######## counter_ring_monitor ########
### Metal 1, counter_ring_monitor

Bar = 20 µm.
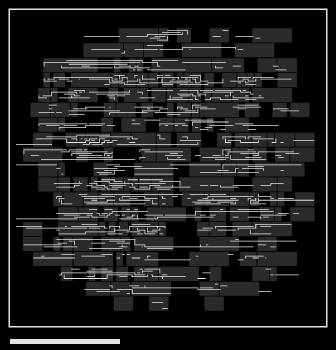

--- src/rtl/counter_ring_monitor.sv ---
// Decodes a one-hot ring bus to a binary index and checks that each step
// is a legal right-rotation, reporting wraps, faults and an error count.
module counter_ring_monitor #(
    parameter int WIDTH = 4,
    parameter int CNT_W = 8,
    parameter int IDX_W = $clog2(WIDTH)
) (
    input  logic             i_clk,
    input  logic             i_rst_n,
    input  logic [WIDTH-1:0] i_ring,
    input  logic             i_enable,
    input  logic             i_clear,
    output logic             o_valid,
    output logic [IDX_W-1:0] o_index,
    output logic             o_wrap,
    output logic             o_onehot_err,
    output logic             o_seq_err,
    output logic             o_err_sticky,
    output logic [CNT_W-1:0] o_err_count,
    output logic [1:0]       o_state
);

    localparam int OW = $clog2(WIDTH + 1);

    typedef enum logic [1:0] {
        SYNC   = 2'd0,
        LOCKED = 2'd1,
        FAULT  = 2'd2
    } state_t;

    state_t state, state_n;

    logic [WIDTH-1:0] prev_ring;
    logic             prev_en;
    logic [WIDTH-1:0] expected;
    logic [OW-1:0]    ones;
    logic [IDX_W-1:0] pos;
    logic             onehot_ok;
    logic             seq_ok;
    logic             valid_n;
    logic             wrap_n;
    logic             oh_err_n;
    logic             seq_err_n;
    logic             err;
    logic [CNT_W-1:0] cnt_base;
    logic [CNT_W-1:0] cnt_n;
    logic             sticky_n;

    always_comb begin
        ones = '0;
        pos  = '0;
        for (int i = 0; i < WIDTH; i++) begin
            if (i_ring[i]) begin
                ones = ones + OW'(1);
                pos  = IDX_W'(i);
            end
        end
    end

    assign onehot_ok = (ones == OW'(1));
    assign expected  = prev_en ? {prev_ring[0], prev_ring[WIDTH-1:1]}
                               : prev_ring;
    assign seq_ok    = (i_ring == expected);

    always_comb begin
        valid_n   = 1'b0;
        wrap_n    = 1'b0;
        oh_err_n  = 1'b0;
        seq_err_n = 1'b0;
        state_n   = state;
        unique case (state)
            SYNC: begin
                if (onehot_ok) begin
                    valid_n = 1'b1;
                    state_n = LOCKED;
                end else begin
                    oh_err_n = 1'b1;
                end
            end
            LOCKED: begin
                if (!onehot_ok) begin
                    oh_err_n = 1'b1;
                    state_n  = FAULT;
                end else if (!seq_ok) begin
                    seq_err_n = 1'b1;
                    state_n   = FAULT;
                end else begin
                    valid_n = 1'b1;
                    wrap_n  = prev_en & prev_ring[0] & i_ring[WIDTH-1];
                end
            end
            FAULT: begin
                state_n = FAULT;
            end
            default: begin
                state_n = SYNC;
            end
        endcase
        if (i_clear) begin
            state_n = SYNC;
        end
    end

    // Clear wipes history first so a same-cycle error still counts once.
    assign err      = oh_err_n | seq_err_n;
    assign cnt_base = i_clear ? '0 : o_err_count;
    assign cnt_n    = (err && (cnt_base != '1)) ? cnt_base + CNT_W'(1)
                                                : cnt_base;
    assign sticky_n = (o_err_sticky & ~i_clear) | err;

    always_ff @(posedge i_clk) begin
        if (!i_rst_n) begin
            state        <= SYNC;
            prev_ring    <= '0;
            prev_en      <= 1'b0;
            o_valid      <= 1'b0;
            o_index      <= '0;
            o_wrap       <= 1'b0;
            o_onehot_err <= 1'b0;
            o_seq_err    <= 1'b0;
            o_err_sticky <= 1'b0;
            o_err_count  <= '0;
        end else begin
            state        <= state_n;
            prev_ring    <= i_ring;
            prev_en      <= i_enable;
            o_valid      <= valid_n;
            o_wrap       <= wrap_n;
            o_onehot_err <= oh_err_n;
            o_seq_err    <= seq_err_n;
            o_err_sticky <= sticky_n;
            o_err_count  <= cnt_n;
            if (onehot_ok) begin
                o_index <= pos;
            end
        end
    end

    assign o_state = state;

endmodule

--- config.mk ---
export PLATFORM = sky130hd
export DESIGN_NAME = counter_ring_monitor
export DESIGN_NICKNAME = d
export VERILOG_FILES = /design/src/rtl/counter_ring_monitor.sv
export SDC_FILE = /design/constraint.sdc
export NUM_CORES = 1
export LEC_CHECK = 0
export CORE_MARGIN = 2
export CORE_UTILIZATION = 46
export DETAILED_ROUTE_END_ITERATION = 10
export GPL_ROUTABILITY_DRIVEN = 1
export GPL_TIMING_DRIVEN = 1
export PLACE_DENSITY = 0.77
export RECOVER_POWER = 50
export SLEW_MARGIN = 30
export SYNTH_ARGS = -nofsm -noshare
export SYNTH_HDL_FRONTEND = slang
export SYNTH_SLANG_ARGS = --single-unit
--- constraint.sdc ---
create_clock -name i_clk -period 2.8 [get_ports i_clk]
set_input_delay 0.56 -clock i_clk [delete_from_list [all_inputs] [get_ports i_clk]]
set_output_delay 0.56 -clock i_clk [all_outputs]
set_load 0.05 [all_outputs]
######## ram_arbiter ########
$ cat config.mk
export PLATFORM = sky130hd
export DESIGN_NAME = ram_arbiter
export DESIGN_NICKNAME = d
export VERILOG_FILES = /design/src/rtl/ram_arb_pkg.sv /design/src/rtl/ram_arbiter_picker.sv /design/src/rtl/ram_arbiter.sv
export SDC_FILE = /design/constraint.sdc
export NUM_CORES = 1
export LEC_CHECK = 0
export CAP_MARGIN = 20
export CORE_MARGIN = 4
export CORE_UTILIZATION = 25
export CTS_CLUSTER_DIAMETER = 40
export CTS_CLUSTER_SIZE = 20
export DETAILED_ROUTE_END_ITERATION = 8
export PLACE_DENSITY = 0.87
export SYNTH_ARGS = -nofsm -noshare
export SYNTH_HDL_FRONTEND = slang
export SYNTH_SLANG_ARGS = --single-unit
$ cat constraint.sdc
create_clock -name clk -period 2.1 [get_ports clk]
set_input_delay 0.63 -clock clk [delete_from_list [all_inputs] [get_ports clk]]
set_output_delay 0.63 -clock clk [all_outputs]
set_load 0.02 [all_outputs]
$ cat src/rtl/ram_arb_pkg.sv
// Shared types, reset constants and width helper for the RAM arbiter.
package ram_arb_pkg;

    typedef enum logic {
        UNLOCKED = 1'b0,
        LOCKED   = 1'b1
    } arb_state_t;

    localparam arb_state_t ARB_STATE_RST = UNLOCKED;
    localparam logic       RSP_VALID_RST = 1'b0;

    // Width of an index into n requesters (owner / round-robin pointer).
    function automatic int unsigned RAM_ARB_IDX_W(input int unsigned n);
        return (n <= 2) ? 1 : $clog2(n);
    endfunction

endpackage

$ cat src/rtl/ram_arbiter_picker.sv
// rr_picker: one-hot selector that searches the request vector circularly from start.
module rr_picker #(
    parameter int unsigned N  = 2,
    parameter int unsigned IW = 1
) (
    input  logic [N-1:0]  req,
    input  logic [IW-1:0] start,
    output logic [N-1:0]  grant
);

    int unsigned idx;
    logic        found;

    always_comb begin
        grant = '0;
        found = 1'b0;
        idx   = 0;
        for (int unsigned k = 0; k < N; k++) begin
            idx = (32'(start) + k) % N;
            if (!found && req[idx]) begin
                grant[idx] = 1'b1;
                found      = 1'b1;
            end
        end
    end

endmodule

$ cat src/rtl/ram_arbiter.sv
// Single-port RAM arbiter with lock support for atomic sequences.
// Define RAM_ARB_ROUND_ROBIN_EN for round-robin; otherwise fixed priority (lowest index wins).
module ram_arbiter
    import ram_arb_pkg::*;
#(
    parameter  int unsigned DATA_WIDTH = 32,
    parameter  int unsigned MEM_DEPTH  = 32,
    parameter  int unsigned NUM_REQ    = 2,
    localparam int unsigned AW         = $clog2(MEM_DEPTH)
) (
    input  logic                          clk,
    input  logic                          rst,
    input  logic [NUM_REQ-1:0]            req_valid,
    output logic [NUM_REQ-1:0]            req_ready,
    input  logic [NUM_REQ-1:0]            req_we,
    input  logic [NUM_REQ-1:0]            req_lock,
    input  logic [NUM_REQ*AW-1:0]         req_addr,
    input  logic [NUM_REQ*DATA_WIDTH-1:0] req_wdata,
    output logic [NUM_REQ-1:0]            rsp_valid,
    output logic [DATA_WIDTH-1:0]         rsp_rdata,
    output logic                          mem_we,
    output logic [AW-1:0]                 mem_address,
    output logic [DATA_WIDTH-1:0]         mem_write_data,
    input  logic [DATA_WIDTH-1:0]         mem_read_data
);

    localparam int unsigned IW = RAM_ARB_IDX_W(NUM_REQ);

    arb_state_t         state, state_nxt;
    logic [IW-1:0]      owner, owner_nxt;
    logic [IW-1:0]      start;
    logic [IW-1:0]      gidx;
    logic [NUM_REQ-1:0] eligible, grant, rsp_q;
    logic               xfer;

`ifdef RAM_ARB_ROUND_ROBIN_EN
    logic [IW-1:0] ptr, ptr_nxt;
    assign start = ptr;
`else
    assign start = '0;
`endif

    rr_picker #(
        .N  (NUM_REQ),
        .IW (IW)
    ) u_picker (
        .req   (eligible),
        .start (start),
        .grant (grant)
    );

    // While locked only the owner's valid reaches the picker.
    always_comb begin
        eligible = req_valid;
        if (state == LOCKED) begin
            eligible        = '0;
            eligible[owner] = req_valid[owner];
        end
    end

    always_comb begin
        gidx           = '0;
        mem_we         = 1'b0;
        mem_address    = '0;
        mem_write_data = '0;
        for (int unsigned i = 0; i < NUM_REQ; i++) begin
            if (grant[i]) begin
                gidx           = IW'(i);
                mem_we         = req_we[i];
                mem_address    = req_addr[i*AW +: AW];
                mem_write_data = req_wdata[i*DATA_WIDTH +: DATA_WIDTH];
            end
        end
    end

    assign xfer      = |grant;
    assign req_ready = grant;

    always_comb begin
        state_nxt = state;
        owner_nxt = owner;
`ifdef RAM_ARB_ROUND_ROBIN_EN
        ptr_nxt   = ptr;
`endif
        case (state)
            UNLOCKED: begin
                if (xfer) begin
`ifdef RAM_ARB_ROUND_ROBIN_EN
                    ptr_nxt = (gidx == IW'(NUM_REQ - 1)) ? '0 : gidx + 1'b1;
`endif
                    if (req_lock[gidx]) begin
                        state_nxt = LOCKED;
                        owner_nxt = gidx;
                    end
                end
            end
            LOCKED: begin
                if (xfer && !req_lock[owner]) state_nxt = UNLOCKED;
            end
            default: state_nxt = UNLOCKED;
        endcase
    end

    always_ff @(posedge clk or posedge rst) begin
        if (rst) begin
            state <= ARB_STATE_RST;
            owner <= '0;
            rsp_q <= {NUM_REQ{RSP_VALID_RST}};
`ifdef RAM_ARB_ROUND_ROBIN_EN
            ptr   <= '0;
`endif
        end else begin
            state <= state_nxt;
            owner <= owner_nxt;
            rsp_q <= grant;
`ifdef RAM_ARB_ROUND_ROBIN_EN
            ptr   <= ptr_nxt;
`endif
        end
    end

    assign rsp_valid = rsp_q;
    assign rsp_rdata = mem_read_data;

endmodule

######## rf_port_scheduler ########
$ cat src/rtl/rf_pkg.sv
// rtl/rf_pkg.sv - shared sizing and round-robin helper for the register-file port scheduler
package rf_pkg;
  localparam int NUM_REGS   = 16;
  localparam int ADDR_W     = 4;
  localparam int DATA_W     = 16;
  localparam int NUM_RD_REQ = 3;
  localparam int NUM_WR_REQ = 2;

  typedef logic [1:0] rd_idx_t;

  function automatic rd_idx_t rr_wrap(input rd_idx_t base, input int step);
    int sum;
    sum = int'(base) + step;
    return rd_idx_t'(sum % NUM_RD_REQ);
  endfunction
endpackage

$ cat src/rtl/rf_wordline_decoder.sv
// rtl/rf_wordline_decoder.sv - address to one-hot row select; row 0 is never selected
module rf_wordline_decoder
  import rf_pkg::*;
#(
  parameter int NUM_REGS = rf_pkg::NUM_REGS,
  parameter int ADDR_W   = rf_pkg::ADDR_W
) (
  input  logic                en,
  input  logic [ADDR_W-1:0]   addr,
  output logic [NUM_REGS-1:0] row_sel
);
  always_comb begin
    row_sel = '0;
    for (int i = 1; i < NUM_REGS; i++) begin
      if (en && addr == ADDR_W'(i)) row_sel[i] = 1'b1;
    end
  end
endmodule

$ cat src/rtl/rf_port_scheduler.sv
// rtl/rf_port_scheduler.sv - 3-reader/2-writer arbiter and pipeline for a 2R1W register file
module rf_port_scheduler
  import rf_pkg::*;
#(
  parameter int NUM_REGS = rf_pkg::NUM_REGS,
  parameter int ADDR_W   = rf_pkg::ADDR_W,
  parameter int DATA_W   = rf_pkg::DATA_W
) (
  input  logic                         clk,
  input  logic                         rst,
  input  logic [NUM_RD_REQ-1:0]        rd_req,
  input  logic [NUM_RD_REQ*ADDR_W-1:0] rd_addr,
  output logic [NUM_RD_REQ-1:0]        rd_gnt,
  output logic [NUM_RD_REQ-1:0]        rd_rsp_valid,
  output logic [NUM_RD_REQ*DATA_W-1:0] rd_rsp_data,
  input  logic [NUM_WR_REQ-1:0]        wr_req,
  input  logic [NUM_WR_REQ*ADDR_W-1:0] wr_addr,
  input  logic [NUM_WR_REQ*DATA_W-1:0] wr_data,
  output logic [NUM_WR_REQ-1:0]        wr_gnt,
  output logic [NUM_REGS-1:0]          ReadEnable1,
  output logic [NUM_REGS-1:0]          ReadEnable2,
  output logic [NUM_REGS-1:0]          WriteEnable,
  output logic [DATA_W-1:0]            D,
  input  logic [DATA_W-1:0]            Bitline1,
  input  logic [DATA_W-1:0]            Bitline2
);
  rd_idx_t ptr, ptr_next, idx, p1_idx, p2_idx, rp_idx1, rp_idx2;
  logic p1_vld, p2_vld;
  logic [1:0] rp_vld;
  logic [ADDR_W-1:0] p1_addr, p2_addr, w_addr;
  logic [DATA_W-1:0] w_data, rd1_data, rd2_data;
  logic [NUM_REGS-1:0] re1_next, re2_next, we_next;
  logic wr_any;

  // Round-robin scan: first hit takes port 1, second hit takes port 2.
  always_comb begin
    rd_gnt   = '0;
    p1_vld   = 1'b0;
    p2_vld   = 1'b0;
    p1_idx   = '0;
    p2_idx   = '0;
    idx      = '0;
    ptr_next = ptr;
    for (int j = 0; j < NUM_RD_REQ; j++) begin
      idx = rr_wrap(ptr, j);
      if (rst && rd_req[idx]) begin
        if (!p1_vld) begin
          p1_vld      = 1'b1;
          p1_idx      = idx;
          rd_gnt[idx] = 1'b1;
        end else if (!p2_vld) begin
          p2_vld      = 1'b1;
          p2_idx      = idx;
          rd_gnt[idx] = 1'b1;
        end
      end
    end
    if (p2_vld)      ptr_next = rr_wrap(p2_idx, 1);
    else if (p1_vld) ptr_next = rr_wrap(p1_idx, 1);
  end

  assign p1_addr = rd_addr[p1_idx*ADDR_W +: ADDR_W];
  assign p2_addr = rd_addr[p2_idx*ADDR_W +: ADDR_W];

  assign wr_gnt[0] = rst & wr_req[0];
  assign wr_gnt[1] = rst & wr_req[1] & ~wr_req[0];
  assign wr_any    = |wr_gnt;
  assign w_addr    = wr_gnt[0] ? wr_addr[0 +: ADDR_W] : wr_addr[ADDR_W +: ADDR_W];
  assign w_data    = wr_gnt[0] ? wr_data[0 +: DATA_W] : wr_data[DATA_W +: DATA_W];

  rf_wordline_decoder #(.NUM_REGS(NUM_REGS), .ADDR_W(ADDR_W)) u_dec_rd1 (
    .en(p1_vld), .addr(p1_addr), .row_sel(re1_next));
  rf_wordline_decoder #(.NUM_REGS(NUM_REGS), .ADDR_W(ADDR_W)) u_dec_rd2 (
    .en(p2_vld), .addr(p2_addr), .row_sel(re2_next));
  rf_wordline_decoder #(.NUM_REGS(NUM_REGS), .ADDR_W(ADDR_W)) u_dec_wr (
    .en(wr_any), .addr(w_addr), .row_sel(we_next));

  // A granted read with no row selected is address 0; a row colliding with the write takes D.
  always_comb begin
    rd1_data = '0;
    rd2_data = '0;
    if (|(ReadEnable1 & WriteEnable)) rd1_data = D;
    else if (|ReadEnable1)            rd1_data = Bitline1;
    if (|(ReadEnable2 & WriteEnable)) rd2_data = D;
    else if (|ReadEnable2)            rd2_data = Bitline2;
  end

  always_ff @(posedge clk or negedge rst) begin
    if (!rst) begin
      ptr          <= '0;
      ReadEnable1  <= '0;
      ReadEnable2  <= '0;
      WriteEnable  <= '0;
      D            <= '0;
      rp_vld       <= '0;
      rp_idx1      <= '0;
      rp_idx2      <= '0;
      rd_rsp_valid <= '0;
      rd_rsp_data  <= '0;
    end else begin
      ptr         <= ptr_next;
      ReadEnable1 <= re1_next;
      ReadEnable2 <= re2_next;
      WriteEnable <= we_next;
      if (wr_any) D <= w_data;
      rp_vld  <= {p2_vld, p1_vld};
      rp_idx1 <= p1_idx;
      rp_idx2 <= p2_idx;
      for (int i = 0; i < NUM_RD_REQ; i++) begin
        rd_rsp_valid[i] <= 1'b0;
        if (rp_vld[0] && rp_idx1 == rd_idx_t'(i)) begin
          rd_rsp_valid[i]                 <= 1'b1;
          rd_rsp_data[i*DATA_W +: DATA_W] <= rd1_data;
        end else if (rp_vld[1] && rp_idx2 == rd_idx_t'(i)) begin
          rd_rsp_valid[i]                 <= 1'b1;
          rd_rsp_data[i*DATA_W +: DATA_W] <= rd2_data;
        end
      end
    end
  end
endmodule
$ cat config.mk
export PLATFORM = sky130hd
export DESIGN_NAME = rf_port_scheduler
export DESIGN_NICKNAME = d
export VERILOG_FILES = /design/src/rtl/rf_pkg.sv /design/src/rtl/rf_wordline_decoder.sv /design/src/rtl/rf_port_scheduler.sv
export SDC_FILE = /design/constraint.sdc
export NUM_CORES = 1
export LEC_CHECK = 0
export ABC_CLOCK_PERIOD_IN_PS = 2650
export CAP_MARGIN = 5
export CORE_ASPECT_RATIO = 2
export CORE_MARGIN = 2
export CORE_UTILIZATION = 41
export DETAILED_ROUTE_END_ITERATION = 8
export PLACE_DENSITY = 0.8
export SETUP_SLACK_MARGIN = 0.05
export SYNTH_ARGS = -nofsm -noshare
export SYNTH_HDL_FRONTEND = slang
export SYNTH_SLANG_ARGS = --single-unit
$ cat constraint.sdc
create_clock -name clk -period 2.65 [get_ports clk]
set_input_delay 0.795 -clock clk [delete_from_list [all_inputs] [get_ports clk]]
set_output_delay 0.795 -clock clk [all_outputs]
set_load 0.01 [all_outputs]
### Sequential cells grouped by signal name, counter_ring_monitor

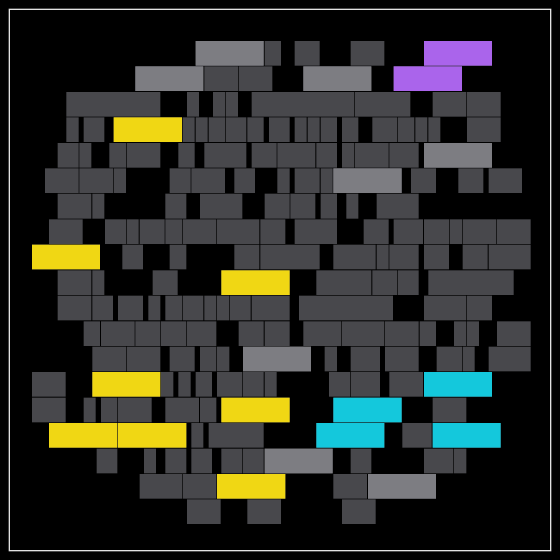
prev_ring: marked cyan, placed flops 4, where lower right. o_err_count: marked yellow, placed flops 8. o_index: marked purple, placed flops 2.

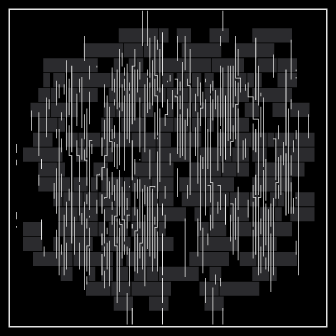
*Metal 2, counter_ring_monitor*
The longest straight run is 29.9 µm. The layer carries 1730 µm of wire. 187 nets have wire on it.

## Picture notes: 'Metal 1' of counter_ring_monitor
The layer holds 43% of the routed length. The wires run mostly horizontal. The longest straight run is 19.8 µm. 176 nets have wire on it. The layer carries 1480 µm of wire.
met1 Track Usage GR: 26.1%
Vias: 1275
final WL: 3410 µm

==> ci_impl_report.md, counter_ring_monitor <==
### Metrics collected by this job

| Metric | Value |
|---|---|
| Fill cell count | 228 |
| Most frequent logic cell in the layout | dfxtp_1 |
| Post-Synthesis Cells | 152 |
| Clock net power | 0.250 mW |
| Reg-to-Reg End | o_state[1] |
| P_comb | 0.299 mW |
| Combinational share of power | 33.4% |
| Seq pwr | 0.346 mW |
| Outcome | finished clean |
| # Cells Yosys | 152 |
| Clk slew on worst S/H paths | 0.13 ns |
| Logic area | 866 µm² |
| R2r worst-path depth | 5 |
| CP Capture Point | o_index[0] |
| Hold path cells | 2 |
| Fraction of layout cells with a size suffix above 1 | 17.9% |
| Post-CTS Setup Inserts | 0 |
| Die area | 3330 µm² |
| Hold slack | 0.499 ns |
-- counter_ring_monitor: critical path, cell delays in order --
cell,delay [ns]
clkdlybuf4s50_1,0.53
mux2i_1,0.22
ha_1,0.27
nor3b_2,0.18
a311o_1,0.23
buf_4,0.15
and3_4,0.19
buf_4,0.12
nor2_1,0.03
a311oi_1,0.25
-- counter_ring_monitor: cell usage after synthesis (3+ instances only) --
| master | instances | share of area [%] |
|---|---|---|
| nor2b_1 | 4 | 1.9 |
| nand3_1 | 9 | 3.4 |
| buf_6 | 3 | 2.5 |
| clkbuf_1 | 4 | 1.1 |
| mux2i_1 | 12 | 9.1 |
| ha_1 | 6 | 5.7 |
| and2_1 | 3 | 1.4 |
| and3_1 | 4 | 1.9 |
| o21ai_0 | 4 | 1.5 |
| nand2b_1 | 3 | 1.4 |
| o211ai_1 | 5 | 2.8 |
| xnor2_1 | 5 | 3.3 |
| nand2_1 | 11 | 3.1 |
| inv_1 | 13 | 3.7 |
| dfxtp_1 | 22 | 33 |
| nor3_1 | 3 | 1.1 |
| or3_1 | 4 | 1.9 |
| nor2_1 | 11 | 3.1 |
| a31oi_1 | 4 | 1.9 |
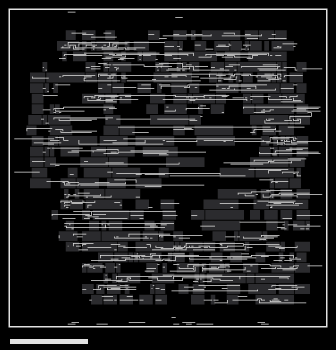
*Metal 1, ram_arbiter*
Bar = 20 µm.
The longest straight run is 39.1 µm. The layer carries 2540 µm of wire. 327 nets have wire on it. The layer holds 37% of the routed length.

==> ci_impl_report.md, ram_arbiter <==
### Metrics collected by this job

| Metric | Value |
|---|---|
| Placed instance area | 2590 µm² |
| Startpoint types | input pin |
| Vias | 1708 |
| Mux frac, synth | 0% |
| Fin area | 3150 µm² |
| GPL Wtd Cong | 0.674 |
| PnR worst setup slack | -0.0624 ns |
| Dpl cells | 336 |
| P_comb | 1.94 mW |
| R2r worst-path depth | 5 |
| Post-Synthesis Cells | 183 |
| Dominant register cell | dfrtp_1 |
| Max-slew violations | 0 |
| Outcome | complete, but fails checks |
| Synth Seq Share | 7.46% |
| Worst setup path startpoint | req_valid[0] |
| Max Fclk | 462 MHz |
| Combinational share of power | 87.1% |
| Violated checks | setup timing |
| Clock net power | 0.163 mW |
| Avg Inst Size Synth | 7.34 µm² |
| Fp util | 26.0% |
| Mapped Area | 1340 µm² |
| Fin crit period | 2.16 ns |
| Sw frac | 44.7% |
| Endpoints failing setup | 32 |
| Cell row count | 26 |
| CTS Buf Count | 3 |
ram_arbiter: stage by stage:
stage,worst slack (ns),TNS [ns]
2_1_floorplan,-0.122,-0.287
3_3_place_gp,-0.916,-35.45
3_5_place_dp,-0.957,-36.63
4_1_cts,-0.0640,-1.84
5_1_grt,-0.0916,-2.39
6_report,-0.0624,-1.05
ram_arbiter: area by class of cell:
type	count	share of cell area [%]
Timing Repair Buffer	150	51.9
Multi-Input combinational cell	88	35.8
Inverter	41	4.89
Sequential cell	4	3.26
Tap cell	70	2.78
Clock buffer	3	1.31
ram_arbiter: flip-flops by register name (all words and copies together), names as in the netlist:
name and cells:
state 1, owner 1, rsp_valid 2
ram_arbiter: layer usage:
layer | share of wire (%) | wire (µm) | track usage [%] | up-vias
met3 | 6.0 | 409 | 2.99 | 10
li1 | - | - | - | 798
met1 | 37 | 2540 | 20.3 | 833
met2 | 56 | 3790 | 34.7 | 67
met4 | 0.88 | 60 | 3.04 | 0
met5 | 0 | 0 | 0 | -
ram_arbiter: worst reg2reg max path: stages (launching register included):
cell and delay [ns]:
dfrtp_2 0.42, a21bo_4 0.20, buf_12 0.17, inv_2 0.06, buf_4 0.13, a221oi_2 0.19
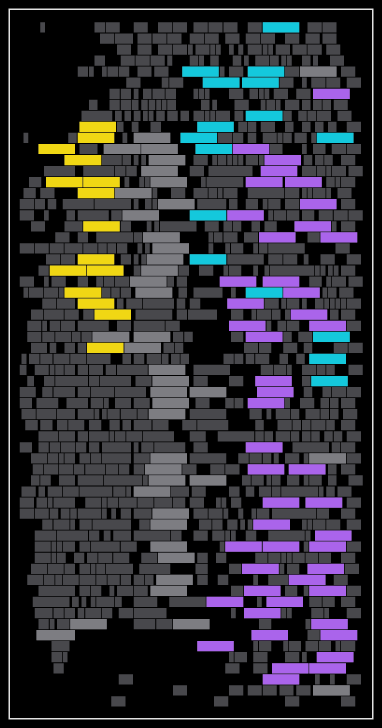
*Sequential cells grouped by signal name, rf_port_scheduler*
rd_rsp_data: marked purple, placed flops 48, where a vertical strip on the right. D: marked cyan, placed flops 16. ReadEnable1: marked yellow, placed flops 15.
Finished Core Util: 70.9%
flop share of the area: 29.7%
Register Area: 3000 µm²
seq pwr: 2.61 mW

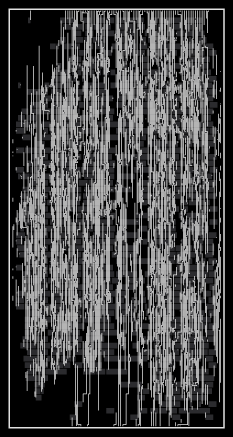
*Metal 2, rf_port_scheduler*
The layer carries 14300 µm of wire. The layer holds 55% of the routed length.

==> ci_impl_report.md, rf_port_scheduler <==
### Metrics collected by this job

| Metric | Value |
|---|---|
| Top cells by count | dfrtp_1 (120), nand2_1 (109), a31oi_1 (50), o221ai_1 (50), nor2_1 (41) |
| Clock net power | 2.41 mW |
| Drt via density | 6.03 |
| Die width | 89.2 µm |
| Aoi share | 20.6% |
| Post-Synthesis Cells | 615 |
| PnR worst setup slack | -0.387 ns |
| Clk pwr share | 24.9% |
| Max-slew violations | 0 |
| FFs w/ async S/R, synth | 100% |
| Final Hold Violating Endpoints | 0 |
| Tap Count | 192 |
| Avg Inst Size Synth | 9.67 µm² |
| Gr ovfl total | 0 |
| Fin area | 10100 µm² |
| Synth Seq Share | 50.5% |
| Outcome | complete, but fails checks |
| P_comb | 4.68 mW |
| Yosys xor share | 0% |
| Yosys top cell by instances | dfrtp_1 |
| Violated checks | setup timing |
| Dominant register cell | dfrtp_1 |
| Simple-gate share of the synthesized area | 21.7% |
| Hold slack | 0.487 ns |
| Fin crit period | 3.04 ns |
| Startpoint types | flip-flop |
| Adder Area Share | 1.41% |
| Mapped Area | 5950 µm² |
| Final WL | 26100 µm |
| Leakage dissipation | 4.20 nW |
| CP Capture Point | ReadEnable2[11] |
| Endpoints failing setup | 34 |
| Synth Warn # | 0 |
| Max-cap violation count | 0 |
| H-tree depth | 4 |
| Bufs w/o clock | 297 |
| Slew @ Worst Pin | 0.938 ns |
| N_diodes | 1 |
| Post-synth area from yosys stat | 5950 µm² |
## rf_port_scheduler: per-layer routing
metal	wire length, µm	global-route usage, %	up-vias
met5	0	0	-
met4	1790	21.4	0
met3	2010	8.12	110
met2	14300	57.8	402
met1	7910	29.2	3261
li1	-	-	2879
## rf_port_scheduler: cells by family (layout without fill, tap and decap cells)
kind of cell             after synthesis  after routing
flip-flops                           120            120
adder cells (fa/ha/maj)                7              7
other                                  1              4
multiplexers                           9              9
AND-OR/OR-AND                        160            160
buffers and inverters                 56            349
AND/OR/NAND/NOR                      262            262
## rf_port_scheduler: worst max-delay path, stage by stage, from the launching register on
cell and delay, ns:
dfrtp_1 0.41, buf_6 0.14, ha_4 0.30, buf_6 0.10, buf_6 0.08, buf_6 0.08, buf_6 0.12, or4bb_4 0.48
o31ai_4 0.08, buf_4 0.17, o211ai_1 0.19, o221a_4 0.20, buf_6 0.12, buf_6 0.13, nor4_2 0.31
## rf_port_scheduler: flip-flops by register name, summed over array words and instances (netlist names)
signal	flops
rp_idx1	2
D	16
ptr	2
rp_idx2	2
WriteEnable	15
rd_rsp_data	48
rd_rsp_valid	3
ReadEnable2	15
rp_vld	2
ReadEnable1	15

==> screenshots <==
Metal 3.
Bar = 20 µm.
picture 1
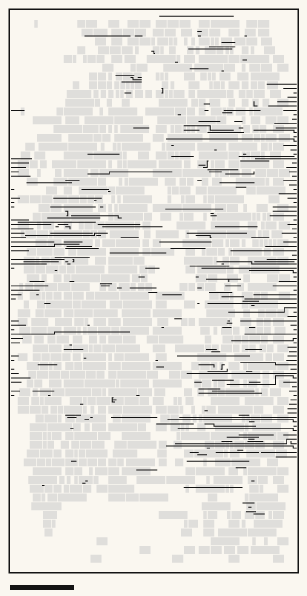
picture 2
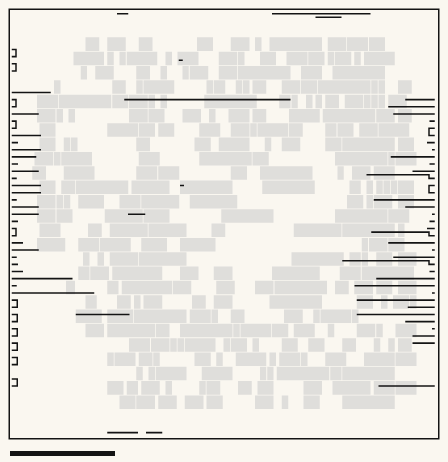
picture 3
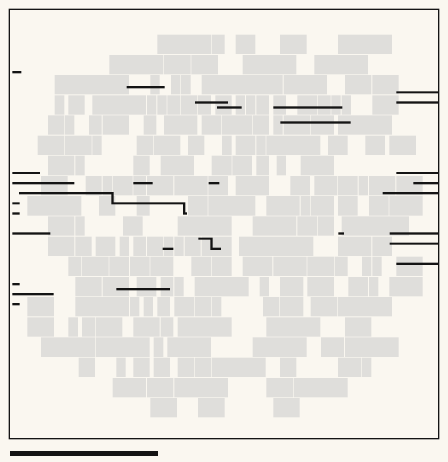
rf_port_scheduler -> picture 1
counter_ring_monitor -> picture 3
ram_arbiter -> picture 2
The one with the smallest die is picture 3.
The one with the largest die is picture 1.

Key to picture 1:
The layer holds 7.7% of the routed length. The layer carries 2010 µm of wire. The longest straight run is 39.6 µm. The wires run mostly horizontal.


######## serial_slt_unit ########
### Placed standard cells, serial_slt_unit

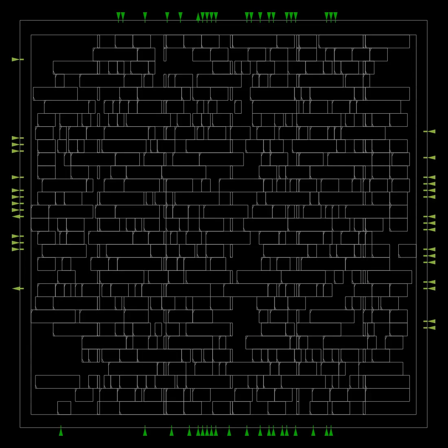

--- src/rtl/serial_slt_unit.sv ---
// rtl/serial_slt_unit.sv - bit-serial set-less-than comparator (slt/sltu)
// One full-adder step per cycle, LSB first, computing a + ~b + 1.
module serial_slt_unit #(
  parameter int WIDTH = 32,
  parameter int CNT_W = 6
) (
  input  logic             clk,
  input  logic             rst_n,
  input  logic             start,
  input  logic [WIDTH-1:0] a,
  input  logic [WIDTH-1:0] b,
  input  logic             is_signed,
  output logic             busy,
  output logic             done,
  output logic             lt
);

  typedef enum logic [1:0] {IDLE, RUN, DONE} state_t;

  localparam logic [CNT_W-1:0] LAST = CNT_W'(WIDTH - 1);

  state_t           state, state_nxt;
  logic [WIDTH-1:0] a_sh, b_sh;
  logic [CNT_W-1:0] cnt;
  logic             sgn;
  logic             carry;
  logic             lt_q;
  logic             sum;
  logic             carry_nxt;
  logic             last;
  logic             accept;

  // One subtract step on the current LSBs: a0 + ~b0 + carry.
  always_comb begin
    sum       = a_sh[0] ^ ~b_sh[0] ^ carry;
    carry_nxt = (a_sh[0] & ~b_sh[0]) | (a_sh[0] & carry) | (~b_sh[0] & carry);
    last      = (cnt == LAST);
    accept    = start && (state != RUN);
  end

  always_ff @(posedge clk or negedge rst_n) begin
    if (!rst_n) begin
      state <= IDLE;
    end else begin
      state <= state_nxt;
    end
  end

  always_comb begin
    state_nxt = state;
    case (state)
      IDLE:    if (start) state_nxt = RUN;
      RUN:     if (last) state_nxt = DONE;
      DONE:    state_nxt = start ? RUN : IDLE;
      default: state_nxt = IDLE;
    endcase
  end

  always_ff @(posedge clk or negedge rst_n) begin
    if (!rst_n) begin
      a_sh  <= '0;
      b_sh  <= '0;
      cnt   <= '0;
      sgn   <= 1'b0;
      carry <= 1'b0;
      lt_q  <= 1'b0;
    end else if (accept) begin
      a_sh  <= a;
      b_sh  <= b;
      sgn   <= is_signed;
      carry <= 1'b1;
      cnt   <= '0;
    end else if (state == RUN) begin
      a_sh  <= a_sh >> 1;
      b_sh  <= b_sh >> 1;
      carry <= carry_nxt;
      if (last) begin
        // Signed: sign of difference corrected by overflow (carry into MSB ^ carry out).
        lt_q <= sgn ? (sum ^ (carry ^ carry_nxt)) : ~carry_nxt;
      end else begin
        cnt <= cnt + CNT_W'(1);
      end
    end
  end

  assign busy = (state == RUN);
  assign done = (state == DONE);
  assign lt   = lt_q;

endmodule

--- config.mk ---
export PLATFORM = sky130hd
export DESIGN_NAME = serial_slt_unit
export DESIGN_NICKNAME = d
export VERILOG_FILES = /design/src/rtl/serial_slt_unit.sv
export SDC_FILE = /design/constraint.sdc
export NUM_CORES = 1
export LEC_CHECK = 0
export CAP_MARGIN = 10
export CORE_MARGIN = 2
export CORE_UTILIZATION = 55
export DETAILED_ROUTE_END_ITERATION = 10
export GPL_TIMING_DRIVEN = 0
export PLACE_DENSITY = 0.84
export SYNTH_ARGS = -nofsm -noshare
export SYNTH_HDL_FRONTEND = slang
export SYNTH_SLANG_ARGS = --single-unit
--- constraint.sdc ---
create_clock -name clk -period 2.9 [get_ports clk]
set_input_delay 0.435 -clock clk [delete_from_list [all_inputs] [get_ports clk]]
set_output_delay 0.435 -clock clk [all_outputs]
set_load 0.005 [all_outputs]
######## arb_pkt_mux_flat ########
File: src/rtl/arb_pkt_mux_if.sv
// arb_pkt_mux_if
//   Bundles the stream and arbiter signals around the packet mux.
//   master: the mux side (drives in_rdy, arb_req and the output slot).
//   slave : the surrounding environment (sources, arbiter, downstream sink).
// Signals
//   in_vld/in_data/in_last/in_rdy : per-channel input beats, channel i at [i*DW +: DW]
//   arb_req/arb_grant             : request vector out, one-hot grant back (same cycle)
//   out_vld/out_data/out_last/out_rdy : registered output beat
interface arb_pkt_mux_if #(
  parameter int WIDTH = 4,
  parameter int DW    = 32
);
  logic [WIDTH-1:0]    in_vld;
  logic [WIDTH*DW-1:0] in_data;
  logic [WIDTH-1:0]    in_last;
  logic [WIDTH-1:0]    in_rdy;
  logic [WIDTH-1:0]    arb_req;
  logic [WIDTH-1:0]    arb_grant;
  logic                out_vld;
  logic [DW-1:0]       out_data;
  logic                out_last;
  logic                out_rdy;

  modport master (
    input  in_vld, in_data, in_last, arb_grant, out_rdy,
    output in_rdy, arb_req, out_vld, out_data, out_last
  );

  modport slave (
    output in_vld, in_data, in_last, arb_grant, out_rdy,
    input  in_rdy, arb_req, out_vld, out_data, out_last
  );
endinterface

File: src/rtl/arb_pkt_mux.sv
// arb_pkt_mux
//   Packet-aware N:1 stream mux working against an external round-robin
//   arbiter. In IDLE it requests for every valid channel (only when the output
//   slot can take a beat) and uses the same-cycle grant. A multi-beat packet
//   locks the winning channel until its last beat; the arbiter sees no request
//   while locked, so its priority advances once per packet.
// Ports
//   clk, rst_n : clock, asynchronous active-low reset
//   bus        : arb_pkt_mux_if master modport (input streams, arbiter, output slot)
//   busy       : 1 while a multi-beat packet holds the lock
//   lock_ch    : one-hot locked channel, 0 when idle
module arb_pkt_mux #(
  parameter int WIDTH = 4,
  parameter int DW    = 32
) (
  input  logic             clk,
  input  logic             rst_n,
  arb_pkt_mux_if.master    bus,
  output logic             busy,
  output logic [WIDTH-1:0] lock_ch
);

  typedef enum logic {IDLE = 1'b0, LOCK = 1'b1} state_t;

  state_t           state_reg, state_next;
  logic [WIDTH-1:0] lock_reg, lock_next;
  logic             out_vld_reg;
  logic             out_last_reg;
  logic [DW-1:0]    out_data_reg;

  logic             out_free;
  logic [WIDTH-1:0] req;
  logic [WIDTH-1:0] rdy;
  logic             xfer;
  logic             xfer_last;
  logic [WIDTH-1:0] grant_masked;
  logic [DW-1:0]    masked [WIDTH];
  logic [DW-1:0]    sel_data;

  // The slot can take a new beat when empty or when its beat leaves this cycle.
  assign out_free     = ~out_vld_reg | bus.out_rdy;
  assign grant_masked = bus.arb_grant & req;

  // Requests and ready are forced low while reset is asserted so the
  // arbiter never sees a request from a design that is being reset.
  always_comb begin
    state_next = state_reg;
    lock_next  = lock_reg;
    req        = '0;
    rdy        = '0;
    xfer       = 1'b0;
    xfer_last  = 1'b0;
    case (state_reg)
      IDLE: begin
        req = bus.in_vld & {WIDTH{out_free & rst_n}};
        rdy = grant_masked;
      end
      LOCK: begin
        rdy = lock_reg & bus.in_vld & {WIDTH{out_free & rst_n}};
      end
      default: ;
    endcase
    xfer      = |rdy;
    xfer_last = |(rdy & bus.in_last);
    if (xfer) begin
      if (state_reg == IDLE && !xfer_last) begin
        state_next = LOCK;
        lock_next  = rdy;
      end else if (state_reg == LOCK && xfer_last) begin
        // Re-arbitration happens the cycle after the last beat.
        state_next = IDLE;
        lock_next  = '0;
      end
    end
  end

  // AND-OR data mux keyed by the one-hot accept vector.
  genvar gi;
  generate
    for (gi = 0; gi < WIDTH; gi++) begin : g_mask
      assign masked[gi] = bus.in_data[gi*DW +: DW] & {DW{rdy[gi]}};
    end
  endgenerate

  always_comb begin
    sel_data = '0;
    for (int i = 0; i < WIDTH; i++) begin
      sel_data = sel_data | masked[i];
    end
  end

  always_ff @(posedge clk or negedge rst_n) begin
    if (!rst_n) begin
      state_reg    <= IDLE;
      lock_reg     <= '0;
      out_vld_reg  <= 1'b0;
      out_last_reg <= 1'b0;
      out_data_reg <= '0;
    end else begin
      state_reg <= state_next;
      lock_reg  <= lock_next;
      if (xfer) begin
        out_vld_reg  <= 1'b1;
        out_data_reg <= sel_data;
        out_last_reg <= xfer_last;
      end else if (bus.out_rdy) begin
        out_vld_reg <= 1'b0;
      end
    end
  end

  // A multi-hot grant would OR several channels together in the data mux.
  assert property (@(posedge clk) disable iff (!rst_n) $onehot0(grant_masked));

  assign bus.arb_req  = req;
  assign bus.in_rdy   = rdy;
  assign bus.out_vld  = out_vld_reg;
  assign bus.out_data = out_data_reg;
  assign bus.out_last = out_last_reg;
  assign busy         = (state_reg == LOCK);
  assign lock_ch      = lock_reg;

endmodule

File: src/flat_wrapper.sv
// flat-port wrapper written by rule: the top's interface ports become plain ports
module arb_pkt_mux_flat 
#(
  parameter int WIDTH = 4,
  parameter int DW    = 32
)
  (clk, rst_n, busy, lock_ch, bus_in_vld, bus_in_data, bus_in_last, bus_arb_grant, bus_out_rdy, bus_in_rdy, bus_arb_req, bus_out_vld, bus_out_data, bus_out_last);
  arb_pkt_mux_if #(.WIDTH(WIDTH), .DW(DW)) bus_i ();
  input  logic clk;
  input  logic rst_n;
  output logic busy;
  output logic [WIDTH-1:0] lock_ch;
  input wire logic [$bits(bus_i.in_vld)-1:0] bus_in_vld;
  input wire logic [$bits(bus_i.in_data)-1:0] bus_in_data;
  input wire logic [$bits(bus_i.in_last)-1:0] bus_in_last;
  input wire logic [$bits(bus_i.arb_grant)-1:0] bus_arb_grant;
  input wire logic [$bits(bus_i.out_rdy)-1:0] bus_out_rdy;
  output wire logic [$bits(bus_i.in_rdy)-1:0] bus_in_rdy;
  output wire logic [$bits(bus_i.arb_req)-1:0] bus_arb_req;
  output wire logic [$bits(bus_i.out_vld)-1:0] bus_out_vld;
  output wire logic [$bits(bus_i.out_data)-1:0] bus_out_data;
  output wire logic [$bits(bus_i.out_last)-1:0] bus_out_last;
  assign bus_i.in_vld = bus_in_vld;
  assign bus_i.in_data = bus_in_data;
  assign bus_i.in_last = bus_in_last;
  assign bus_i.arb_grant = bus_arb_grant;
  assign bus_i.out_rdy = bus_out_rdy;
  assign bus_in_rdy = bus_i.in_rdy;
  assign bus_arb_req = bus_i.arb_req;
  assign bus_out_vld = bus_i.out_vld;
  assign bus_out_data = bus_i.out_data;
  assign bus_out_last = bus_i.out_last;
  arb_pkt_mux #(.WIDTH(WIDTH), .DW(DW)) u_core (.clk(clk), .rst_n(rst_n), .bus(bus_i), .busy(busy), .lock_ch(lock_ch));
endmodule
File: config.mk
export PLATFORM = sky130hd
export DESIGN_NAME = arb_pkt_mux_flat
export DESIGN_NICKNAME = d
export VERILOG_FILES = /design/src/rtl/arb_pkt_mux_if.sv /design/src/rtl/arb_pkt_mux.sv /design/src/flat_wrapper.sv
export SDC_FILE = /design/constraint.sdc
export NUM_CORES = 1
export LEC_CHECK = 0
export CAP_MARGIN = 30
export CORE_MARGIN = 4
export CORE_UTILIZATION = 38
export DETAILED_ROUTE_END_ITERATION = 7
export GPL_TIMING_DRIVEN = 0
export MAX_ROUTING_LAYER = met4
export PLACE_DENSITY = 0.79
export SLEW_MARGIN = 25
export SYNTH_ARGS = -nofsm -noshare
export SYNTH_HDL_FRONTEND = slang
export SYNTH_SLANG_ARGS = --single-unit
File: constraint.sdc
create_clock -name clk -period 3.6 [get_ports clk]
set_input_delay 0.72 -clock clk [delete_from_list [all_inputs] [get_ports clk]]
set_output_delay 0.72 -clock clk [all_outputs]
set_load 0.05 [all_outputs]
######## dmem_arbiter_flat ########
**src/rtl/dmem_pkg.sv**
```systemverilog
// rtl/dmem_pkg.sv - shared types, constants and byte-merge helper for the data memory arbiter
package dmem_pkg;

  typedef enum logic {
    IDLE   = 1'b0,
    RMW_WR = 1'b1
  } state_t;

  localparam logic [3:0] BE_FULL = 4'hF;

  // Byte lane i comes from new_w where be[i] is set, otherwise from old_w.
  function automatic logic [31:0] merge_bytes(input logic [31:0] old_w,
                                              input logic [31:0] new_w,
                                              input logic [3:0]  be);
    logic [31:0] merged;
    merged = old_w;
    for (int i = 0; i < 4; i++) begin
      if (be[i]) merged[8*i +: 8] = new_w[8*i +: 8];
    end
    return merged;
  endfunction

endpackage

```
**src/rtl/dmem_arbiter_if.sv**
```systemverilog
// rtl/dmem_arbiter_if.sv - requester ports and memory pins of the data memory arbiter
interface dmem_arbiter_if;

  logic        p0_req;
  logic        p0_we;
  logic [31:0] p0_addr;
  logic [31:0] p0_wdata;
  logic [3:0]  p0_be;
  logic        p0_gnt;
  logic        p0_rvalid;
  logic [31:0] p0_rdata;

  logic        p1_req;
  logic        p1_we;
  logic [31:0] p1_addr;
  logic [31:0] p1_wdata;
  logic [3:0]  p1_be;
  logic        p1_gnt;
  logic        p1_rvalid;
  logic [31:0] p1_rdata;

  logic        mem_we;
  logic [31:0] mem_a;
  logic [31:0] mem_wd;
  logic [31:0] mem_rd;

  // Arbiter side.
  modport slave (
    input  p0_req, p0_we, p0_addr, p0_wdata, p0_be,
    input  p1_req, p1_we, p1_addr, p1_wdata, p1_be,
    input  mem_rd,
    output p0_gnt, p0_rvalid, p0_rdata,
    output p1_gnt, p1_rvalid, p1_rdata,
    output mem_we, mem_a, mem_wd
  );

  // Requester / memory side.
  modport master (
    output p0_req, p0_we, p0_addr, p0_wdata, p0_be,
    output p1_req, p1_we, p1_addr, p1_wdata, p1_be,
    output mem_rd,
    input  p0_gnt, p0_rvalid, p0_rdata,
    input  p1_gnt, p1_rvalid, p1_rdata,
    input  mem_we, mem_a, mem_wd
  );

endinterface

```
**src/rtl/rr_arbiter2.sv**
```systemverilog
// rtl/rr_arbiter2.sv - two-way round-robin arbiter holding the last-granted port
module rr_arbiter2 (
  input  logic       clk,
  input  logic       rst,
  input  logic [1:0] i_req,
  input  logic       i_en,
  output logic [1:0] o_gnt
);

  logic r_last;
  logic [1:0] w_gnt;

  // On a conflict the port that was not granted last time wins.
  always_comb begin
    w_gnt = 2'b00;
    if (i_en) begin
      if (i_req == 2'b11) w_gnt = r_last ? 2'b01 : 2'b10;
      else                w_gnt = i_req;
    end
  end

  assign o_gnt = w_gnt;

  // Remember the granted port; reset to 1 so port 0 wins the first conflict.
  always_ff @(posedge clk or posedge rst) begin
    if (rst)         r_last <= 1'b1;
    else if (|w_gnt) r_last <= w_gnt[1];
  end

endmodule

```
**src/rtl/dmem_arbiter.sv**
```systemverilog
// rtl/dmem_arbiter.sv - round-robin data memory arbiter with sub-word read-modify-write
import dmem_pkg::*;

module dmem_arbiter #(
  parameter int DEPTH_WORDS = 64
) (
  input  logic           clk,
  input  logic           rst,
  dmem_arbiter_if.slave  bus
);

  state_t      r_state, w_state_nxt;
  logic [1:0]  w_gnt;
  logic        w_en, w_granted;
  logic        w_we, w_in_range, w_full, w_partial, w_rmw_start;
  logic [31:0] w_addr, w_wdata, w_word_addr;
  logic [3:0]  w_be;
  logic        w_mem_we;
  logic [31:0] w_mem_a, w_mem_wd;
  logic [31:0] r_addr, r_merged;
  logic        r_p0_rvalid, r_p1_rvalid;
  logic [31:0] r_p0_rdata, r_p1_rdata;

  // Grants are only made in IDLE and never while reset is held.
  assign w_en = (r_state == IDLE) && !rst;

  rr_arbiter2 u_arb (
    .clk   (clk),
    .rst   (rst),
    .i_req ({bus.p1_req, bus.p0_req}),
    .i_en  (w_en),
    .o_gnt (w_gnt)
  );

  // Select the granted port's request fields and classify the access.
  always_comb begin
    w_granted   = |w_gnt;
    w_we        = w_gnt[1] ? bus.p1_we    : bus.p0_we;
    w_addr      = w_gnt[1] ? bus.p1_addr  : bus.p0_addr;
    w_wdata     = w_gnt[1] ? bus.p1_wdata : bus.p0_wdata;
    w_be        = w_gnt[1] ? bus.p1_be    : bus.p0_be;
    w_word_addr = w_addr & 32'hFFFF_FFFC;
    w_in_range  = (w_addr >> 2) < 32'(DEPTH_WORDS);
    w_full      = (w_be == BE_FULL);
    w_partial   = (w_be != 4'h0) && !w_full;
    w_rmw_start = w_granted && w_we && w_partial && w_in_range;
  end

  // Next state and memory pin drive; the RMW write drops as soon as reset rises.
  always_comb begin
    w_state_nxt = r_state;
    w_mem_we    = 1'b0;
    w_mem_a     = 32'h0;
    w_mem_wd    = 32'h0;
    case (r_state)
      IDLE: begin
        if (w_granted) begin
          w_mem_a = w_word_addr;
          if (w_we && w_in_range && w_full) begin
            w_mem_we = 1'b1;
            w_mem_wd = w_wdata;
          end
          if (w_rmw_start) w_state_nxt = RMW_WR;
        end
      end
      RMW_WR: begin
        w_mem_we    = !rst;
        w_mem_a     = r_addr;
        w_mem_wd    = r_merged;
        w_state_nxt = IDLE;
      end
      default: w_state_nxt = IDLE;
    endcase
  end

  // FSM state register.
  always_ff @(posedge clk or posedge rst) begin
    if (rst) r_state <= IDLE;
    else     r_state <= w_state_nxt;
  end

  // Capture the target address and merged word when a partial store is granted.
  always_ff @(posedge clk or posedge rst) begin
    if (rst) begin
      r_addr   <= 32'h0;
      r_merged <= 32'h0;
    end else if (w_rmw_start) begin
      r_addr   <= w_word_addr;
      r_merged <= merge_bytes(bus.mem_rd, w_wdata, w_be);
    end
  end

  // Per-port load responses; out-of-range loads return zero.
  always_ff @(posedge clk or posedge rst) begin
    if (rst) begin
      r_p0_rvalid <= 1'b0;
      r_p1_rvalid <= 1'b0;
      r_p0_rdata  <= 32'h0;
      r_p1_rdata  <= 32'h0;
    end else begin
      r_p0_rvalid <= w_gnt[0] && !w_we;
      r_p1_rvalid <= w_gnt[1] && !w_we;
      if (w_gnt[0] && !w_we) r_p0_rdata <= w_in_range ? bus.mem_rd : 32'h0;
      if (w_gnt[1] && !w_we) r_p1_rdata <= w_in_range ? bus.mem_rd : 32'h0;
    end
  end

  assign bus.p0_gnt    = w_gnt[0];
  assign bus.p1_gnt    = w_gnt[1];
  assign bus.p0_rvalid = r_p0_rvalid;
  assign bus.p1_rvalid = r_p1_rvalid;
  assign bus.p0_rdata  = r_p0_rdata;
  assign bus.p1_rdata  = r_p1_rdata;
  assign bus.mem_we    = w_mem_we;
  assign bus.mem_a     = w_mem_a;
  assign bus.mem_wd    = w_mem_wd;

endmodule

```
**src/flat_wrapper.sv**
```systemverilog
// flat-port wrapper written by rule: the top's interface ports become plain ports
module dmem_arbiter_flat 
#(
  parameter int DEPTH_WORDS = 64
)
  (clk, rst, bus_p0_req, bus_p0_we, bus_p0_addr, bus_p0_wdata, bus_p0_be, bus_p1_req, bus_p1_we, bus_p1_addr, bus_p1_wdata, bus_p1_be, bus_mem_rd, bus_p0_gnt, bus_p0_rvalid, bus_p0_rdata, bus_p1_gnt, bus_p1_rvalid, bus_p1_rdata, bus_mem_we, bus_mem_a, bus_mem_wd);
  dmem_arbiter_if bus_i ();
  input  logic clk;
  input  logic rst;
  input wire logic [$bits(bus_i.p0_req)-1:0] bus_p0_req;
  input wire logic [$bits(bus_i.p0_we)-1:0] bus_p0_we;
  input wire logic [$bits(bus_i.p0_addr)-1:0] bus_p0_addr;
  input wire logic [$bits(bus_i.p0_wdata)-1:0] bus_p0_wdata;
  input wire logic [$bits(bus_i.p0_be)-1:0] bus_p0_be;
  input wire logic [$bits(bus_i.p1_req)-1:0] bus_p1_req;
  input wire logic [$bits(bus_i.p1_we)-1:0] bus_p1_we;
  input wire logic [$bits(bus_i.p1_addr)-1:0] bus_p1_addr;
  input wire logic [$bits(bus_i.p1_wdata)-1:0] bus_p1_wdata;
  input wire logic [$bits(bus_i.p1_be)-1:0] bus_p1_be;
  input wire logic [$bits(bus_i.mem_rd)-1:0] bus_mem_rd;
  output wire logic [$bits(bus_i.p0_gnt)-1:0] bus_p0_gnt;
  output wire logic [$bits(bus_i.p0_rvalid)-1:0] bus_p0_rvalid;
  output wire logic [$bits(bus_i.p0_rdata)-1:0] bus_p0_rdata;
  output wire logic [$bits(bus_i.p1_gnt)-1:0] bus_p1_gnt;
  output wire logic [$bits(bus_i.p1_rvalid)-1:0] bus_p1_rvalid;
  output wire logic [$bits(bus_i.p1_rdata)-1:0] bus_p1_rdata;
  output wire logic [$bits(bus_i.mem_we)-1:0] bus_mem_we;
  output wire logic [$bits(bus_i.mem_a)-1:0] bus_mem_a;
  output wire logic [$bits(bus_i.mem_wd)-1:0] bus_mem_wd;
  assign bus_i.p0_req = bus_p0_req;
  assign bus_i.p0_we = bus_p0_we;
  assign bus_i.p0_addr = bus_p0_addr;
  assign bus_i.p0_wdata = bus_p0_wdata;
  assign bus_i.p0_be = bus_p0_be;
  assign bus_i.p1_req = bus_p1_req;
  assign bus_i.p1_we = bus_p1_we;
  assign bus_i.p1_addr = bus_p1_addr;
  assign bus_i.p1_wdata = bus_p1_wdata;
  assign bus_i.p1_be = bus_p1_be;
  assign bus_i.mem_rd = bus_mem_rd;
  assign bus_p0_gnt = bus_i.p0_gnt;
  assign bus_p0_rvalid = bus_i.p0_rvalid;
  assign bus_p0_rdata = bus_i.p0_rdata;
  assign bus_p1_gnt = bus_i.p1_gnt;
  assign bus_p1_rvalid = bus_i.p1_rvalid;
  assign bus_p1_rdata = bus_i.p1_rdata;
  assign bus_mem_we = bus_i.mem_we;
  assign bus_mem_a = bus_i.mem_a;
  assign bus_mem_wd = bus_i.mem_wd;
  dmem_arbiter #(.DEPTH_WORDS(DEPTH_WORDS)) u_core (.clk(clk), .rst(rst), .bus(bus_i));
endmodule
```
**config.mk**
```make
export PLATFORM = sky130hd
export DESIGN_NAME = dmem_arbiter_flat
export DESIGN_NICKNAME = d
export VERILOG_FILES = /design/src/rtl/dmem_pkg.sv /design/src/rtl/dmem_arbiter_if.sv /design/src/rtl/rr_arbiter2.sv /design/src/rtl/dmem_arbiter.sv /design/src/flat_wrapper.sv
export SDC_FILE = /design/constraint.sdc
export NUM_CORES = 1
export LEC_CHECK = 0
export ABC_CLOCK_PERIOD_IN_PS = 3900
export CAP_MARGIN = 20
export CELL_PAD_IN_SITES_DETAIL_PLACEMENT = 0
export CELL_PAD_IN_SITES_GLOBAL_PLACEMENT = 1
export CORE_AREA = 2 2 161 163
export CTS_CLUSTER_SIZE = 12
export DETAILED_ROUTE_END_ITERATION = 12
export DIE_AREA = 0 0 163 165
export PLACE_DENSITY_LB_ADDON = 0.1
export SLEW_MARGIN = 30
export SYNTH_ARGS = -nofsm -noshare
export SYNTH_HDL_FRONTEND = slang
export SYNTH_SLANG_ARGS = --single-unit
export TNS_END_PERCENT = 10
```
**constraint.sdc**
```tcl
create_clock -name clk -period 3.9 [get_ports clk]
set_input_delay 0.78 -clock clk [delete_from_list [all_inputs] [get_ports clk]]
set_output_delay 0.78 -clock clk [all_outputs]
set_load 0.05 [all_outputs]
```
### Metal 1, dmem_arbiter_flat

Bar = 50 µm.
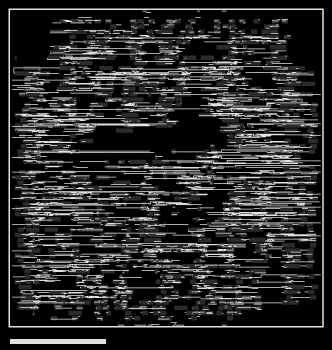
946 nets have wire on it. The layer carries 10500 µm of wire. The wires run mostly horizontal. The layer holds 42% of the routed length.
met1 Track Usage GR: 23.1%
final WL: 24900 µm
Vias: 6181

==> ci_impl_report.md, dmem_arbiter_flat <==
### Metrics collected by this job

| Metric | Value |
|---|---|
| Cell row count | 58 |
| CP endpoint kind | output pin |
| Dominant register cell | dfrtp_1 |
| CP max stage delay | 0.54 ns |
| Endpoints failing setup | 0 |
| Yosys top cell by instances | mux2_2 |
| Outcome | finished clean |
| Fin cells | 1292 |
| Logic family by area | multiplexers |
| Dpl cells | 1259 |
| Hold Path Sink | u_core.r_addr[19] |
| DIE HEIGHT | 165 µm |
| Crit-path cells | clkdlybuf4s50_1 -> nor4_1 -> nand2_1 -> o32ai_4 -> buf_4 -> o211ai_1 -> o21ai_0 -> buf_4 -> buf_12 |
| TritonRoute pass-1 iters | 4 |
| GPL Wtd Cong | 0.769 |
| R2r setup slk | 1.30 ns |
| CORE AREA | 25000 µm² |
| Seq cells | 130 |
| Sw frac | 27.0% |
| DR top layer | met4 |
| Adder Area Share | 0% |
| Global-route usage over all layers | 18.7% |
| Synth Warn # | 0 |
| Post-DRT Antenna Nets | 0 |
| Final #Nets | 1122 |
| Num ports | 307 |
## dmem_arbiter_flat: worst max path at each step
stage | start | endpoint | slack, ns
after global placement | bus_p0_addr[21] | bus_mem_wd[26] | -0.04
after global routing | bus_p0_addr[9] | bus_mem_wd[31] | -0.02
final | bus_p0_addr[15] | bus_mem_wd[31] | 0.12
after CTS | bus_p0_req | bus_mem_wd[13] | 0.03
after detailed placement | bus_p0_addr[21] | bus_mem_wd[17] | -0.04
after floorplan | bus_p0_req | bus_mem_wd[31] | 0.01
## dmem_arbiter_flat: power by group through the flow
| stage | Sequential (mW) | Clock (mW) | Combinational [mW] |
|---|---|---|---|
| after global routing | 1.35 | 1.69 | 0.676 |
| after CTS | 1.35 | 1.63 | 0.643 |
| final | 1.35 | 1.59 | 0.635 |
| after detailed placement | 1.38 | 0 | 0.639 |
| after floorplan | 1.38 | 0 | 0.288 |
| after global placement | 1.38 | 0 | 0.631 |
## dmem_arbiter_flat: routing by layer
metal	up-vias	global-route usage (%)
li1	2914	-
met1	3058	23.1
met2	187	32.7
met3	22	4.04
met4	0	5.63
met5	-	0
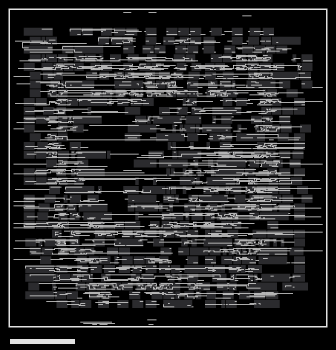
*Metal 1, arb_pkt_mux_flat*
Bar = 20 µm.
The layer carries 5130 µm of wire. The layer holds 42% of the routed length.
met1 Track Usage GR: 30.8%
Vias: 3474
final WL: 12300 µm

==> ci_impl_report.md, arb_pkt_mux_flat <==
### Metrics collected by this job

| Metric | Value |
|---|---|
| CTS sink count | 39 |
| Fin crit period | 3.43 ns |
| Detail Route met2 WL | 6280 µm |
| GPL Wtd Cong | 0.890 |
| Fill cell count | 664 |
| CORE AREA | 7810 µm² |
| Placed instance area | 5100 µm² |
| Pint | 1.66 mW |
| Die area | 9580 µm² |
| DIE HEIGHT | 97.9 µm |
| Final #Nets | 652 |
| Distinct cells, synth | 25 |
| Max reg flops | 32 |
| Crit-path leading delay family | buffers and inverters |
| Num ports | 190 |
| CTS Buf Count | 5 |
| Combinational share of power | 68.8% |
| Outcome | finished clean |
| R2r setup slk | 0.65 ns |
| Seq cells | 39 |
| Clock net power | 0.332 mW |
| Logic family by area | simple AND/OR/NAND/NOR gates |
-- arb_pkt_mux_flat: worst max path at each step --
stage | to | slack [ns] | from
final | bus_in_rdy[0] | 0.17 | rst_n
after global routing | u_core.busy | 0.03 | rst_n
after CTS | bus_in_rdy[2] | 0.008 | rst_n
after detailed placement | bus_in_rdy[1] | -0.59 | rst_n
after global placement | bus_in_rdy[1] | -2.05 | rst_n
after floorplan | u_core.busy | 0.22 | u_core.busy
-- arb_pkt_mux_flat: metrics by stage --
stage | cells | util, % | TNS (ns) | worst slack [ns]
final | 610 | 66.8 | 0 | 0.168
after global routing | 610 | 66.8 | 0 | 0.0281
after CTS | 610 | 66.7 | 0 | 0.00825
after detailed placement | 603 | 65.4 | -2.39 | -0.586
after global placement | 602 | 65.2 | -50.66 | -2.05
after floorplan | 311 | - | 0 | 0.220
-- arb_pkt_mux_flat: layout by cell type, fill, tap and decap left out, types with 4 or more instances in the layout --
master / instances
a2111oi_0: 32
clkbuf_8: 7
clkbuf_1: 26
clkdlybuf4s50_1: 182
mux2i_1: 33
o21ai_1: 4
dfrtp_1: 39
nor3_1: 4
nor4b_1: 96
buf_12: 4
nand3_1: 4
inv_1: 39
buf_2: 5
nand2_1: 4
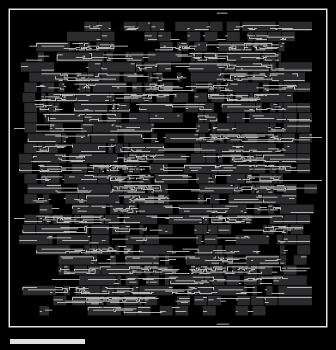
*Metal 1, serial_slt_unit*
Bar = 20 µm.
The layer carries 3390 µm of wire. The layer holds 47% of the routed length. The longest straight run is 22.1 µm. 425 nets have wire on it.

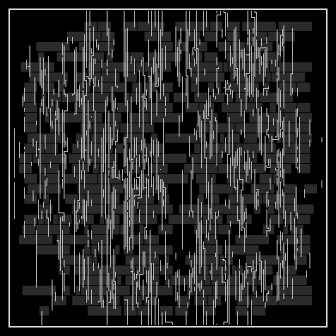
*Metal 2, serial_slt_unit*
The layer carries 3520 µm of wire. The wires run mostly vertical. The longest straight run is 37.7 µm. The layer holds 49% of the routed length.

About 'Placed standard cells' of serial_slt_unit:
fill cell count: 473
Tap Count: 77

==> ci_impl_report.md, serial_slt_unit <==
### Metrics collected by this job

| Metric | Value |
|---|---|
| Number of I/O port buffers | 69 |
| Mapped Area | 3570 µm² |
| Logic family by area | multiplexers |
| TritonRoute pass-1 iters | 4 |
| Cell row count | 29 |
| Max-cap violation count | 0 |
| Bufs w/o clock | 93 |
| R2r worst-path depth | 4 |
| Critical path fanouts, max | 10 |
| Area Overhead vs Synth | 27.4% |
| Gr ovfl total | 0 |
| CP Capture Point | busy |
| Worst-Skew Late Latency | 0.34 ns |
| CTS Buffer Depth | 2 |
| Num ports | 71 |
| Pwr/cell area | 850 nW/µm² |
| Crit path DRT | 2.47 ns |
| PostCTS Resize Cnt | 0 |
| Post-CTS Setup Inserts | 0 |
| Hold Buf Count CTS | 0 |
| Vias in the first global route | 2746 |
| Fraction of layout cells with a size suffix above 1 | 11.6% |
| Final Power | 3.87 mW |
| Post-Synthesis Cells | 327 |
| TritonCTS clock tree | yes |
| Outcome | finished clean |
| Mux frac, synth | 19.2% |
| N_diodes | 0 |
| H-tree depth | 3 |
| Final Hold Violating Endpoints | 0 |
| CP endpoint kind | output pin |
| Post-Route Setup TNS | 0 ns |
| R2r setup slk | 1.31 ns |
| Post-synth area from yosys stat | 3570 µm² |
| Startpoint types | flip-flop |
| Reg2reg start | a_sh[0] |
| Logic area | 1490 µm² |
| Final #Nets | 479 |
| Yosys xor share | 0% |
| CTS Buf Count | 9 |
| Period Utilization, post-route | 80.8% |
| Largest net degree at the start of global routing | 50 |
| Drt via density | 5.38 |
==> serial_slt_unit: sequential cells by signal, indices dropped and copies added (netlist names) <==
signal / flops
b_sh: 32
cnt: 6
carry: 1
a_sh: 32
state: 2
sgn: 1
lt: 1
==> serial_slt_unit: worst max-delay path: cells and delay by family (launching register included) <==
kind | cells | cell delay (ns)
flops | 1 | 0.44
simple gates | 1 | 0.19
buf+inv | 4 | 0.95
==> serial_slt_unit: Yosys cell counts (all sizes together) <==
master   n  area share (%)
a21oi    2            0.28
a22o     1            0.25
a311oi   1            0.42
a31oi    1            0.18
a41oi    2            0.49
buf     18             4.7
clkbuf   5            0.66
dfrtp   75              53
fa       2             1.1
ha       1            0.35
inv      5            0.53
mux2     4             1.3
mux2i   64              18
nand2   63             6.6
nand3    1            0.14
nand3b   1            0.21
nand4b   3            0.74
nor2     5            0.60
nor2b    2            0.56
nor3     3            0.56
nor3b    1            0.21
o21a     1            0.21
o21ai   62             8.7
o21bai   1            0.21
o221ai   1            0.25
o22ai    1            0.18
o41ai    1            0.25

==> layout pictures side by side <==
Metal 3.
panel A
Bar = 50 µm.
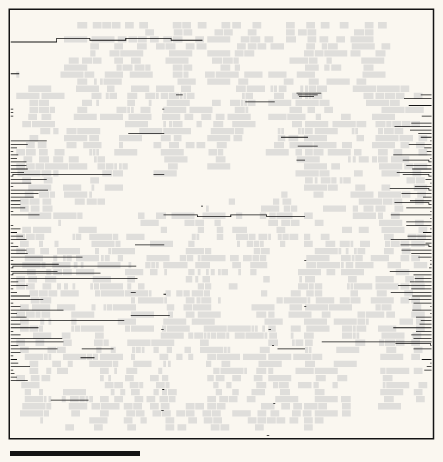
panel B
Bar = 20 µm.
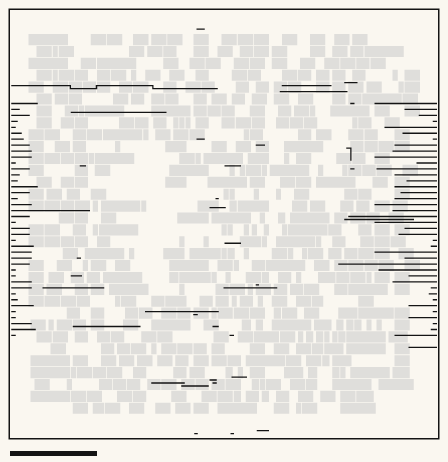
panel C
Bar = 20 µm.
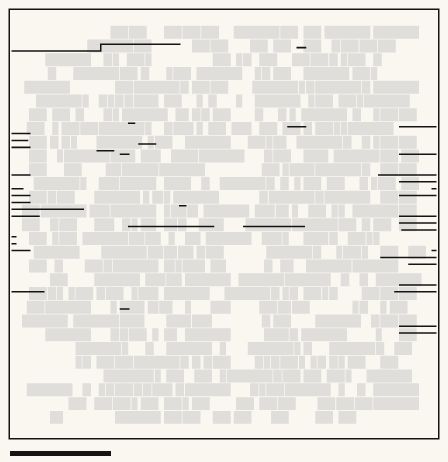
Of these, smallest die: panel C
Panel A is dmem_arbiter_flat.
Panel B is arb_pkt_mux_flat.
Panel C is serial_slt_unit.


######## prog_loader ########
### Placed standard cells, prog_loader

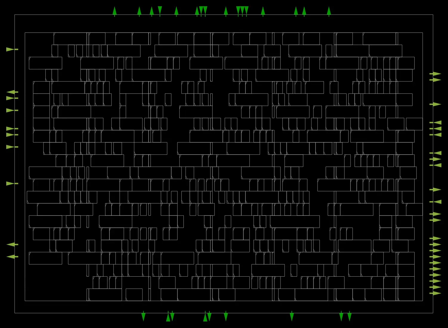

<file path="src/rtl/prog_loader_pkg.sv">
// Shared CPU load-bus definitions (opcodes, bus widths, loader state codes) and the loader package.
// Optional feature macro used by prog_loader: PROG_LOADER_CKSUM_EN.
`ifndef PROG_LOADER_DEFINITIONS
`define PROG_LOADER_DEFINITIONS
`define ON        1'b1
`define OFF       1'b0
`define BIT_INST  15:0
`define BIT_DATA  15:0
`define LD_INS    4'hA
`define SZA_INS   16
`define PL_IDLE   3'd0
`define PL_WAIT   3'd1
`define PL_ADDR   3'd2
`define PL_DATA   3'd3
`define PL_END    3'd4
`define PL_FIN    3'd5
`endif

package prog_loader_pkg;
    localparam int CNT_W  = 4;
    localparam int ADDR_W = 4;

    typedef enum logic [2:0] {
        S_IDLE = `PL_IDLE,
        S_WAIT = `PL_WAIT,
        S_ADDR = `PL_ADDR,
        S_DATA = `PL_DATA,
        S_END  = `PL_END,
        S_FIN  = `PL_FIN
    } pl_state_t;
endpackage

</file>
<file path="src/rtl/prog_loader.sv">
// Streams host words into the CPU instruction memory over the io_inst/io_din load bus.
// Define PROG_LOADER_CKSUM_EN to add a running modulo-2^16 checksum output (cksum).
module prog_loader
    import prog_loader_pkg::*;
#(
    parameter int HOLD_CYC = 2,
    parameter int N_INS    = `SZA_INS
) (
    input  logic             clock,
    input  logic             reset,
    input  logic             start,
    input  logic             host_valid,
    input  logic [`BIT_DATA] host_data,
    input  logic             host_last,
    output logic             host_ready,
    output logic             busy,
    output logic             done,
    output logic             err,
    output logic             interrupt,
    output logic [`BIT_INST] io_inst,
    output logic [`BIT_DATA] io_din
`ifdef PROG_LOADER_CKSUM_EN
    ,
    output logic [`BIT_DATA] cksum
`endif
);

    localparam logic [CNT_W-1:0]  HOLD_LAST = CNT_W'(HOLD_CYC - 1);
    localparam logic [ADDR_W-1:0] ADDR_LAST = ADDR_W'(N_INS - 1);

    pl_state_t           state;
    logic [CNT_W-1:0]    hold_cnt;
    logic [ADDR_W-1:0]   addr;
    logic [`BIT_DATA]    word_q;
    logic                last_q;
    logic                hold_end;
    logic                at_top;

    assign hold_end = (hold_cnt == HOLD_LAST);
    assign at_top   = (addr == ADDR_LAST);

    // Outputs are loaded on the transition into each state so every one is a plain register.
    always_ff @(posedge clock) begin
        if (reset) begin
            state      <= S_IDLE;
            hold_cnt   <= '0;
            addr       <= '0;
            word_q     <= '0;
            last_q     <= 1'b0;
            host_ready <= 1'b0;
            busy       <= 1'b0;
            done       <= 1'b0;
            err        <= 1'b0;
            interrupt  <= `OFF;
            io_inst    <= '0;
            io_din     <= '0;
`ifdef PROG_LOADER_CKSUM_EN
            cksum      <= '0;
`endif
        end else begin
            done <= 1'b0;
            case (state)
                S_IDLE: begin
                    if (start) begin
                        state      <= S_WAIT;
                        busy       <= 1'b1;
                        host_ready <= 1'b1;
                        interrupt  <= `ON;
                        err        <= 1'b0;
                        addr       <= '0;
`ifdef PROG_LOADER_CKSUM_EN
                        cksum      <= '0;
`endif
                    end
                end
                S_WAIT: begin
                    if (host_valid && host_ready) begin
                        state      <= S_ADDR;
                        host_ready <= 1'b0;
                        word_q     <= host_data;
                        // The top slot always closes the session; a missing last flag there is an overflow.
                        last_q     <= host_last || at_top;
                        if (at_top && !host_last)
                            err <= 1'b1;
                        io_inst    <= {`LD_INS, addr, 8'h00};
                        io_din     <= '0;
`ifdef PROG_LOADER_CKSUM_EN
                        cksum      <= cksum + host_data;
`endif
                    end
                end
                S_ADDR: begin
                    if (hold_end) begin
                        state    <= S_DATA;
                        hold_cnt <= '0;
                        io_din   <= word_q;
                    end else begin
                        hold_cnt <= hold_cnt + 1'b1;
                    end
                end
                S_DATA: begin
                    if (hold_end) begin
                        hold_cnt <= '0;
                        if (last_q) begin
                            state   <= S_END;
                            io_inst <= '1;
                            io_din  <= '0;
                        end else begin
                            state      <= S_WAIT;
                            host_ready <= 1'b1;
                            addr       <= addr + 1'b1;
                        end
                    end else begin
                        hold_cnt <= hold_cnt + 1'b1;
                    end
                end
                S_END: begin
                    if (hold_end) begin
                        state     <= S_FIN;
                        hold_cnt  <= '0;
                        interrupt <= `OFF;
                        io_inst   <= '0;
                        io_din    <= '0;
                        done      <= 1'b1;
                    end else begin
                        hold_cnt <= hold_cnt + 1'b1;
                    end
                end
                S_FIN: begin
                    state <= S_IDLE;
                    busy  <= 1'b0;
                end
                default: begin
                    state <= S_IDLE;
                end
            endcase
        end
    end

endmodule

</file>
<file path="config.mk">
export PLATFORM = sky130hd
export DESIGN_NAME = prog_loader
export DESIGN_NICKNAME = d
export VERILOG_FILES = /design/src/rtl/prog_loader_pkg.sv /design/src/rtl/prog_loader.sv
export SDC_FILE = /design/constraint.sdc
export NUM_CORES = 1
export LEC_CHECK = 0
export ABC_AREA = 1
export ABC_CLOCK_PERIOD_IN_PS = 2200
export CAP_MARGIN = 20
export CORE_ASPECT_RATIO = 0.7
export CORE_MARGIN = 2
export CORE_UTILIZATION = 45
export CTS_CLUSTER_SIZE = 10
export DETAILED_ROUTE_END_ITERATION = 7
export GPL_TIMING_DRIVEN = 0
export PLACE_DENSITY_LB_ADDON = 0.08
export SYNTH_ARGS = -nofsm -noshare
export SYNTH_HDL_FRONTEND = slang
export SYNTH_SLANG_ARGS = --single-unit
</file>
<file path="constraint.sdc">
create_clock -name clock -period 2.2 [get_ports clock]
set_input_delay 0.44 -clock clock [delete_from_list [all_inputs] [get_ports clock]]
set_output_delay 0.44 -clock clock [all_outputs]
set_load 0.02 [all_outputs]
</file>
######## quad_encoder_counter ########
===== config.mk =====
export PLATFORM = sky130hd
export DESIGN_NAME = quad_encoder_counter
export DESIGN_NICKNAME = d
export VERILOG_FILES = /design/src/rtl/quad_encoder_counter.sv
export SDC_FILE = /design/constraint.sdc
export NUM_CORES = 1
export LEC_CHECK = 0
export CAP_MARGIN = 20
export CORE_MARGIN = 3
export CORE_UTILIZATION = 25
export CTS_BUF_LIST = sky130_fd_sc_hd__clkbuf_8
export DETAILED_ROUTE_END_ITERATION = 8
export PLACE_DENSITY = 0.43
export SLEW_MARGIN = 5
export SYNTH_ARGS = -nofsm -noshare
export SYNTH_HDL_FRONTEND = slang
export SYNTH_SLANG_ARGS = --single-unit

===== constraint.sdc =====
create_clock -name CLOCK_50 -period 4.75 [get_ports CLOCK_50]
set_input_delay 0.475 -clock CLOCK_50 [delete_from_list [all_inputs] [get_ports CLOCK_50]]
set_output_delay 0.475 -clock CLOCK_50 [all_outputs]
set_load 0.01 [all_outputs]

===== src/rtl/quad_encoder_counter.sv =====
`default_nettype none
// ============================================================================
// Module   : quad_encoder_counter
// Brief    : Synchronised, glitch-filtered 4x quadrature decoder with signed
//            wrapping position count and windowed, saturating signed velocity.
// Revision : 1.0 - initial release
// ============================================================================
module quad_encoder_counter #(
  parameter int COUNT_W    = 24,
  parameter int FILT_LEN   = 4,
  parameter int VEL_WINDOW = 500000,
  parameter int VEL_W      = 16
) (
  input  logic                      CLOCK_50,
  input  logic                      rst_n,
  input  logic                      A,
  input  logic                      B,
  input  logic                      clr,
  input  logic                      err_clr,
  output logic signed [COUNT_W-1:0] c_out,
  output logic                      dir,
  output logic                      step_pulse,
  output logic                      err,
  output logic signed [VEL_W-1:0]   velocity,
  output logic                      vel_valid
);

  localparam int c_filt_w  = $clog2(FILT_LEN);
  localparam int c_prime_w = $clog2(FILT_LEN + 3);
  localparam int c_win_w   = $clog2(VEL_WINDOW);
  localparam logic signed [VEL_W:0] c_vmax = {2'b00, {(VEL_W-1){1'b1}}};
  localparam logic signed [VEL_W:0] c_vmin = -c_vmax;

  logic [1:0] w_raw;
  logic [1:0] w_filt;

  assign w_raw = {A, B};

  for (genvar ch = 0; ch < 2; ch++) begin : g_chan
    logic                s1_q;
    logic                s2_q;
    logic                filt_q;
    logic [c_filt_w-1:0] cnt_q;

    always_ff @(posedge CLOCK_50) begin
      if (!rst_n) begin
        s1_q   <= 1'b0;
        s2_q   <= 1'b0;
        filt_q <= 1'b0;
        cnt_q  <= '0;
      end else begin
        s1_q <= w_raw[ch];
        s2_q <= s1_q;
        if (s2_q == filt_q) begin
          cnt_q <= '0;
        end else if (cnt_q == c_filt_w'(FILT_LEN - 1)) begin
          filt_q <= s2_q;
          cnt_q  <= '0;
        end else begin
          cnt_q <= cnt_q + 1'b1;
        end
      end
    end

    assign w_filt[ch] = filt_q;
  end

  logic [1:0]               prev_q;
  logic [c_prime_w-1:0]     prime_cnt_q;
  logic                     primed_q;
  logic signed [COUNT_W-1:0] c_out_q, c_out_d;
  logic                     dir_q, dir_d;
  logic                     step_q, step_d;
  logic                     err_q, err_d;
  logic [c_win_w-1:0]       win_q, win_d;
  logic signed [VEL_W-1:0]  acc_q, acc_d;
  logic signed [VEL_W-1:0]  vel_q, vel_d;
  logic                     vel_valid_q, vel_valid_d;

  // Gray position along the forward sequence 00->10->11->01 as {B, A^B}.
  logic [1:0] w_pos_prev, w_pos_curr, w_delta;
  logic       w_fwd, w_rev, w_ill, w_cnt_step;
  logic       w_win_last;
  logic signed [VEL_W:0]   w_vstep, w_vsum;
  logic signed [VEL_W-1:0] w_vsat;

  assign w_pos_prev = {prev_q[0], prev_q[1] ^ prev_q[0]};
  assign w_pos_curr = {w_filt[0], w_filt[1] ^ w_filt[0]};
  assign w_delta    = w_pos_curr - w_pos_prev;
  assign w_fwd      = primed_q && (w_delta == 2'd1);
  assign w_rev      = primed_q && (w_delta == 2'd3);
  assign w_ill      = primed_q && (w_delta == 2'd2);
  assign w_cnt_step = (w_fwd || w_rev) && !clr;
  assign w_win_last = (win_q == c_win_w'(VEL_WINDOW - 1));

  always_comb begin
    w_vstep = '0;
    if (w_cnt_step) begin
      w_vstep = w_fwd ? (VEL_W+1)'(1) : '1;
    end
    w_vsum = {acc_q[VEL_W-1], acc_q} + w_vstep;
    w_vsat = w_vsum[VEL_W-1:0];
    if (w_vsum > c_vmax) begin
      w_vsat = c_vmax[VEL_W-1:0];
    end else if (w_vsum < c_vmin) begin
      w_vsat = c_vmin[VEL_W-1:0];
    end
  end

  always_comb begin
    c_out_d     = c_out_q;
    dir_d       = dir_q;
    step_d      = 1'b0;
    err_d       = err_q;
    if (clr) begin
      c_out_d = '0;
    end else if (w_fwd || w_rev) begin
      step_d  = 1'b1;
      dir_d   = w_fwd;
      c_out_d = w_fwd ? c_out_q + 1'b1 : c_out_q - 1'b1;
    end
    if (w_ill) begin
      err_d = 1'b1;
    end else if (err_clr) begin
      err_d = 1'b0;
    end
    win_d       = w_win_last ? '0 : win_q + 1'b1;
    acc_d       = w_win_last ? '0 : w_vsat;
    vel_d       = w_win_last ? w_vsat : vel_q;
    vel_valid_d = (win_d == c_win_w'(VEL_WINDOW - 1));
  end

  // Decoding stays gated one edge past the first possible filter settle,
  // so a level held through reset never reads as an illegal jump from 00.
  always_ff @(posedge CLOCK_50) begin
    if (!rst_n) begin
      prev_q      <= '0;
      prime_cnt_q <= '0;
      primed_q    <= 1'b0;
      c_out_q     <= '0;
      dir_q       <= 1'b0;
      step_q      <= 1'b0;
      err_q       <= 1'b0;
      win_q       <= '0;
      acc_q       <= '0;
      vel_q       <= '0;
      vel_valid_q <= 1'b0;
    end else begin
      prev_q <= w_filt;
      if (!primed_q) begin
        prime_cnt_q <= prime_cnt_q + 1'b1;
        primed_q    <= (prime_cnt_q == c_prime_w'(FILT_LEN + 2));
      end
      c_out_q     <= c_out_d;
      dir_q       <= dir_d;
      step_q      <= step_d;
      err_q       <= err_d;
      win_q       <= win_d;
      acc_q       <= acc_d;
      vel_q       <= vel_d;
      vel_valid_q <= vel_valid_d;
    end
  end

  assign c_out      = c_out_q;
  assign dir        = dir_q;
  assign step_pulse = step_q;
  assign err        = err_q;
  assign velocity   = vel_q;
  assign vel_valid  = vel_valid_q;

endmodule
`default_nettype wire


######## bip_alu_seq_flat ########
**src/rtl/bip_alu_seq_if.sv**
```systemverilog
// Handshake and result bus between the BIP control unit and the sequential ALU.
interface bip_alu_seq_if #(
  parameter int unsigned WIDTH = 12
);
  logic             start;
  logic [2:0]       op;
  logic [WIDTH-1:0] operand;
  logic             ready;
  logic             done;
  logic [WIDTH-1:0] acc;
  logic             zero;
  logic             neg;
  logic             carry;
  logic             overflow;

  // Control unit side: issues ops and observes results.
  modport master (
    output start, op, operand,
    input  ready, done, acc, zero, neg, carry, overflow
  );

  // ALU side.
  modport slave (
    input  start, op, operand,
    output ready, done, acc, zero, neg, carry, overflow
  );
endinterface

```
**src/rtl/bip_alu_seq.sv**
```systemverilog
// Accumulator-based ALU for the BIP datapath: single-cycle logic/arith ops and a
// WIDTH-iteration shift-add multiply behind a start/ready/done handshake.
module bip_alu_seq #(
  parameter int unsigned WIDTH = 12,
  parameter int unsigned CNT_W = 5
) (
  input logic          clk,
  input logic          reset,
  bip_alu_seq_if.slave bus
);

  typedef enum logic [2:0] {
    OpLoad = 3'b000,
    OpAdd  = 3'b001,
    OpSub  = 3'b010,
    OpAnd  = 3'b011,
    OpOr   = 3'b100,
    OpXor  = 3'b101,
    OpMul  = 3'b110,
    OpClr  = 3'b111
  } op_e;

  typedef enum logic {
    StIdle,
    StMul
  } state_e;

  state_e             state_q;
  logic [WIDTH-1:0]   acc_q;
  logic               zero_q;
  logic               neg_q;
  logic               carry_q;
  logic               ovf_q;
  logic               done_q;
  logic               ready_q;
  logic [CNT_W-1:0]   cnt_q;
  logic [2*WIDTH-1:0] mcand_q;
  logic [WIDTH-1:0]   mplier_q;
  logic [2*WIDTH-1:0] prod_q;

  op_e                op;
  logic [WIDTH:0]     sum;
  logic [WIDTH:0]     diff;
  logic [WIDTH-1:0]   alu_res;
  logic               alu_c;
  logic               alu_v;
  logic [2*WIDTH-1:0] prod_next;

  assign op = op_e'(bus.op);

  // Single-cycle result and flags for the op presented on the bus.
  always_comb begin
    sum     = {1'b0, acc_q} + {1'b0, bus.operand};
    diff    = {1'b0, acc_q} - {1'b0, bus.operand};
    alu_res = '0;
    alu_c   = 1'b0;
    alu_v   = 1'b0;
    unique case (op)
      OpLoad: alu_res = bus.operand;
      OpAdd: begin
        alu_res = sum[WIDTH-1:0];
        alu_c   = sum[WIDTH];
        alu_v   = (acc_q[WIDTH-1] == bus.operand[WIDTH-1]) &&
                  (sum[WIDTH-1] != acc_q[WIDTH-1]);
      end
      OpSub: begin
        alu_res = diff[WIDTH-1:0];
        // Top bit of the extended difference is the unsigned borrow.
        alu_c   = diff[WIDTH];
        alu_v   = (acc_q[WIDTH-1] != bus.operand[WIDTH-1]) &&
                  (diff[WIDTH-1] != acc_q[WIDTH-1]);
      end
      OpAnd:   alu_res = acc_q & bus.operand;
      OpOr:    alu_res = acc_q | bus.operand;
      OpXor:   alu_res = acc_q ^ bus.operand;
      OpMul:   alu_res = acc_q;
      OpClr:   alu_res = '0;
      default: alu_res = '0;
    endcase
  end

  // Partial product after the current shift-add iteration.
  always_comb begin
    prod_next = prod_q + (mplier_q[0] ? mcand_q : '0);
  end

  // Control FSM, accumulator, flags and multiply datapath.
  always_ff @(posedge clk) begin
    if (reset) begin
      state_q  <= StIdle;
      acc_q    <= '0;
      zero_q   <= 1'b1;
      neg_q    <= 1'b0;
      carry_q  <= 1'b0;
      ovf_q    <= 1'b0;
      done_q   <= 1'b0;
      ready_q  <= 1'b1;
      cnt_q    <= '0;
      mcand_q  <= '0;
      mplier_q <= '0;
      prod_q   <= '0;
    end else begin
      done_q <= 1'b0;
      unique case (state_q)
        StIdle: begin
          if (bus.start && ready_q) begin
            if (op == OpMul) begin
              mcand_q  <= {{WIDTH{1'b0}}, acc_q};
              mplier_q <= bus.operand;
              prod_q   <= '0;
              cnt_q    <= '0;
              ready_q  <= 1'b0;
              state_q  <= StMul;
            end else begin
              acc_q   <= alu_res;
              zero_q  <= (alu_res == '0);
              neg_q   <= alu_res[WIDTH-1];
              carry_q <= alu_c;
              ovf_q   <= alu_v;
              done_q  <= 1'b1;
            end
          end
        end
        StMul: begin
          prod_q   <= prod_next;
          mcand_q  <= mcand_q << 1;
          mplier_q <= mplier_q >> 1;
          cnt_q    <= cnt_q + 1'b1;
          if (cnt_q == CNT_W'(WIDTH - 1)) begin
            acc_q   <= prod_next[WIDTH-1:0];
            zero_q  <= (prod_next[WIDTH-1:0] == '0);
            neg_q   <= prod_next[WIDTH-1];
            carry_q <= 1'b0;
            // Any bits above the accumulator width are lost.
            ovf_q   <= |prod_next[2*WIDTH-1:WIDTH];
            ready_q <= 1'b1;
            done_q  <= 1'b1;
            state_q <= StIdle;
          end
        end
        default: state_q <= StIdle;
      endcase
    end
  end

  assign bus.acc      = acc_q;
  assign bus.zero     = zero_q;
  assign bus.neg      = neg_q;
  assign bus.carry    = carry_q;
  assign bus.overflow = ovf_q;
  assign bus.done     = done_q;
  assign bus.ready    = ready_q;

endmodule

```
**src/flat_wrapper.sv**
```systemverilog
// flat-port wrapper written by rule: the top's interface ports become plain ports
module bip_alu_seq_flat 
#(
  parameter int unsigned WIDTH = 12,
  parameter int unsigned CNT_W = 5
)
  (clk, reset, bus_start, bus_op, bus_operand, bus_ready, bus_done, bus_acc, bus_zero, bus_neg, bus_carry, bus_overflow);
  bip_alu_seq_if #(.WIDTH(WIDTH)) bus_i ();
  input logic clk;
  input logic reset;
  input wire logic [$bits(bus_i.start)-1:0] bus_start;
  input wire logic [$bits(bus_i.op)-1:0] bus_op;
  input wire logic [$bits(bus_i.operand)-1:0] bus_operand;
  output wire logic [$bits(bus_i.ready)-1:0] bus_ready;
  output wire logic [$bits(bus_i.done)-1:0] bus_done;
  output wire logic [$bits(bus_i.acc)-1:0] bus_acc;
  output wire logic [$bits(bus_i.zero)-1:0] bus_zero;
  output wire logic [$bits(bus_i.neg)-1:0] bus_neg;
  output wire logic [$bits(bus_i.carry)-1:0] bus_carry;
  output wire logic [$bits(bus_i.overflow)-1:0] bus_overflow;
  assign bus_i.start = bus_start;
  assign bus_i.op = bus_op;
  assign bus_i.operand = bus_operand;
  assign bus_ready = bus_i.ready;
  assign bus_done = bus_i.done;
  assign bus_acc = bus_i.acc;
  assign bus_zero = bus_i.zero;
  assign bus_neg = bus_i.neg;
  assign bus_carry = bus_i.carry;
  assign bus_overflow = bus_i.overflow;
  bip_alu_seq #(.WIDTH(WIDTH), .CNT_W(CNT_W)) u_core (.clk(clk), .reset(reset), .bus(bus_i));
endmodule
```
**config.mk**
```make
export PLATFORM = sky130hd
export DESIGN_NAME = bip_alu_seq_flat
export DESIGN_NICKNAME = d
export VERILOG_FILES = /design/src/rtl/bip_alu_seq_if.sv /design/src/rtl/bip_alu_seq.sv /design/src/flat_wrapper.sv
export SDC_FILE = /design/constraint.sdc
export NUM_CORES = 1
export LEC_CHECK = 0
export ABC_AREA = 1
export CAP_MARGIN = 20
export CORE_MARGIN = 10
export CORE_UTILIZATION = 55
export CTS_CLUSTER_SIZE = 10
export DETAILED_ROUTE_END_ITERATION = 10
export PLACE_DENSITY = 0.75
export SLEW_MARGIN = 25
export SYNTH_ARGS = -nofsm -noshare
export SYNTH_HDL_FRONTEND = slang
export SYNTH_SLANG_ARGS = --single-unit
```
**constraint.sdc**
```tcl
create_clock -name clk -period 7.34 [get_ports clk]
set_input_delay 1.101 -clock clk [delete_from_list [all_inputs] [get_ports clk]]
set_output_delay 1.101 -clock clk [all_outputs]
set_load 0.01 [all_outputs]
```
######## seg7_scan_mux ########
===== config.mk =====
export PLATFORM = sky130hd
export DESIGN_NAME = seg7_scan_mux
export DESIGN_NICKNAME = d
export VERILOG_FILES = /design/src/rtl/seg7_scan_mux.sv
export SDC_FILE = /design/constraint.sdc
export NUM_CORES = 1
export LEC_CHECK = 0
export CAP_MARGIN = 10
export CORE_MARGIN = 2
export CORE_UTILIZATION = 53
export CTS_CLUSTER_DIAMETER = 200
export DETAILED_ROUTE_END_ITERATION = 12
export MAX_ROUTING_LAYER = met4
export PLACE_DENSITY = 0.81
export SYNTH_ARGS = -nofsm -noshare
export SYNTH_HDL_FRONTEND = slang
export SYNTH_SLANG_ARGS = --single-unit

===== constraint.sdc =====
create_clock -name clk -period 4.97 [get_ports clk]
set_input_delay 0.994 -clock clk [delete_from_list [all_inputs] [get_ports clk]]
set_output_delay 0.994 -clock clk [all_outputs]
set_load 0.01 [all_outputs]

===== src/rtl/seg7_scan_mux.sv =====
// Four-digit multiplexed seven-segment driver with frame-synchronous shadow
// registers and per-slot PWM dimming; all display lines are active-low.
module seg7_scan_mux #(
    parameter int unsigned DIM_BITS = 4
) (
    input  logic                clk,
    input  logic                rst,
    input  logic                tick_display,
    input  logic [15:0]         digits_in,
    input  logic [3:0]          blank_in,
    input  logic [3:0]          dp_in,
    input  logic                load,
    input  logic [DIM_BITS-1:0] brightness,
    output logic [3:0]          anodos,
    output logic [7:0]          segmentos,
    output logic                frame_done
);

    function automatic logic [6:0] hex7(input logic [3:0] nib);
        unique case (nib)
            4'h0: hex7 = 7'h3F;
            4'h1: hex7 = 7'h06;
            4'h2: hex7 = 7'h5B;
            4'h3: hex7 = 7'h4F;
            4'h4: hex7 = 7'h66;
            4'h5: hex7 = 7'h6D;
            4'h6: hex7 = 7'h7D;
            4'h7: hex7 = 7'h07;
            4'h8: hex7 = 7'h7F;
            4'h9: hex7 = 7'h6F;
            4'hA: hex7 = 7'h77;
            4'hB: hex7 = 7'h7C;
            4'hC: hex7 = 7'h39;
            4'hD: hex7 = 7'h5E;
            4'hE: hex7 = 7'h79;
            default: hex7 = 7'h71;
        endcase
    endfunction

    logic [1:0]          idx_q, idx_d;
    logic [DIM_BITS-1:0] dim_q, dim_d;
    logic [15:0]         pend_digits_q, pend_digits_d;
    logic [3:0]          pend_blank_q, pend_blank_d;
    logic [3:0]          pend_dp_q, pend_dp_d;
    logic                pend_valid_q, pend_valid_d;
    logic [15:0]         act_digits_q, act_digits_d;
    logic [3:0]          act_blank_q, act_blank_d;
    logic [3:0]          act_dp_q, act_dp_d;
    logic [3:0]          anodos_q, anodos_d;
    logic [7:0]          segs_q, segs_d;
    logic                frame_done_q;
    logic                boundary;
    logic                slot_on;
    logic [3:0]          cur_digit;

    always_comb begin
        boundary      = tick_display && (idx_q == 2'd3);
        idx_d         = tick_display ? idx_q + 2'd1 : idx_q;
        dim_d         = tick_display ? '0 : dim_q + DIM_BITS'(1);

        pend_digits_d = pend_digits_q;
        pend_blank_d  = pend_blank_q;
        pend_dp_d     = pend_dp_q;
        pend_valid_d  = pend_valid_q;
        act_digits_d  = act_digits_q;
        act_blank_d   = act_blank_q;
        act_dp_d      = act_dp_q;

        // Transfer uses the old pending copy, so a coincident load waits a frame.
        if (boundary && pend_valid_q) begin
            act_digits_d = pend_digits_q;
            act_blank_d  = pend_blank_q;
            act_dp_d     = pend_dp_q;
            pend_valid_d = 1'b0;
        end
        if (load) begin
            pend_digits_d = digits_in;
            pend_blank_d  = blank_in;
            pend_dp_d     = dp_in;
            pend_valid_d  = 1'b1;
        end

        slot_on   = (brightness == {DIM_BITS{1'b1}}) || (dim_q < brightness);
        cur_digit = act_digits_q[{idx_q, 2'b00} +: 4];
        anodos_d  = 4'b1111;
        segs_d    = 8'hFF;
        if (slot_on && !act_blank_q[idx_q]) begin
            anodos_d = ~(4'b0001 << idx_q);
            segs_d   = {~act_dp_q[idx_q], ~hex7(cur_digit)};
        end
    end

    always_ff @(posedge clk or negedge rst) begin
        if (!rst) begin
            idx_q         <= 2'd0;
            dim_q         <= '0;
            pend_digits_q <= 16'h0000;
            pend_blank_q  <= 4'b1111;
            pend_dp_q     <= 4'b0000;
            pend_valid_q  <= 1'b0;
            act_digits_q  <= 16'h0000;
            act_blank_q   <= 4'b1111;
            act_dp_q      <= 4'b0000;
            anodos_q      <= 4'b1111;
            segs_q        <= 8'hFF;
            frame_done_q  <= 1'b0;
        end else begin
            idx_q         <= idx_d;
            dim_q         <= dim_d;
            pend_digits_q <= pend_digits_d;
            pend_blank_q  <= pend_blank_d;
            pend_dp_q     <= pend_dp_d;
            pend_valid_q  <= pend_valid_d;
            act_digits_q  <= act_digits_d;
            act_blank_q   <= act_blank_d;
            act_dp_q      <= act_dp_d;
            anodos_q      <= anodos_d;
            segs_q        <= segs_d;
            frame_done_q  <= boundary;
        end
    end

    assign anodos     = anodos_q;
    assign segmentos  = segs_q;
    assign frame_done = frame_done_q;

endmodule


### Metal 1, prog_loader

Bar = 20 µm.
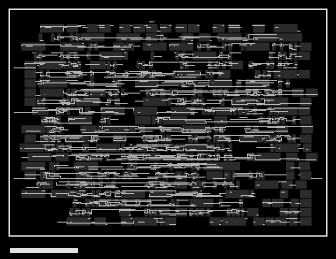
The wires run mostly horizontal. The layer holds 52% of the routed length. The longest straight run is 28.5 µm. The layer carries 3060 µm of wire. 419 nets have wire on it.
met1 Track Usage GR: 29.1%
final WL: 5910 µm
Vias: 2426

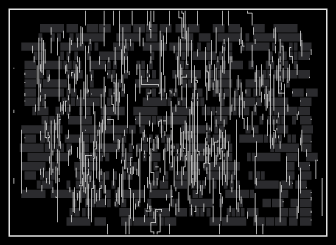
*Metal 2, prog_loader*
The wires run mostly vertical. The longest straight run is 35.4 µm. 356 nets have wire on it.

Notes on 'Placed standard cells' of prog_loader above:
fin cells: 511
flop share of the area: 33.4%

==> ci_impl_report.md, prog_loader <==
### Metrics collected by this job

| Metric | Value |
|---|---|
| Hold slack | 0.462 ns |
| Post-synth top area cell | dfxtp_1 |
| WP buf/inv | 2 |
| Top cell area share | 43.7% |
| Worst path depth | 2 |
| Final Power | 4.89 mW |
| Outcome | finished clean |
| Bufs w/o clock | 79 |
| Worst Path Arrival | 1.58 ns |
| R2r setup slk | 0.43 ns |
| Fin crit period | 2.02 ns |
| Slew margin rel. | 65.7% |
| Dpl cells | 503 |
| Distinct cells, synth | 25 |
| Hold path cells | 2 |
| Hold WC Path Type | flip-flop to flip-flop |
| PostCTS Resize Cnt | 0 |
| Violation tally from detailed-route iteration zero | 143 |
| Clk slew on worst S/H paths | 0.10 ns |
| Buffering overhead | 21.6% |
| Mapped Area | 2520 µm² |
| Crit path DRT | 1.76 ns |
| Yosys top cell by instances | nand2_1 |
| FFs w/ async S/R, synth | 0% |
## prog_loader: layer usage
layer  part of all wire [%]  wire, µm  vias up  track usage [%]
li1                       -         -     1267                -
met1                     52      3060     1085             29.1
met2                     40      2360       67             31.4
met3                    7.4       437        7             3.73
met4                   0.91        54        0             4.96
met5                      0         0        -                0
## prog_loader: placed cells by master, fill, tap and decap left out
cell type        instances
clkbuf_8                 6
dfxtp_1                 55
inv_1                   34
buf_4                   11
nor2_1                  90
buf_6                    2
ha_1                     1
a21oi_1                 18
nand2_1                 91
nand2_2                  4
o21ai_0                 24
nor3b_1                  1
o21ai_1                  1
xor2_1                   1
nor2_4                   3
a22oi_1                  1
bufinv_16                1
clkbuf_1                 4
o31ai_1                  1
nand3_1                 18
clkdlybuf4s50_1         57
buf_1                    2
nor2_2                   1
nand4_1                  2
buf_2                    3
clkinv_2                 1
inv_2                    3
nand3_2                  2
xnor2_1                  1
## prog_loader: logic make-up (layout without fill, tap and decap cells)
group | after synthesis | count (layout) | synth area share (%)
compound gates | 45 | 45 | 9.15
xor+xnor | 2 | 2 | 0.696
fa+ha+maj | 1 | 1 | 0.497
buf+inv | 59 | 124 | 11.2
flops | 55 | 55 | 43.7
simple gates | 212 | 212 | 34.7
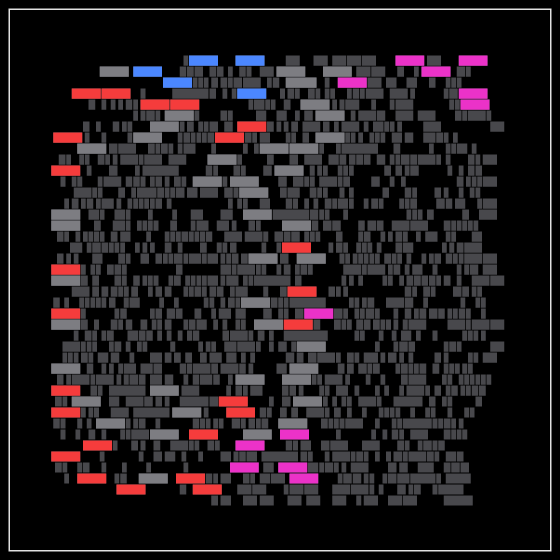
*Sequential cells grouped by signal name, bip_alu_seq_flat*
u_core.mcand_q: marked red, placed flops 24. u_core.cnt_q: marked blue, placed flops 5. u_core.mplier_q: marked magenta, placed flops 12.
seq pwr: 0.481 mW
flop share of the area: 21.5%

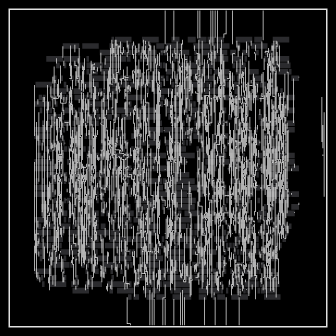
*Metal 2, bip_alu_seq_flat*
The layer holds 48% of the routed length. The wires run mostly vertical.
Vias: 7394
Global Route met2 Usage: 39.4%
final WL: 20800 µm

==> ci_impl_report.md, bip_alu_seq_flat <==
### Metrics collected by this job

| Metric | Value |
|---|---|
| Adder Area Share | 12.1% |
| Hold WC Path Type | flip-flop to flip-flop |
| Crit path DRT | 7.60 ns |
| Number of I/O port buffers | 35 |
| Global-route usage over all layers | 23.3% |
| Outcome | finished clean |
| Top cells by count | nand2_1 (347), inv_1 (137), a21oi_1 (92) |
| FFs w/ async S/R, synth | 0% |
| Die width | 134 µm |
| Combinational share of power | 22.2% |
| Mux frac, synth | 0% |
| R2r worst-path depth | 6 |
| PostCTS Resize Cnt | 0 |
| Area Overhead vs Synth | 9.14% |
| Finished Core Util | 61.3% |
| Worst Path Arrival | 3.87 ns |
| CP max stage delay | 0.75 ns |
| Hold slack | 0.462 ns |
| Final Hold Violating Endpoints | 0 |
| Pwr/cell area | 155 nW/µm² |
| Detail Route met2 WL | 9930 µm |
| R2r setup slk | 4.16 ns |
| Vias in the first global route | 6972 |
| WP buf/inv | 4 |
| Simple-gate share of the synthesized area | 35.6% |
| Yosys xor share | 2.10% |
| Maximum VDD drop | 0.112 mV |
bip_alu_seq_flat: registers in the layout (all words and copies together) (netlist names):
register	flops
u_core.state_q	1
u_core.bus.ready	1
u_core.mplier_q	12
u_core.mcand_q	24
u_core.bus.overflow	1
u_core.prod_q	24
u_core.bus.zero	1
u_core.cnt_q	5
u_core.bus.acc	12
u_core.bus.carry	1
u_core.bus.done	1
bip_alu_seq_flat: placed cells by master (no fill, tap or decap), types with 5 or more instances in the layout:
| cell | count |
|---|---|
| o21bai_1 | 6 |
| nand3b_1 | 5 |
| or2_0 | 5 |
| or2_2 | 5 |
| a31oi_1 | 19 |
| a21oi_1 | 92 |
| xor2_1 | 9 |
| a22oi_1 | 12 |
| nor3_1 | 12 |
| inv_2 | 7 |
| clkdlybuf4s50_1 | 34 |
| inv_1 | 137 |
| o21ai_0 | 37 |
| xnor2_1 | 8 |
| nand3_1 | 87 |
| nor2_1 | 79 |
| nand4_1 | 30 |
| dfxtp_1 | 82 |
| nand2_1 | 347 |
| ha_1 | 64 |
| clkbuf_16 | 9 |
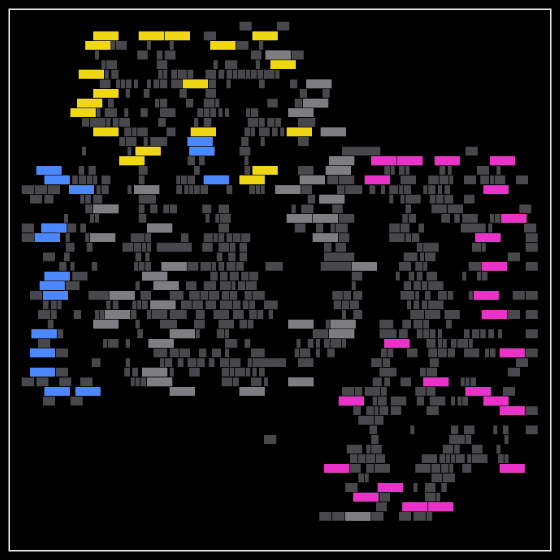
*Sequential cells grouped by signal name, quad_encoder_counter*
velocity: marked blue, placed flops 16. win_q: marked yellow, placed flops 19. c_out: marked magenta, placed flops 24.

==> ci_impl_report.md, quad_encoder_counter <==
### Metrics collected by this job

| Metric | Value |
|---|---|
| CLK BUF | 9 |
| Final WL | 13900 µm |
| Sequential share of power | 56.4% |
| Most frequent logic cell in the layout | dfxtp_1 |
| Pint | 1.07 mW |
| Final Hold Violating Endpoints | 0 |
| Post-CTS Setup Inserts | 0 |
| Drt via density | 4.84 |
| Outcome | finished clean |
| Mux frac, synth | 0.929% |
| Vias in the first global route | 4549 |
| PnR worst setup slack | 0.350 ns |
| Placed instance area | 6200 µm² |
| Buffering overhead | 8.94% |
| Dpl cells | 950 |
| Tool warnings | 27 |
| Clk pwr share | 40.9% |
| Crit-path slowest cell | or3b_1 |
| Max-cap violation count | 0 |
| Syn Nets | 680 |
quad_encoder_counter: cells in the mapped netlist (all sizes together), types with 11 or more instances:
| library cell | number | area share, % |
|---|---|---|
| nand2 | 55 | 3.9 |
| nor2 | 73 | 5.1 |
| xnor2 | 31 | 5.0 |
| nor3 | 15 | 1.6 |
| xor2 | 18 | 2.9 |
| and3 | 13 | 1.6 |
| o21ai | 43 | 4.1 |
| and2 | 16 | 1.9 |
| ha | 30 | 7.0 |
| nand3 | 18 | 1.7 |
| nor4 | 12 | 1.5 |
| dfxtp | 95 | 35 |
| clkbuf | 23 | 1.6 |
| a21oi | 43 | 4.0 |
| inv | 18 | 1.3 |
| or3 | 11 | 1.3 |
quad_encoder_counter: registers in the layout (all words and copies together), names as in the netlist:
| signal | flops |
|---|---|
| g_chan.s1_q | 2 |
| err | 1 |
| win_q | 19 |
| vel_valid | 1 |
| velocity | 16 |
| prime_cnt_q | 3 |
| g_chan.s2_q | 2 |
| g_chan.filt_q | 2 |
| g_chan.cnt_q | 4 |
| dir | 1 |
| acc_q | 16 |
| prev_q | 2 |
| c_out | 24 |
| step_pulse | 1 |
| primed_q | 1 |
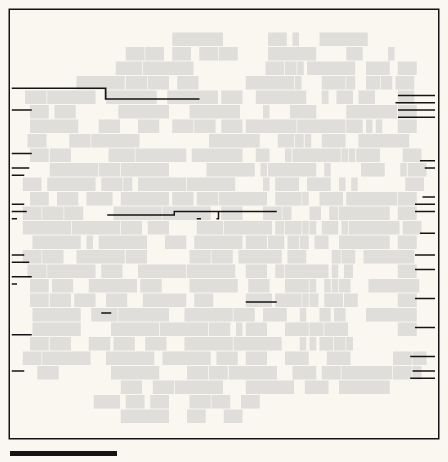
*Metal 3, seg7_scan_mux*
Bar = 20 µm.
The layer carries 179 µm of wire. The longest straight run is 19.1 µm.

==> ci_impl_report.md, seg7_scan_mux <==
### Metrics collected by this job

| Metric | Value |
|---|---|
| Outcome | finished clean |
| Register Area | 1730 µm² |
| TritonCTS clock tree | yes |
| Non-clk invs | 10 |
| Clk pwr share | 17.1% |
| Dominant register cell | dfrtp_1 |
| Adder Area Share | 5.68% |
| Vias in the first global route | 1855 |
| Hold Buf Count CTS | 0 |
| Logic share of the area | 33.8% |
| Crit-path slowest cell | clkdlybuf4s50_1 |
| PostCTS Resize Cnt | 0 |
| R2r worst-path depth | 5 |
| Fill cell count | 440 |
| Clk slew on worst S/H paths | 0.07 ns |
| Hold Path Sink | pend_valid_q |
| H-tree depth | 3 |
| Post-DRT Antenna Nets | 0 |
| R2r setup slk | 2.53 ns |
seg7_scan_mux: metrics by stage:
stage | setup slack (ns) | instance area (µm²) | hold WS [ns] | util (%) | cells
after detailed placement | 1.96 | 3550 | 0.471 | 63.7 | 324
after floorplan | 2.77 | 3080 | 0.445 | - | 217
after global placement | 1.97 | 3550 | 0.459 | 63.7 | 324
after global routing | 2.12 | 3720 | 0.496 | 66.7 | 340
final | 2.31 | 3720 | 0.484 | 66.7 | 340
after CTS | 2.31 | 3720 | 0.486 | 66.7 | 340
seg7_scan_mux: worst max-delay path by stage:
| stage | start | endpoint | slack, ns | cells after the start |
|---|---|---|---|---|
| after CTS | tick_display | act_dp_q[0] | 2.31 | 5 |
| after global placement | tick_display | act_digits_q[0] | 1.97 | 5 |
| after global routing | tick_display | act_digits_q[13] | 2.12 | 5 |
| final | tick_display | act_digits_q[0] | 2.31 | 5 |
| after floorplan | brightness[1] | segmentos[5] | 2.77 | 7 |
| after detailed placement | tick_display | act_digits_q[7] | 1.96 | 5 |
seg7_scan_mux: layer usage:
layer,GRT usage [%],share of wire (%)
met1,22.4,46
met2,27.6,49
met3,3.71,3.7
met4,8.14,1.2
met5,-,0

######## fetch_unit ########
### Metal 3, fetch_unit

Bar = 50 µm.
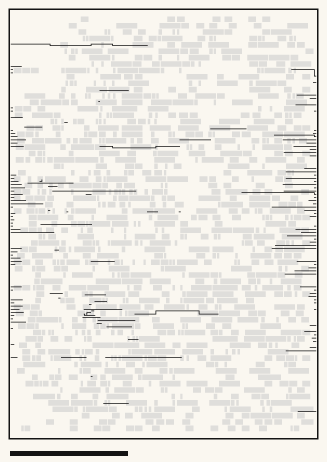

**src/rtl/riscv_pkg.sv**
```systemverilog
// Shared RV32 definitions for the fetch stage: word size, the canonical NOP,
// the fetch FSM state encoding and PC helpers.
package riscv_pkg;

    localparam int XLEN = 32;

    localparam logic [XLEN-1:0] NOP_INSTR = 32'h0000_0013;
    localparam logic [XLEN-1:0] PC_STEP   = 32'd4;

    typedef enum logic [1:0] {
        IDLE = 2'd0,
        REQ  = 2'd1,
        WAIT = 2'd2,
        HOLD = 2'd3
    } fetch_state_t;

    // Instructions are word aligned; the low two address bits are forced to zero.
    function automatic logic [XLEN-1:0] align_pc(input logic [XLEN-1:0] addr);
        return addr & ~32'h0000_0003;
    endfunction

endpackage

```
**src/rtl/fetch_unit_if_id_reg.sv**
```systemverilog
// IF/ID pipeline register. Loads on enable, loads a bubble on flush (flush
// wins over enable), otherwise holds. An enabled load with d_valid low also
// stores a bubble so a stale instruction is never presented twice.
module if_id_reg
    import riscv_pkg::*;
(
    input  logic            clk,
    input  logic            rst_n,
    input  logic            enable,
    input  logic            flush,
    input  logic            d_valid,
    input  logic [XLEN-1:0] d_pc,
    input  logic [XLEN-1:0] d_instr,
    output logic            q_valid,
    output logic [XLEN-1:0] q_pc,
    output logic [XLEN-1:0] q_instr
);

    logic            vld_p1;
    logic [XLEN-1:0] pc_p1;
    logic [XLEN-1:0] instr_p1;

    // IF -> ID stage boundary: bubble on reset/flush, load on enable, else hold.
    always_ff @(posedge clk or negedge rst_n) begin
        if (!rst_n) begin
            vld_p1   <= 1'b0;
            pc_p1    <= '0;
            instr_p1 <= NOP_INSTR;
        end else if (flush) begin
            vld_p1   <= 1'b0;
            pc_p1    <= '0;
            instr_p1 <= NOP_INSTR;
        end else if (enable) begin
            vld_p1   <= d_valid;
            pc_p1    <= d_valid ? d_pc : '0;
            instr_p1 <= d_valid ? d_instr : NOP_INSTR;
        end
    end

    assign q_valid = vld_p1;
    assign q_pc    = pc_p1;
    assign q_instr = instr_p1;

endmodule

```
**src/rtl/fetch_unit.sv**
```systemverilog
// Instruction-fetch stage: owns the PC, runs the single-outstanding
// instruction-memory handshake, parks a response in a one-entry hold buffer
// while ID is stalled, and feeds the IF/ID register.
module fetch_unit
    import riscv_pkg::*;
#(
    parameter logic [XLEN-1:0] RESET_PC = 32'h0000_0000
) (
    input  logic            clk,
    input  logic            rst_n,
    input  logic            pc_write_en,
    input  logic            if_id_enable,
    input  logic            if_id_flush,
    input  logic            redirect_valid,
    input  logic [XLEN-1:0] redirect_pc,
    output logic            imem_req,
    output logic [XLEN-1:0] imem_addr,
    input  logic            imem_ready,
    input  logic            imem_rvalid,
    input  logic [XLEN-1:0] imem_rdata,
    output logic            if_id_valid,
    output logic [XLEN-1:0] if_id_pc,
    output logic [XLEN-1:0] if_id_instr
);

    fetch_state_t    state;
    logic [XLEN-1:0] pc_q;
    logic [XLEN-1:0] fetch_pc;
    logic            discard_q;
    logic [XLEN-1:0] hold_pc;
    logic [XLEN-1:0] hold_instr;

    logic            rsp_live;
    logic            deliver;
    logic            accept;
    logic [XLEN-1:0] d_pc;
    logic [XLEN-1:0] d_instr;

    // A response is usable only when it is not the leftover of a redirected fetch.
    assign rsp_live = (state == WAIT) && imem_rvalid && !discard_q;

    // An instruction enters IF/ID from the live response or from the hold buffer,
    // never in a redirect cycle (that cycle always bubbles IF/ID).
    assign deliver = !redirect_valid && if_id_enable && !if_id_flush &&
                     (rsp_live || (state == HOLD));

    assign d_pc    = (state == HOLD) ? hold_pc    : fetch_pc;
    assign d_instr = (state == HOLD) ? hold_instr : imem_rdata;

    // Request generation: REQ asks whenever allowed; WAIT/HOLD chain the next
    // request onto the cycle that hands an instruction to IF/ID.
    always_comb begin
        imem_req = 1'b0;
        case (state)
            REQ:        imem_req = pc_write_en && !redirect_valid;
            WAIT, HOLD: imem_req = pc_write_en && deliver;
            default:    imem_req = 1'b0;
        endcase
    end

    assign imem_addr = pc_q;
    assign accept    = imem_req && imem_ready;

    // Fetch FSM with PC, outstanding-request tag, discard flag and hold buffer.
    always_ff @(posedge clk or negedge rst_n) begin
        if (!rst_n) begin
            state      <= IDLE;
            pc_q       <= RESET_PC;
            fetch_pc   <= '0;
            discard_q  <= 1'b0;
            hold_pc    <= '0;
            hold_instr <= NOP_INSTR;
        end else if (redirect_valid) begin
            pc_q <= align_pc(redirect_pc);
            case (state)
                IDLE: state <= REQ;
                REQ:  state <= REQ;
                WAIT: begin
                    // A response in this very cycle is the one being abandoned.
                    if (imem_rvalid) begin
                        discard_q <= 1'b0;
                        state     <= REQ;
                    end else begin
                        discard_q <= 1'b1;
                    end
                end
                HOLD:    state <= REQ;
                default: state <= IDLE;
            endcase
        end else begin
            case (state)
                IDLE: state <= REQ;
                REQ: begin
                    if (accept) begin
                        fetch_pc <= pc_q;
                        pc_q     <= pc_q + PC_STEP;
                        state    <= WAIT;
                    end
                end
                WAIT: begin
                    if (imem_rvalid) begin
                        if (discard_q) begin
                            discard_q <= 1'b0;
                            state     <= REQ;
                        end else if (if_id_enable && !if_id_flush) begin
                            if (accept) begin
                                fetch_pc <= pc_q;
                                pc_q     <= pc_q + PC_STEP;
                                state    <= WAIT;
                            end else begin
                                state <= REQ;
                            end
                        end else if (!if_id_enable) begin
                            hold_pc    <= fetch_pc;
                            hold_instr <= imem_rdata;
                            state      <= HOLD;
                        end else begin
                            // Flush without redirect while ID advances: the word is killed.
                            state <= REQ;
                        end
                    end
                end
                HOLD: begin
                    // A flush here only bubbles IF/ID; the buffered word waits.
                    if (if_id_enable && !if_id_flush) begin
                        if (accept) begin
                            fetch_pc <= pc_q;
                            pc_q     <= pc_q + PC_STEP;
                            state    <= WAIT;
                        end else begin
                            state <= REQ;
                        end
                    end
                end
                default: state <= IDLE;
            endcase
        end
    end

    if_id_reg u_if_id_reg (
        .clk     (clk),
        .rst_n   (rst_n),
        .enable  (if_id_enable),
        .flush   (if_id_flush || redirect_valid),
        .d_valid (deliver),
        .d_pc    (d_pc),
        .d_instr (d_instr),
        .q_valid (if_id_valid),
        .q_pc    (if_id_pc),
        .q_instr (if_id_instr)
    );

endmodule

```
**config.mk**
```make
export PLATFORM = sky130hd
export DESIGN_NAME = fetch_unit
export DESIGN_NICKNAME = d
export VERILOG_FILES = /design/src/rtl/riscv_pkg.sv /design/src/rtl/fetch_unit_if_id_reg.sv /design/src/rtl/fetch_unit.sv
export SDC_FILE = /design/constraint.sdc
export NUM_CORES = 1
export LEC_CHECK = 0
export CELL_PAD_IN_SITES_DETAIL_PLACEMENT = 0
export CELL_PAD_IN_SITES_GLOBAL_PLACEMENT = 1
export CORE_ASPECT_RATIO = 1.4
export CORE_UTILIZATION = 37
export CTS_CLUSTER_DIAMETER = 120
export DETAILED_ROUTE_END_ITERATION = 16
export GPL_TIMING_DRIVEN = 0
export PLACE_DENSITY_LB_ADDON = 0.1
export SLEW_MARGIN = 20
export SYNTH_ARGS = -nofsm -noshare
export SYNTH_HDL_FRONTEND = slang
export SYNTH_SLANG_ARGS = --single-unit
```
**constraint.sdc**
```tcl
create_clock -name clk -period 2.26 [get_ports clk]
set_clock_uncertainty 0.05 [all_clocks]
set_input_delay 0.339 -clock clk [delete_from_list [all_inputs] [get_ports clk]]
set_output_delay 0.339 -clock clk [all_outputs]
set_load 0.01 [all_outputs]
```
######## regfile_mp ########
<file path="config.mk">
export PLATFORM = sky130hd
export DESIGN_NAME = regfile_mp
export DESIGN_NICKNAME = d
export VERILOG_FILES = /design/src/rtl/regfile_mp.sv
export SDC_FILE = /design/constraint.sdc
export NUM_CORES = 2
export LEC_CHECK = 0
export CORE_ASPECT_RATIO = 0.5
export CORE_MARGIN = 5
export CORE_UTILIZATION = 55
export CTS_CLUSTER_SIZE = 28
export DETAILED_ROUTE_END_ITERATION = 6
export GPL_ROUTABILITY_DRIVEN = 1
export PLACE_DENSITY = 0.71
export SLEW_MARGIN = 20
export SYNTH_ARGS = -nofsm -noshare
export SYNTH_HDL_FRONTEND = slang
export SYNTH_SLANG_ARGS = --single-unit
</file>
<file path="constraint.sdc">
create_clock -name i_clk -period 6.8 [get_ports i_clk]
set_input_delay 1.7 -clock i_clk [delete_from_list [all_inputs] [get_ports i_clk]]
set_output_delay 1.7 -clock i_clk [all_outputs]
set_load 0.005 [all_outputs]
</file>
<file path="src/rtl/regfile_mp.sv">
// Multi-port integer register file: N_RD combinational reads, two prioritised writes,
// optional write-to-read bypass, per-entry pending scoreboard and a post-reset clear engine.
//
// state    | meaning
// ---------+------------------------------------------------------------
// ST_CLEAR | zeroing one entry per edge from clr_ptr; file not usable
// ST_RUN   | normal operation until the next reset
module regfile_mp #(
  parameter int DATA_W = 32,
  parameter int DEPTH  = 32,
  parameter int N_RD   = 2,
  parameter int BYPASS = 1,
  localparam int AW    = $clog2(DEPTH)
) (
  input  logic                   i_clk,
  input  logic                   i_rstn,
  input  logic                   i_wa_en,
  input  logic [AW-1:0]          i_wa_addr,
  input  logic [DATA_W-1:0]      i_wa_data,
  input  logic                   i_wb_en,
  input  logic [AW-1:0]          i_wb_addr,
  input  logic [DATA_W-1:0]      i_wb_data,
  input  logic [N_RD*AW-1:0]     i_raddr,
  output logic [N_RD*DATA_W-1:0] o_rdata,
  output logic [N_RD-1:0]        o_rpend,
  input  logic                   i_alloc_en,
  input  logic [AW-1:0]          i_alloc_addr,
  input  logic                   i_flush,
  output logic                   o_ready
);

  typedef enum logic {ST_CLEAR, ST_RUN} state_t;

  state_t            state_q, state_d;
  logic [AW-1:0]     clr_ptr_q, clr_ptr_d;
  logic              ready_q, ready_d;
  logic [DEPTH-1:0]  pend_q, pend_d;
  logic [DATA_W-1:0] mem_q [DEPTH];

  logic wa_ok, wb_ok, alloc_ok;

  // Entry 0 is hardwired zero; addresses past DEPTH (non power-of-two files) do not exist.
  function automatic logic addr_ok(input logic [AW-1:0] a);
    return (a != '0) && (int'(a) < DEPTH);
  endfunction

  assign wb_ok    = ready_q && i_wb_en && addr_ok(i_wb_addr);
  assign wa_ok    = ready_q && i_wa_en && addr_ok(i_wa_addr) && !(wb_ok && (i_wb_addr == i_wa_addr));
  assign alloc_ok = ready_q && i_alloc_en && addr_ok(i_alloc_addr);
  assign o_ready  = ready_q;

  always_comb begin
    state_d   = state_q;
    clr_ptr_d = clr_ptr_q;
    ready_d   = ready_q;
    case (state_q)
      ST_CLEAR: begin
        clr_ptr_d = clr_ptr_q + AW'(1);
        if (clr_ptr_q == AW'(DEPTH - 1)) begin
          state_d   = ST_RUN;
          ready_d   = 1'b1;
          clr_ptr_d = '0;
        end
      end
      default: ;
    endcase
  end

  // Alloc after write-clear so a same-cycle new producer keeps the bit set; flush beats both.
  always_comb begin
    pend_d = pend_q;
    if (ready_q) begin
      if (wa_ok) pend_d[i_wa_addr] = 1'b0;
      if (wb_ok) pend_d[i_wb_addr] = 1'b0;
      if (alloc_ok) pend_d[i_alloc_addr] = 1'b1;
      if (i_flush) pend_d = '0;
    end
    pend_d[0] = 1'b0;
  end

  always_ff @(posedge i_clk) begin
    if (!i_rstn) begin
      state_q   <= ST_CLEAR;
      clr_ptr_q <= '0;
      ready_q   <= 1'b0;
      pend_q    <= '0;
    end else begin
      state_q   <= state_d;
      clr_ptr_q <= clr_ptr_d;
      ready_q   <= ready_d;
      pend_q    <= pend_d;
    end
  end

  // Storage is not reset; the clear engine zeroes it one entry per edge instead.
  always_ff @(posedge i_clk) begin
    if (i_rstn) begin
      if (state_q == ST_CLEAR) begin
        mem_q[clr_ptr_q] <= '0;
      end else begin
        if (wa_ok) mem_q[i_wa_addr] <= i_wa_data;
        if (wb_ok) mem_q[i_wb_addr] <= i_wb_data;
      end
    end
  end

  always_comb begin
    logic [AW-1:0] ra;
    ra      = '0;
    o_rdata = '0;
    o_rpend = '0;
    for (int k = 0; k < N_RD; k++) begin
      ra = i_raddr[k*AW +: AW];
      if (ready_q && addr_ok(ra)) begin
        if ((BYPASS != 0) && wb_ok && (i_wb_addr == ra)) begin
          o_rdata[k*DATA_W +: DATA_W] = i_wb_data;
        end else if ((BYPASS != 0) && wa_ok && (i_wa_addr == ra)) begin
          o_rdata[k*DATA_W +: DATA_W] = i_wa_data;
        end else begin
          o_rdata[k*DATA_W +: DATA_W] = mem_q[ra];
          o_rpend[k]                  = pend_q[ra];
        end
      end
    end
  end

endmodule

</file>

==> gallery <==
Metal 2.
(a)
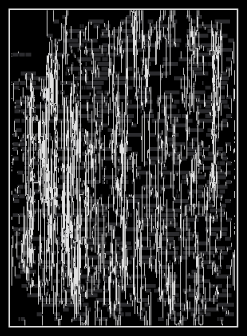
(b)
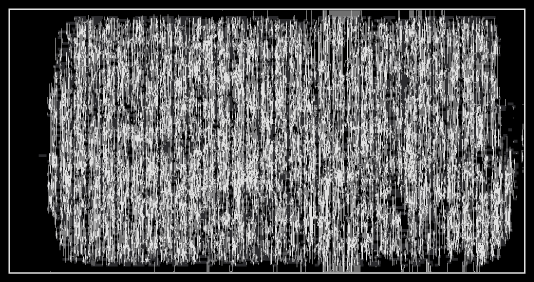
| picture | from |
|---|---|
| (a) | fetch_unit |
| (b) | regfile_mp |

Key to (a):
The wires run mostly vertical. 879 nets have wire on it. The layer holds 51% of the routed length. The longest straight run is 103 µm. The layer carries 11900 µm of wire.

### Metal 1, fetch_unit

Bar = 50 µm.
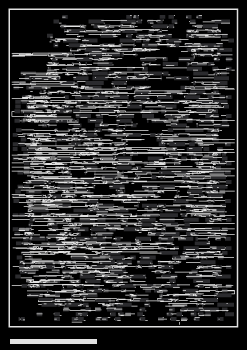
The layer holds 44% of the routed length. The layer carries 10400 µm of wire.

## Picture notes: 'Metal 3' of fetch_unit
132 nets have wire on it. The layer carries 951 µm of wire. The layer holds 4.0% of the routed length. The longest straight run is 35.4 µm. The wires run mostly horizontal.
final WL: 23600 µm
Vias: 6446
met3 Use GR: 3.43%

==> ci_impl_report.md, fetch_unit <==
### Metrics collected by this job

| Metric | Value |
|---|---|
| N_diodes | 0 |
| PostCTS Resize Cnt | 42 |
| CTS Buffer Depth | 2 |
| Finished Core Util | 51.6% |
| Mux frac, synth | 17.2% |
| Logic family by area | multiplexers |
| CP most frequent cell | buf_12 |
| DIE HEIGHT | 182 µm |
| Non-clk invs | 9 |
| Slew margin rel. | 38.3% |
| Post-synth top area cell | dfrtp_1 |
| Outcome | complete, but fails checks |
| Simple-gate share of the synthesized area | 12.6% |
| CP Capture Point | imem_req |
| Max Fclk | 404 MHz |
| Violated checks | setup timing |
| Crit-path leading delay family | AND-OR/OR-AND gates |
| Logic area | 3620 µm² |
| Worst setup path startpoint | discard_q |
| Area Overhead vs Synth | 36.0% |
| PnR worst setup slack | -0.216 ns |
| Clk pwr share | 40.4% |
| Yosys xor share | 0.715% |
| GPL Wtd Cong | 0.821 |
| CTS root buf | clkbuf_16 |
| Final Hold Violating Endpoints | 0 |
| TritonCTS clock tree | yes |
| Worst path depth | 7 |
| Detailed Place HPWL | 16600 µm |
| Initial antenna violation count | 0 |
| Post-DRT Antenna Nets | 0 |
| Endpoints failing setup | 4 |
| Hold Buf Count CTS | 1 |
| WL/cell | 18.4 µm |
| CP max stage delay | 0.46 ns |
| Largest net degree at the start of global routing | 93 |
| Die area | 23800 µm² |
| Mapped Area | 8570 µm² |
| Final #Nets | 1043 |
-- fetch_unit: sequential cells by signal, indices dropped and copies added (netlist names) --
name and count:
fetch_pc 30, discard_q 1, state 2, hold_instr 32
u_if_id_reg.q_valid 1, imem_addr 30, hold_pc 30, u_if_id_reg.q_pc 31
u_if_id_reg.q_instr 32
-- fetch_unit: metrics by stage --
step,instances,cell area [µm²]
after global placement,1229,10600
after CTS,1272,11500
after detailed placement,1231,10700
after floorplan,763,8580
after global routing,1282,11700
final,1282,11700
-- fetch_unit: layer usage --
metal / part of all wire [%] / vias up
met5: 0 / -
met2: 51 / 169
met4: 1.4 / 0
met1: 44 / 3158
met3: 4.0 / 19
li1: - / 3100
-- fetch_unit: power by group through the flow --
stage / combinational [mW] / sequential, mW / clock, mW
detailed placement: 1.04 / 3.94 / 0
finish: 1.10 / 3.88 / 3.37
CTS: 1.09 / 3.88 / 3.47
global placement: 1.02 / 3.93 / 0
global route: 1.22 / 3.92 / 3.59
floorplan: 0.525 / 3.89 / 0
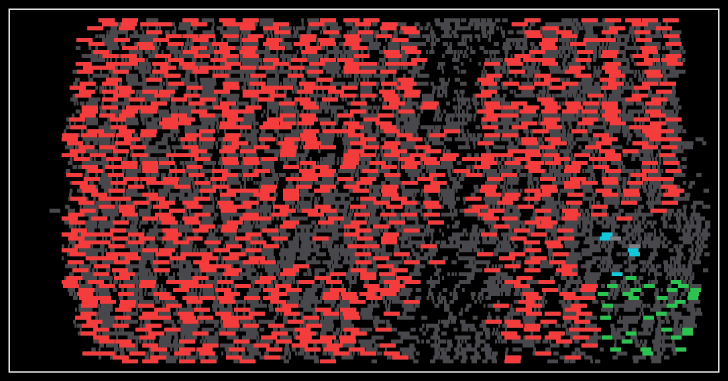
*Sequential cells grouped by signal name, regfile_mp*
pend_q: marked green, placed flops 31, where lower right. clr_ptr_q: marked cyan, placed flops 5. mem_q: marked red, placed flops 1024, where all over the die.
flop share of the area: 44.8%
seq pwr: 7.14 mW
Register Area: 31500 µm²
Finished Core Util: 62.5%

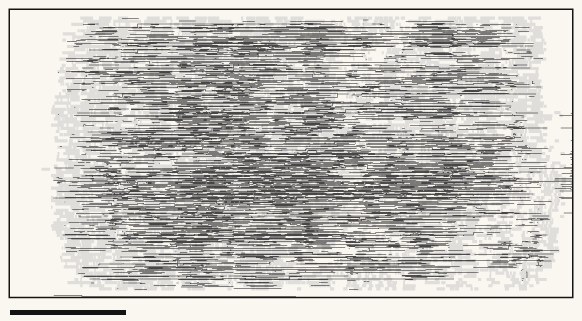
*Metal 3, regfile_mp*
Bar = 100 µm.
The longest straight run is 223 µm. 903 nets have wire on it. The wires run mostly horizontal.
met3 Use GR: 27.0%
final WL: 255000 µm
Vias: 51800

==> ci_impl_report.md, regfile_mp <==
### Metrics collected by this job

| Metric | Value |
|---|---|
| Met1 wire length | 86500 µm |
| Post-Route Setup TNS | 0 ns |
| Tool warnings | 27 |
| Slew @ Worst Pin | 1.27 ns |
| Drt via density | 7.42 |
| Reg2reg start | state_q |
| Endpoints failing setup | 0 |
| Max Clock Skew | 0.0260 ns |
| Vias in the first global route | 48600 |
| Post-DRT Antenna Nets | 1 |
| Drc violations | 8 |
| Seq cells | 1062 |
| Violated checks | antenna rules, DRC |
| Hold Crit Start | pend_q[18] |
| WL/cell | 36.6 µm |
| Leakage dissipation | 20.9 nW |
| Most common logic cells in the final layout | o21ai_0 (1103), nand2_1 (1084), edfxtp_1 (1024) |
| Bufs w/o clock | 497 |
| CTS Buffer Depth | 3 |
| Fin cells | 6975 |
| Initial antenna violation count | 19 |
| CP most frequent cell | clkdlybuf4s50_1 |
| TritonRoute pass-1 iters | 7 |
| Period Utilization, post-route | 99.4% |
| Max Fclk | 148 MHz |
| Biggest consumer | sequential cells |
| R2r setup slk | 2.15 ns |
| Outcome | complete, but fails checks |
| Pint | 10.7 mW |
| Critical path fanouts, max | 32 |
| Final Power | 14.4 mW |
## regfile_mp: synth_stat cells, types with 5 or more instances
library cell  instances
a211oi_1             53
o211ai_1              7
nand2_1            1089
inv_1                39
nor2b_1              68
o21ai_0            1107
buf_1                79
and2_1                5
o22ai_1              78
a22oi_1             132
nor4_1                6
nand3_1             136
nor2_1              106
o21ai_1               7
xnor2_1              11
o221ai_1             14
dfxtp_1              38
clkbuf_1            488
nor3_1               35
edfxtp_1           1024
nor3b_1               7
nand3b_1              5
xor2_1               14
mux2i_1              81
a21oi_1              38
or2_2                 6
buf_2                78
or3_1                 6
nand2b_1             11
mux4_2              539
o21bai_1             12
o31ai_1              11
mux2_2                9
and3_1               28
## regfile_mp: flip-flops by register name (all words and copies together) (netlist names)
register,flops
pend_q,31
mem_q,1024
clr_ptr_q,5
o_ready,1
state_q,1
## regfile_mp: kinds of logic after synthesis
group	after synthesis	synth area share [%]
fa+ha+maj	2	0.0402
flops	1062	50.7
buf+inv	692	4.37
compound gates	1487	13.3
mux	629	21.0
xor+xnor	25	0.352
simple gates	1524	10.3
## regfile_mp: tightest hold or removal path, cell delays in order (launching register included)
cell and delay [ns]:
dfxtp_1 0.32, o221ai_1 0.07, a21oi_1 0.06


==> gallery <==
Metal 1.
shot_01.png
Bar = 50 µm.
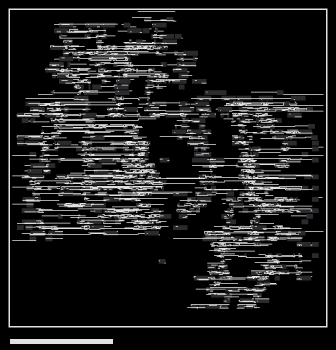
shot_02.png
Bar = 100 µm.
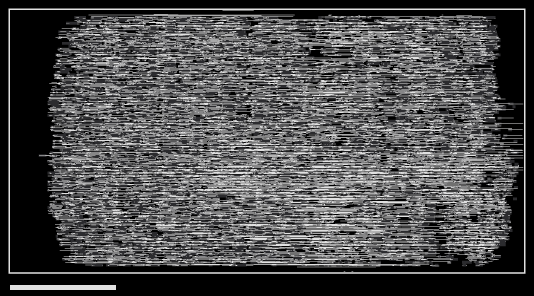
shot_03.png
Bar = 20 µm.
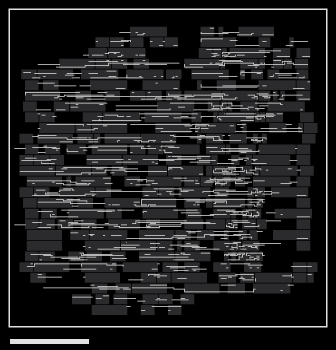
shot_04.png
Bar = 50 µm.
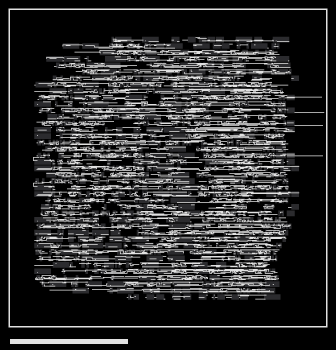
shot_05.png
Bar = 20 µm.
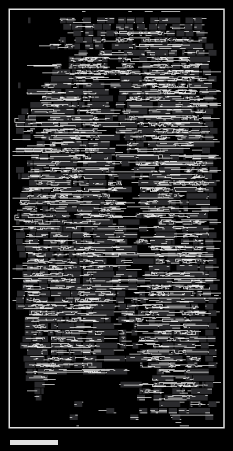
- quad_encoder_counter = shot_01.png
- rf_port_scheduler = shot_05.png
- seg7_scan_mux = shot_03.png
- regfile_mp = shot_02.png
- bip_alu_seq_flat = shot_04.png
- smallest die: shot_03.png
- largest die: shot_02.png

Key to shot_01.png:
The layer carries 7080 µm of wire. The longest straight run is 48.3 µm. The wires run mostly horizontal. The layer holds 51% of the routed length.


## Gallery

Sequential cells grouped by signal name.
Plate I
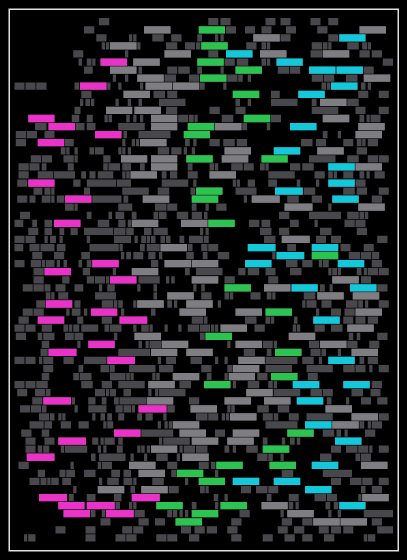
Plate II
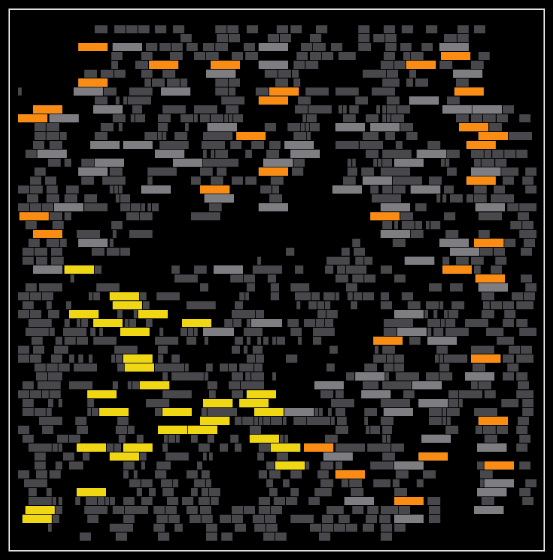
Plate III
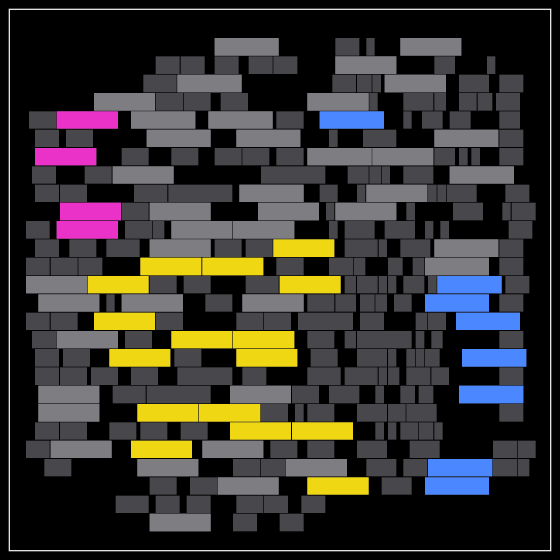
Plate IV
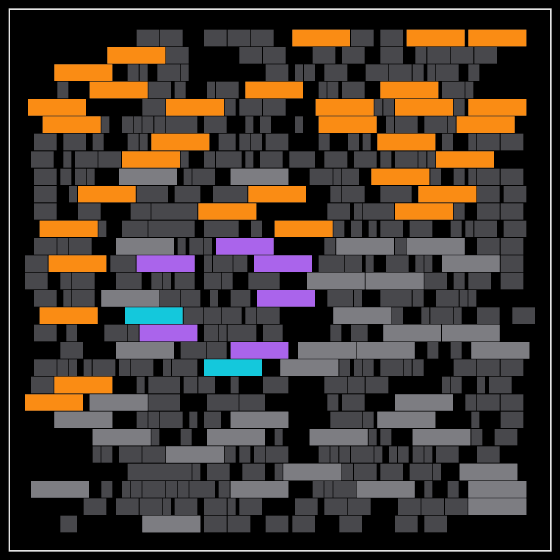
Plate V
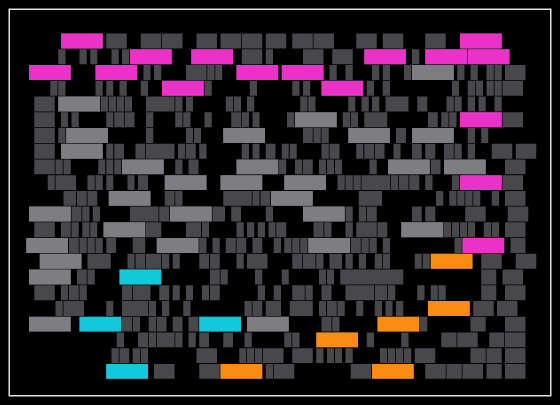
Plate VI
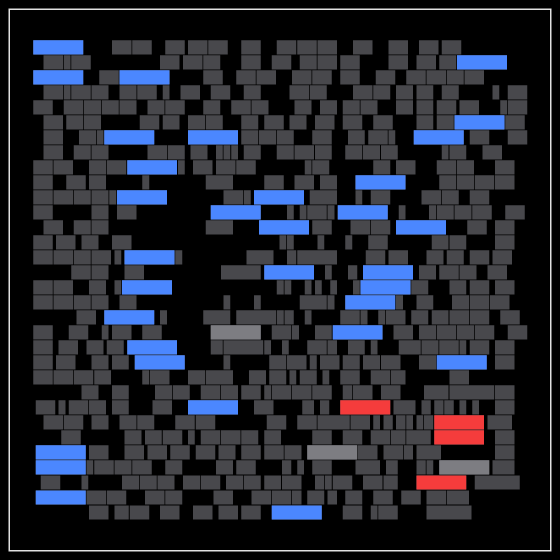
dmem_arbiter_flat is Plate II.
serial_slt_unit is Plate IV.
seg7_scan_mux is Plate III.
arb_pkt_mux_flat is Plate VI.
fetch_unit is Plate I.
prog_loader is Plate V.

Key to Plate I:
hold_instr: marked cyan, placed flops 32, where a vertical strip on the right. u_if_id_reg.q_pc: marked green, placed flops 31, where a vertical strip down the middle. imem_addr: marked magenta, placed flops 30, where a vertical strip on the left.
Another 96 sequential cells are not colored.

Power and IR drop assume default switching activity.
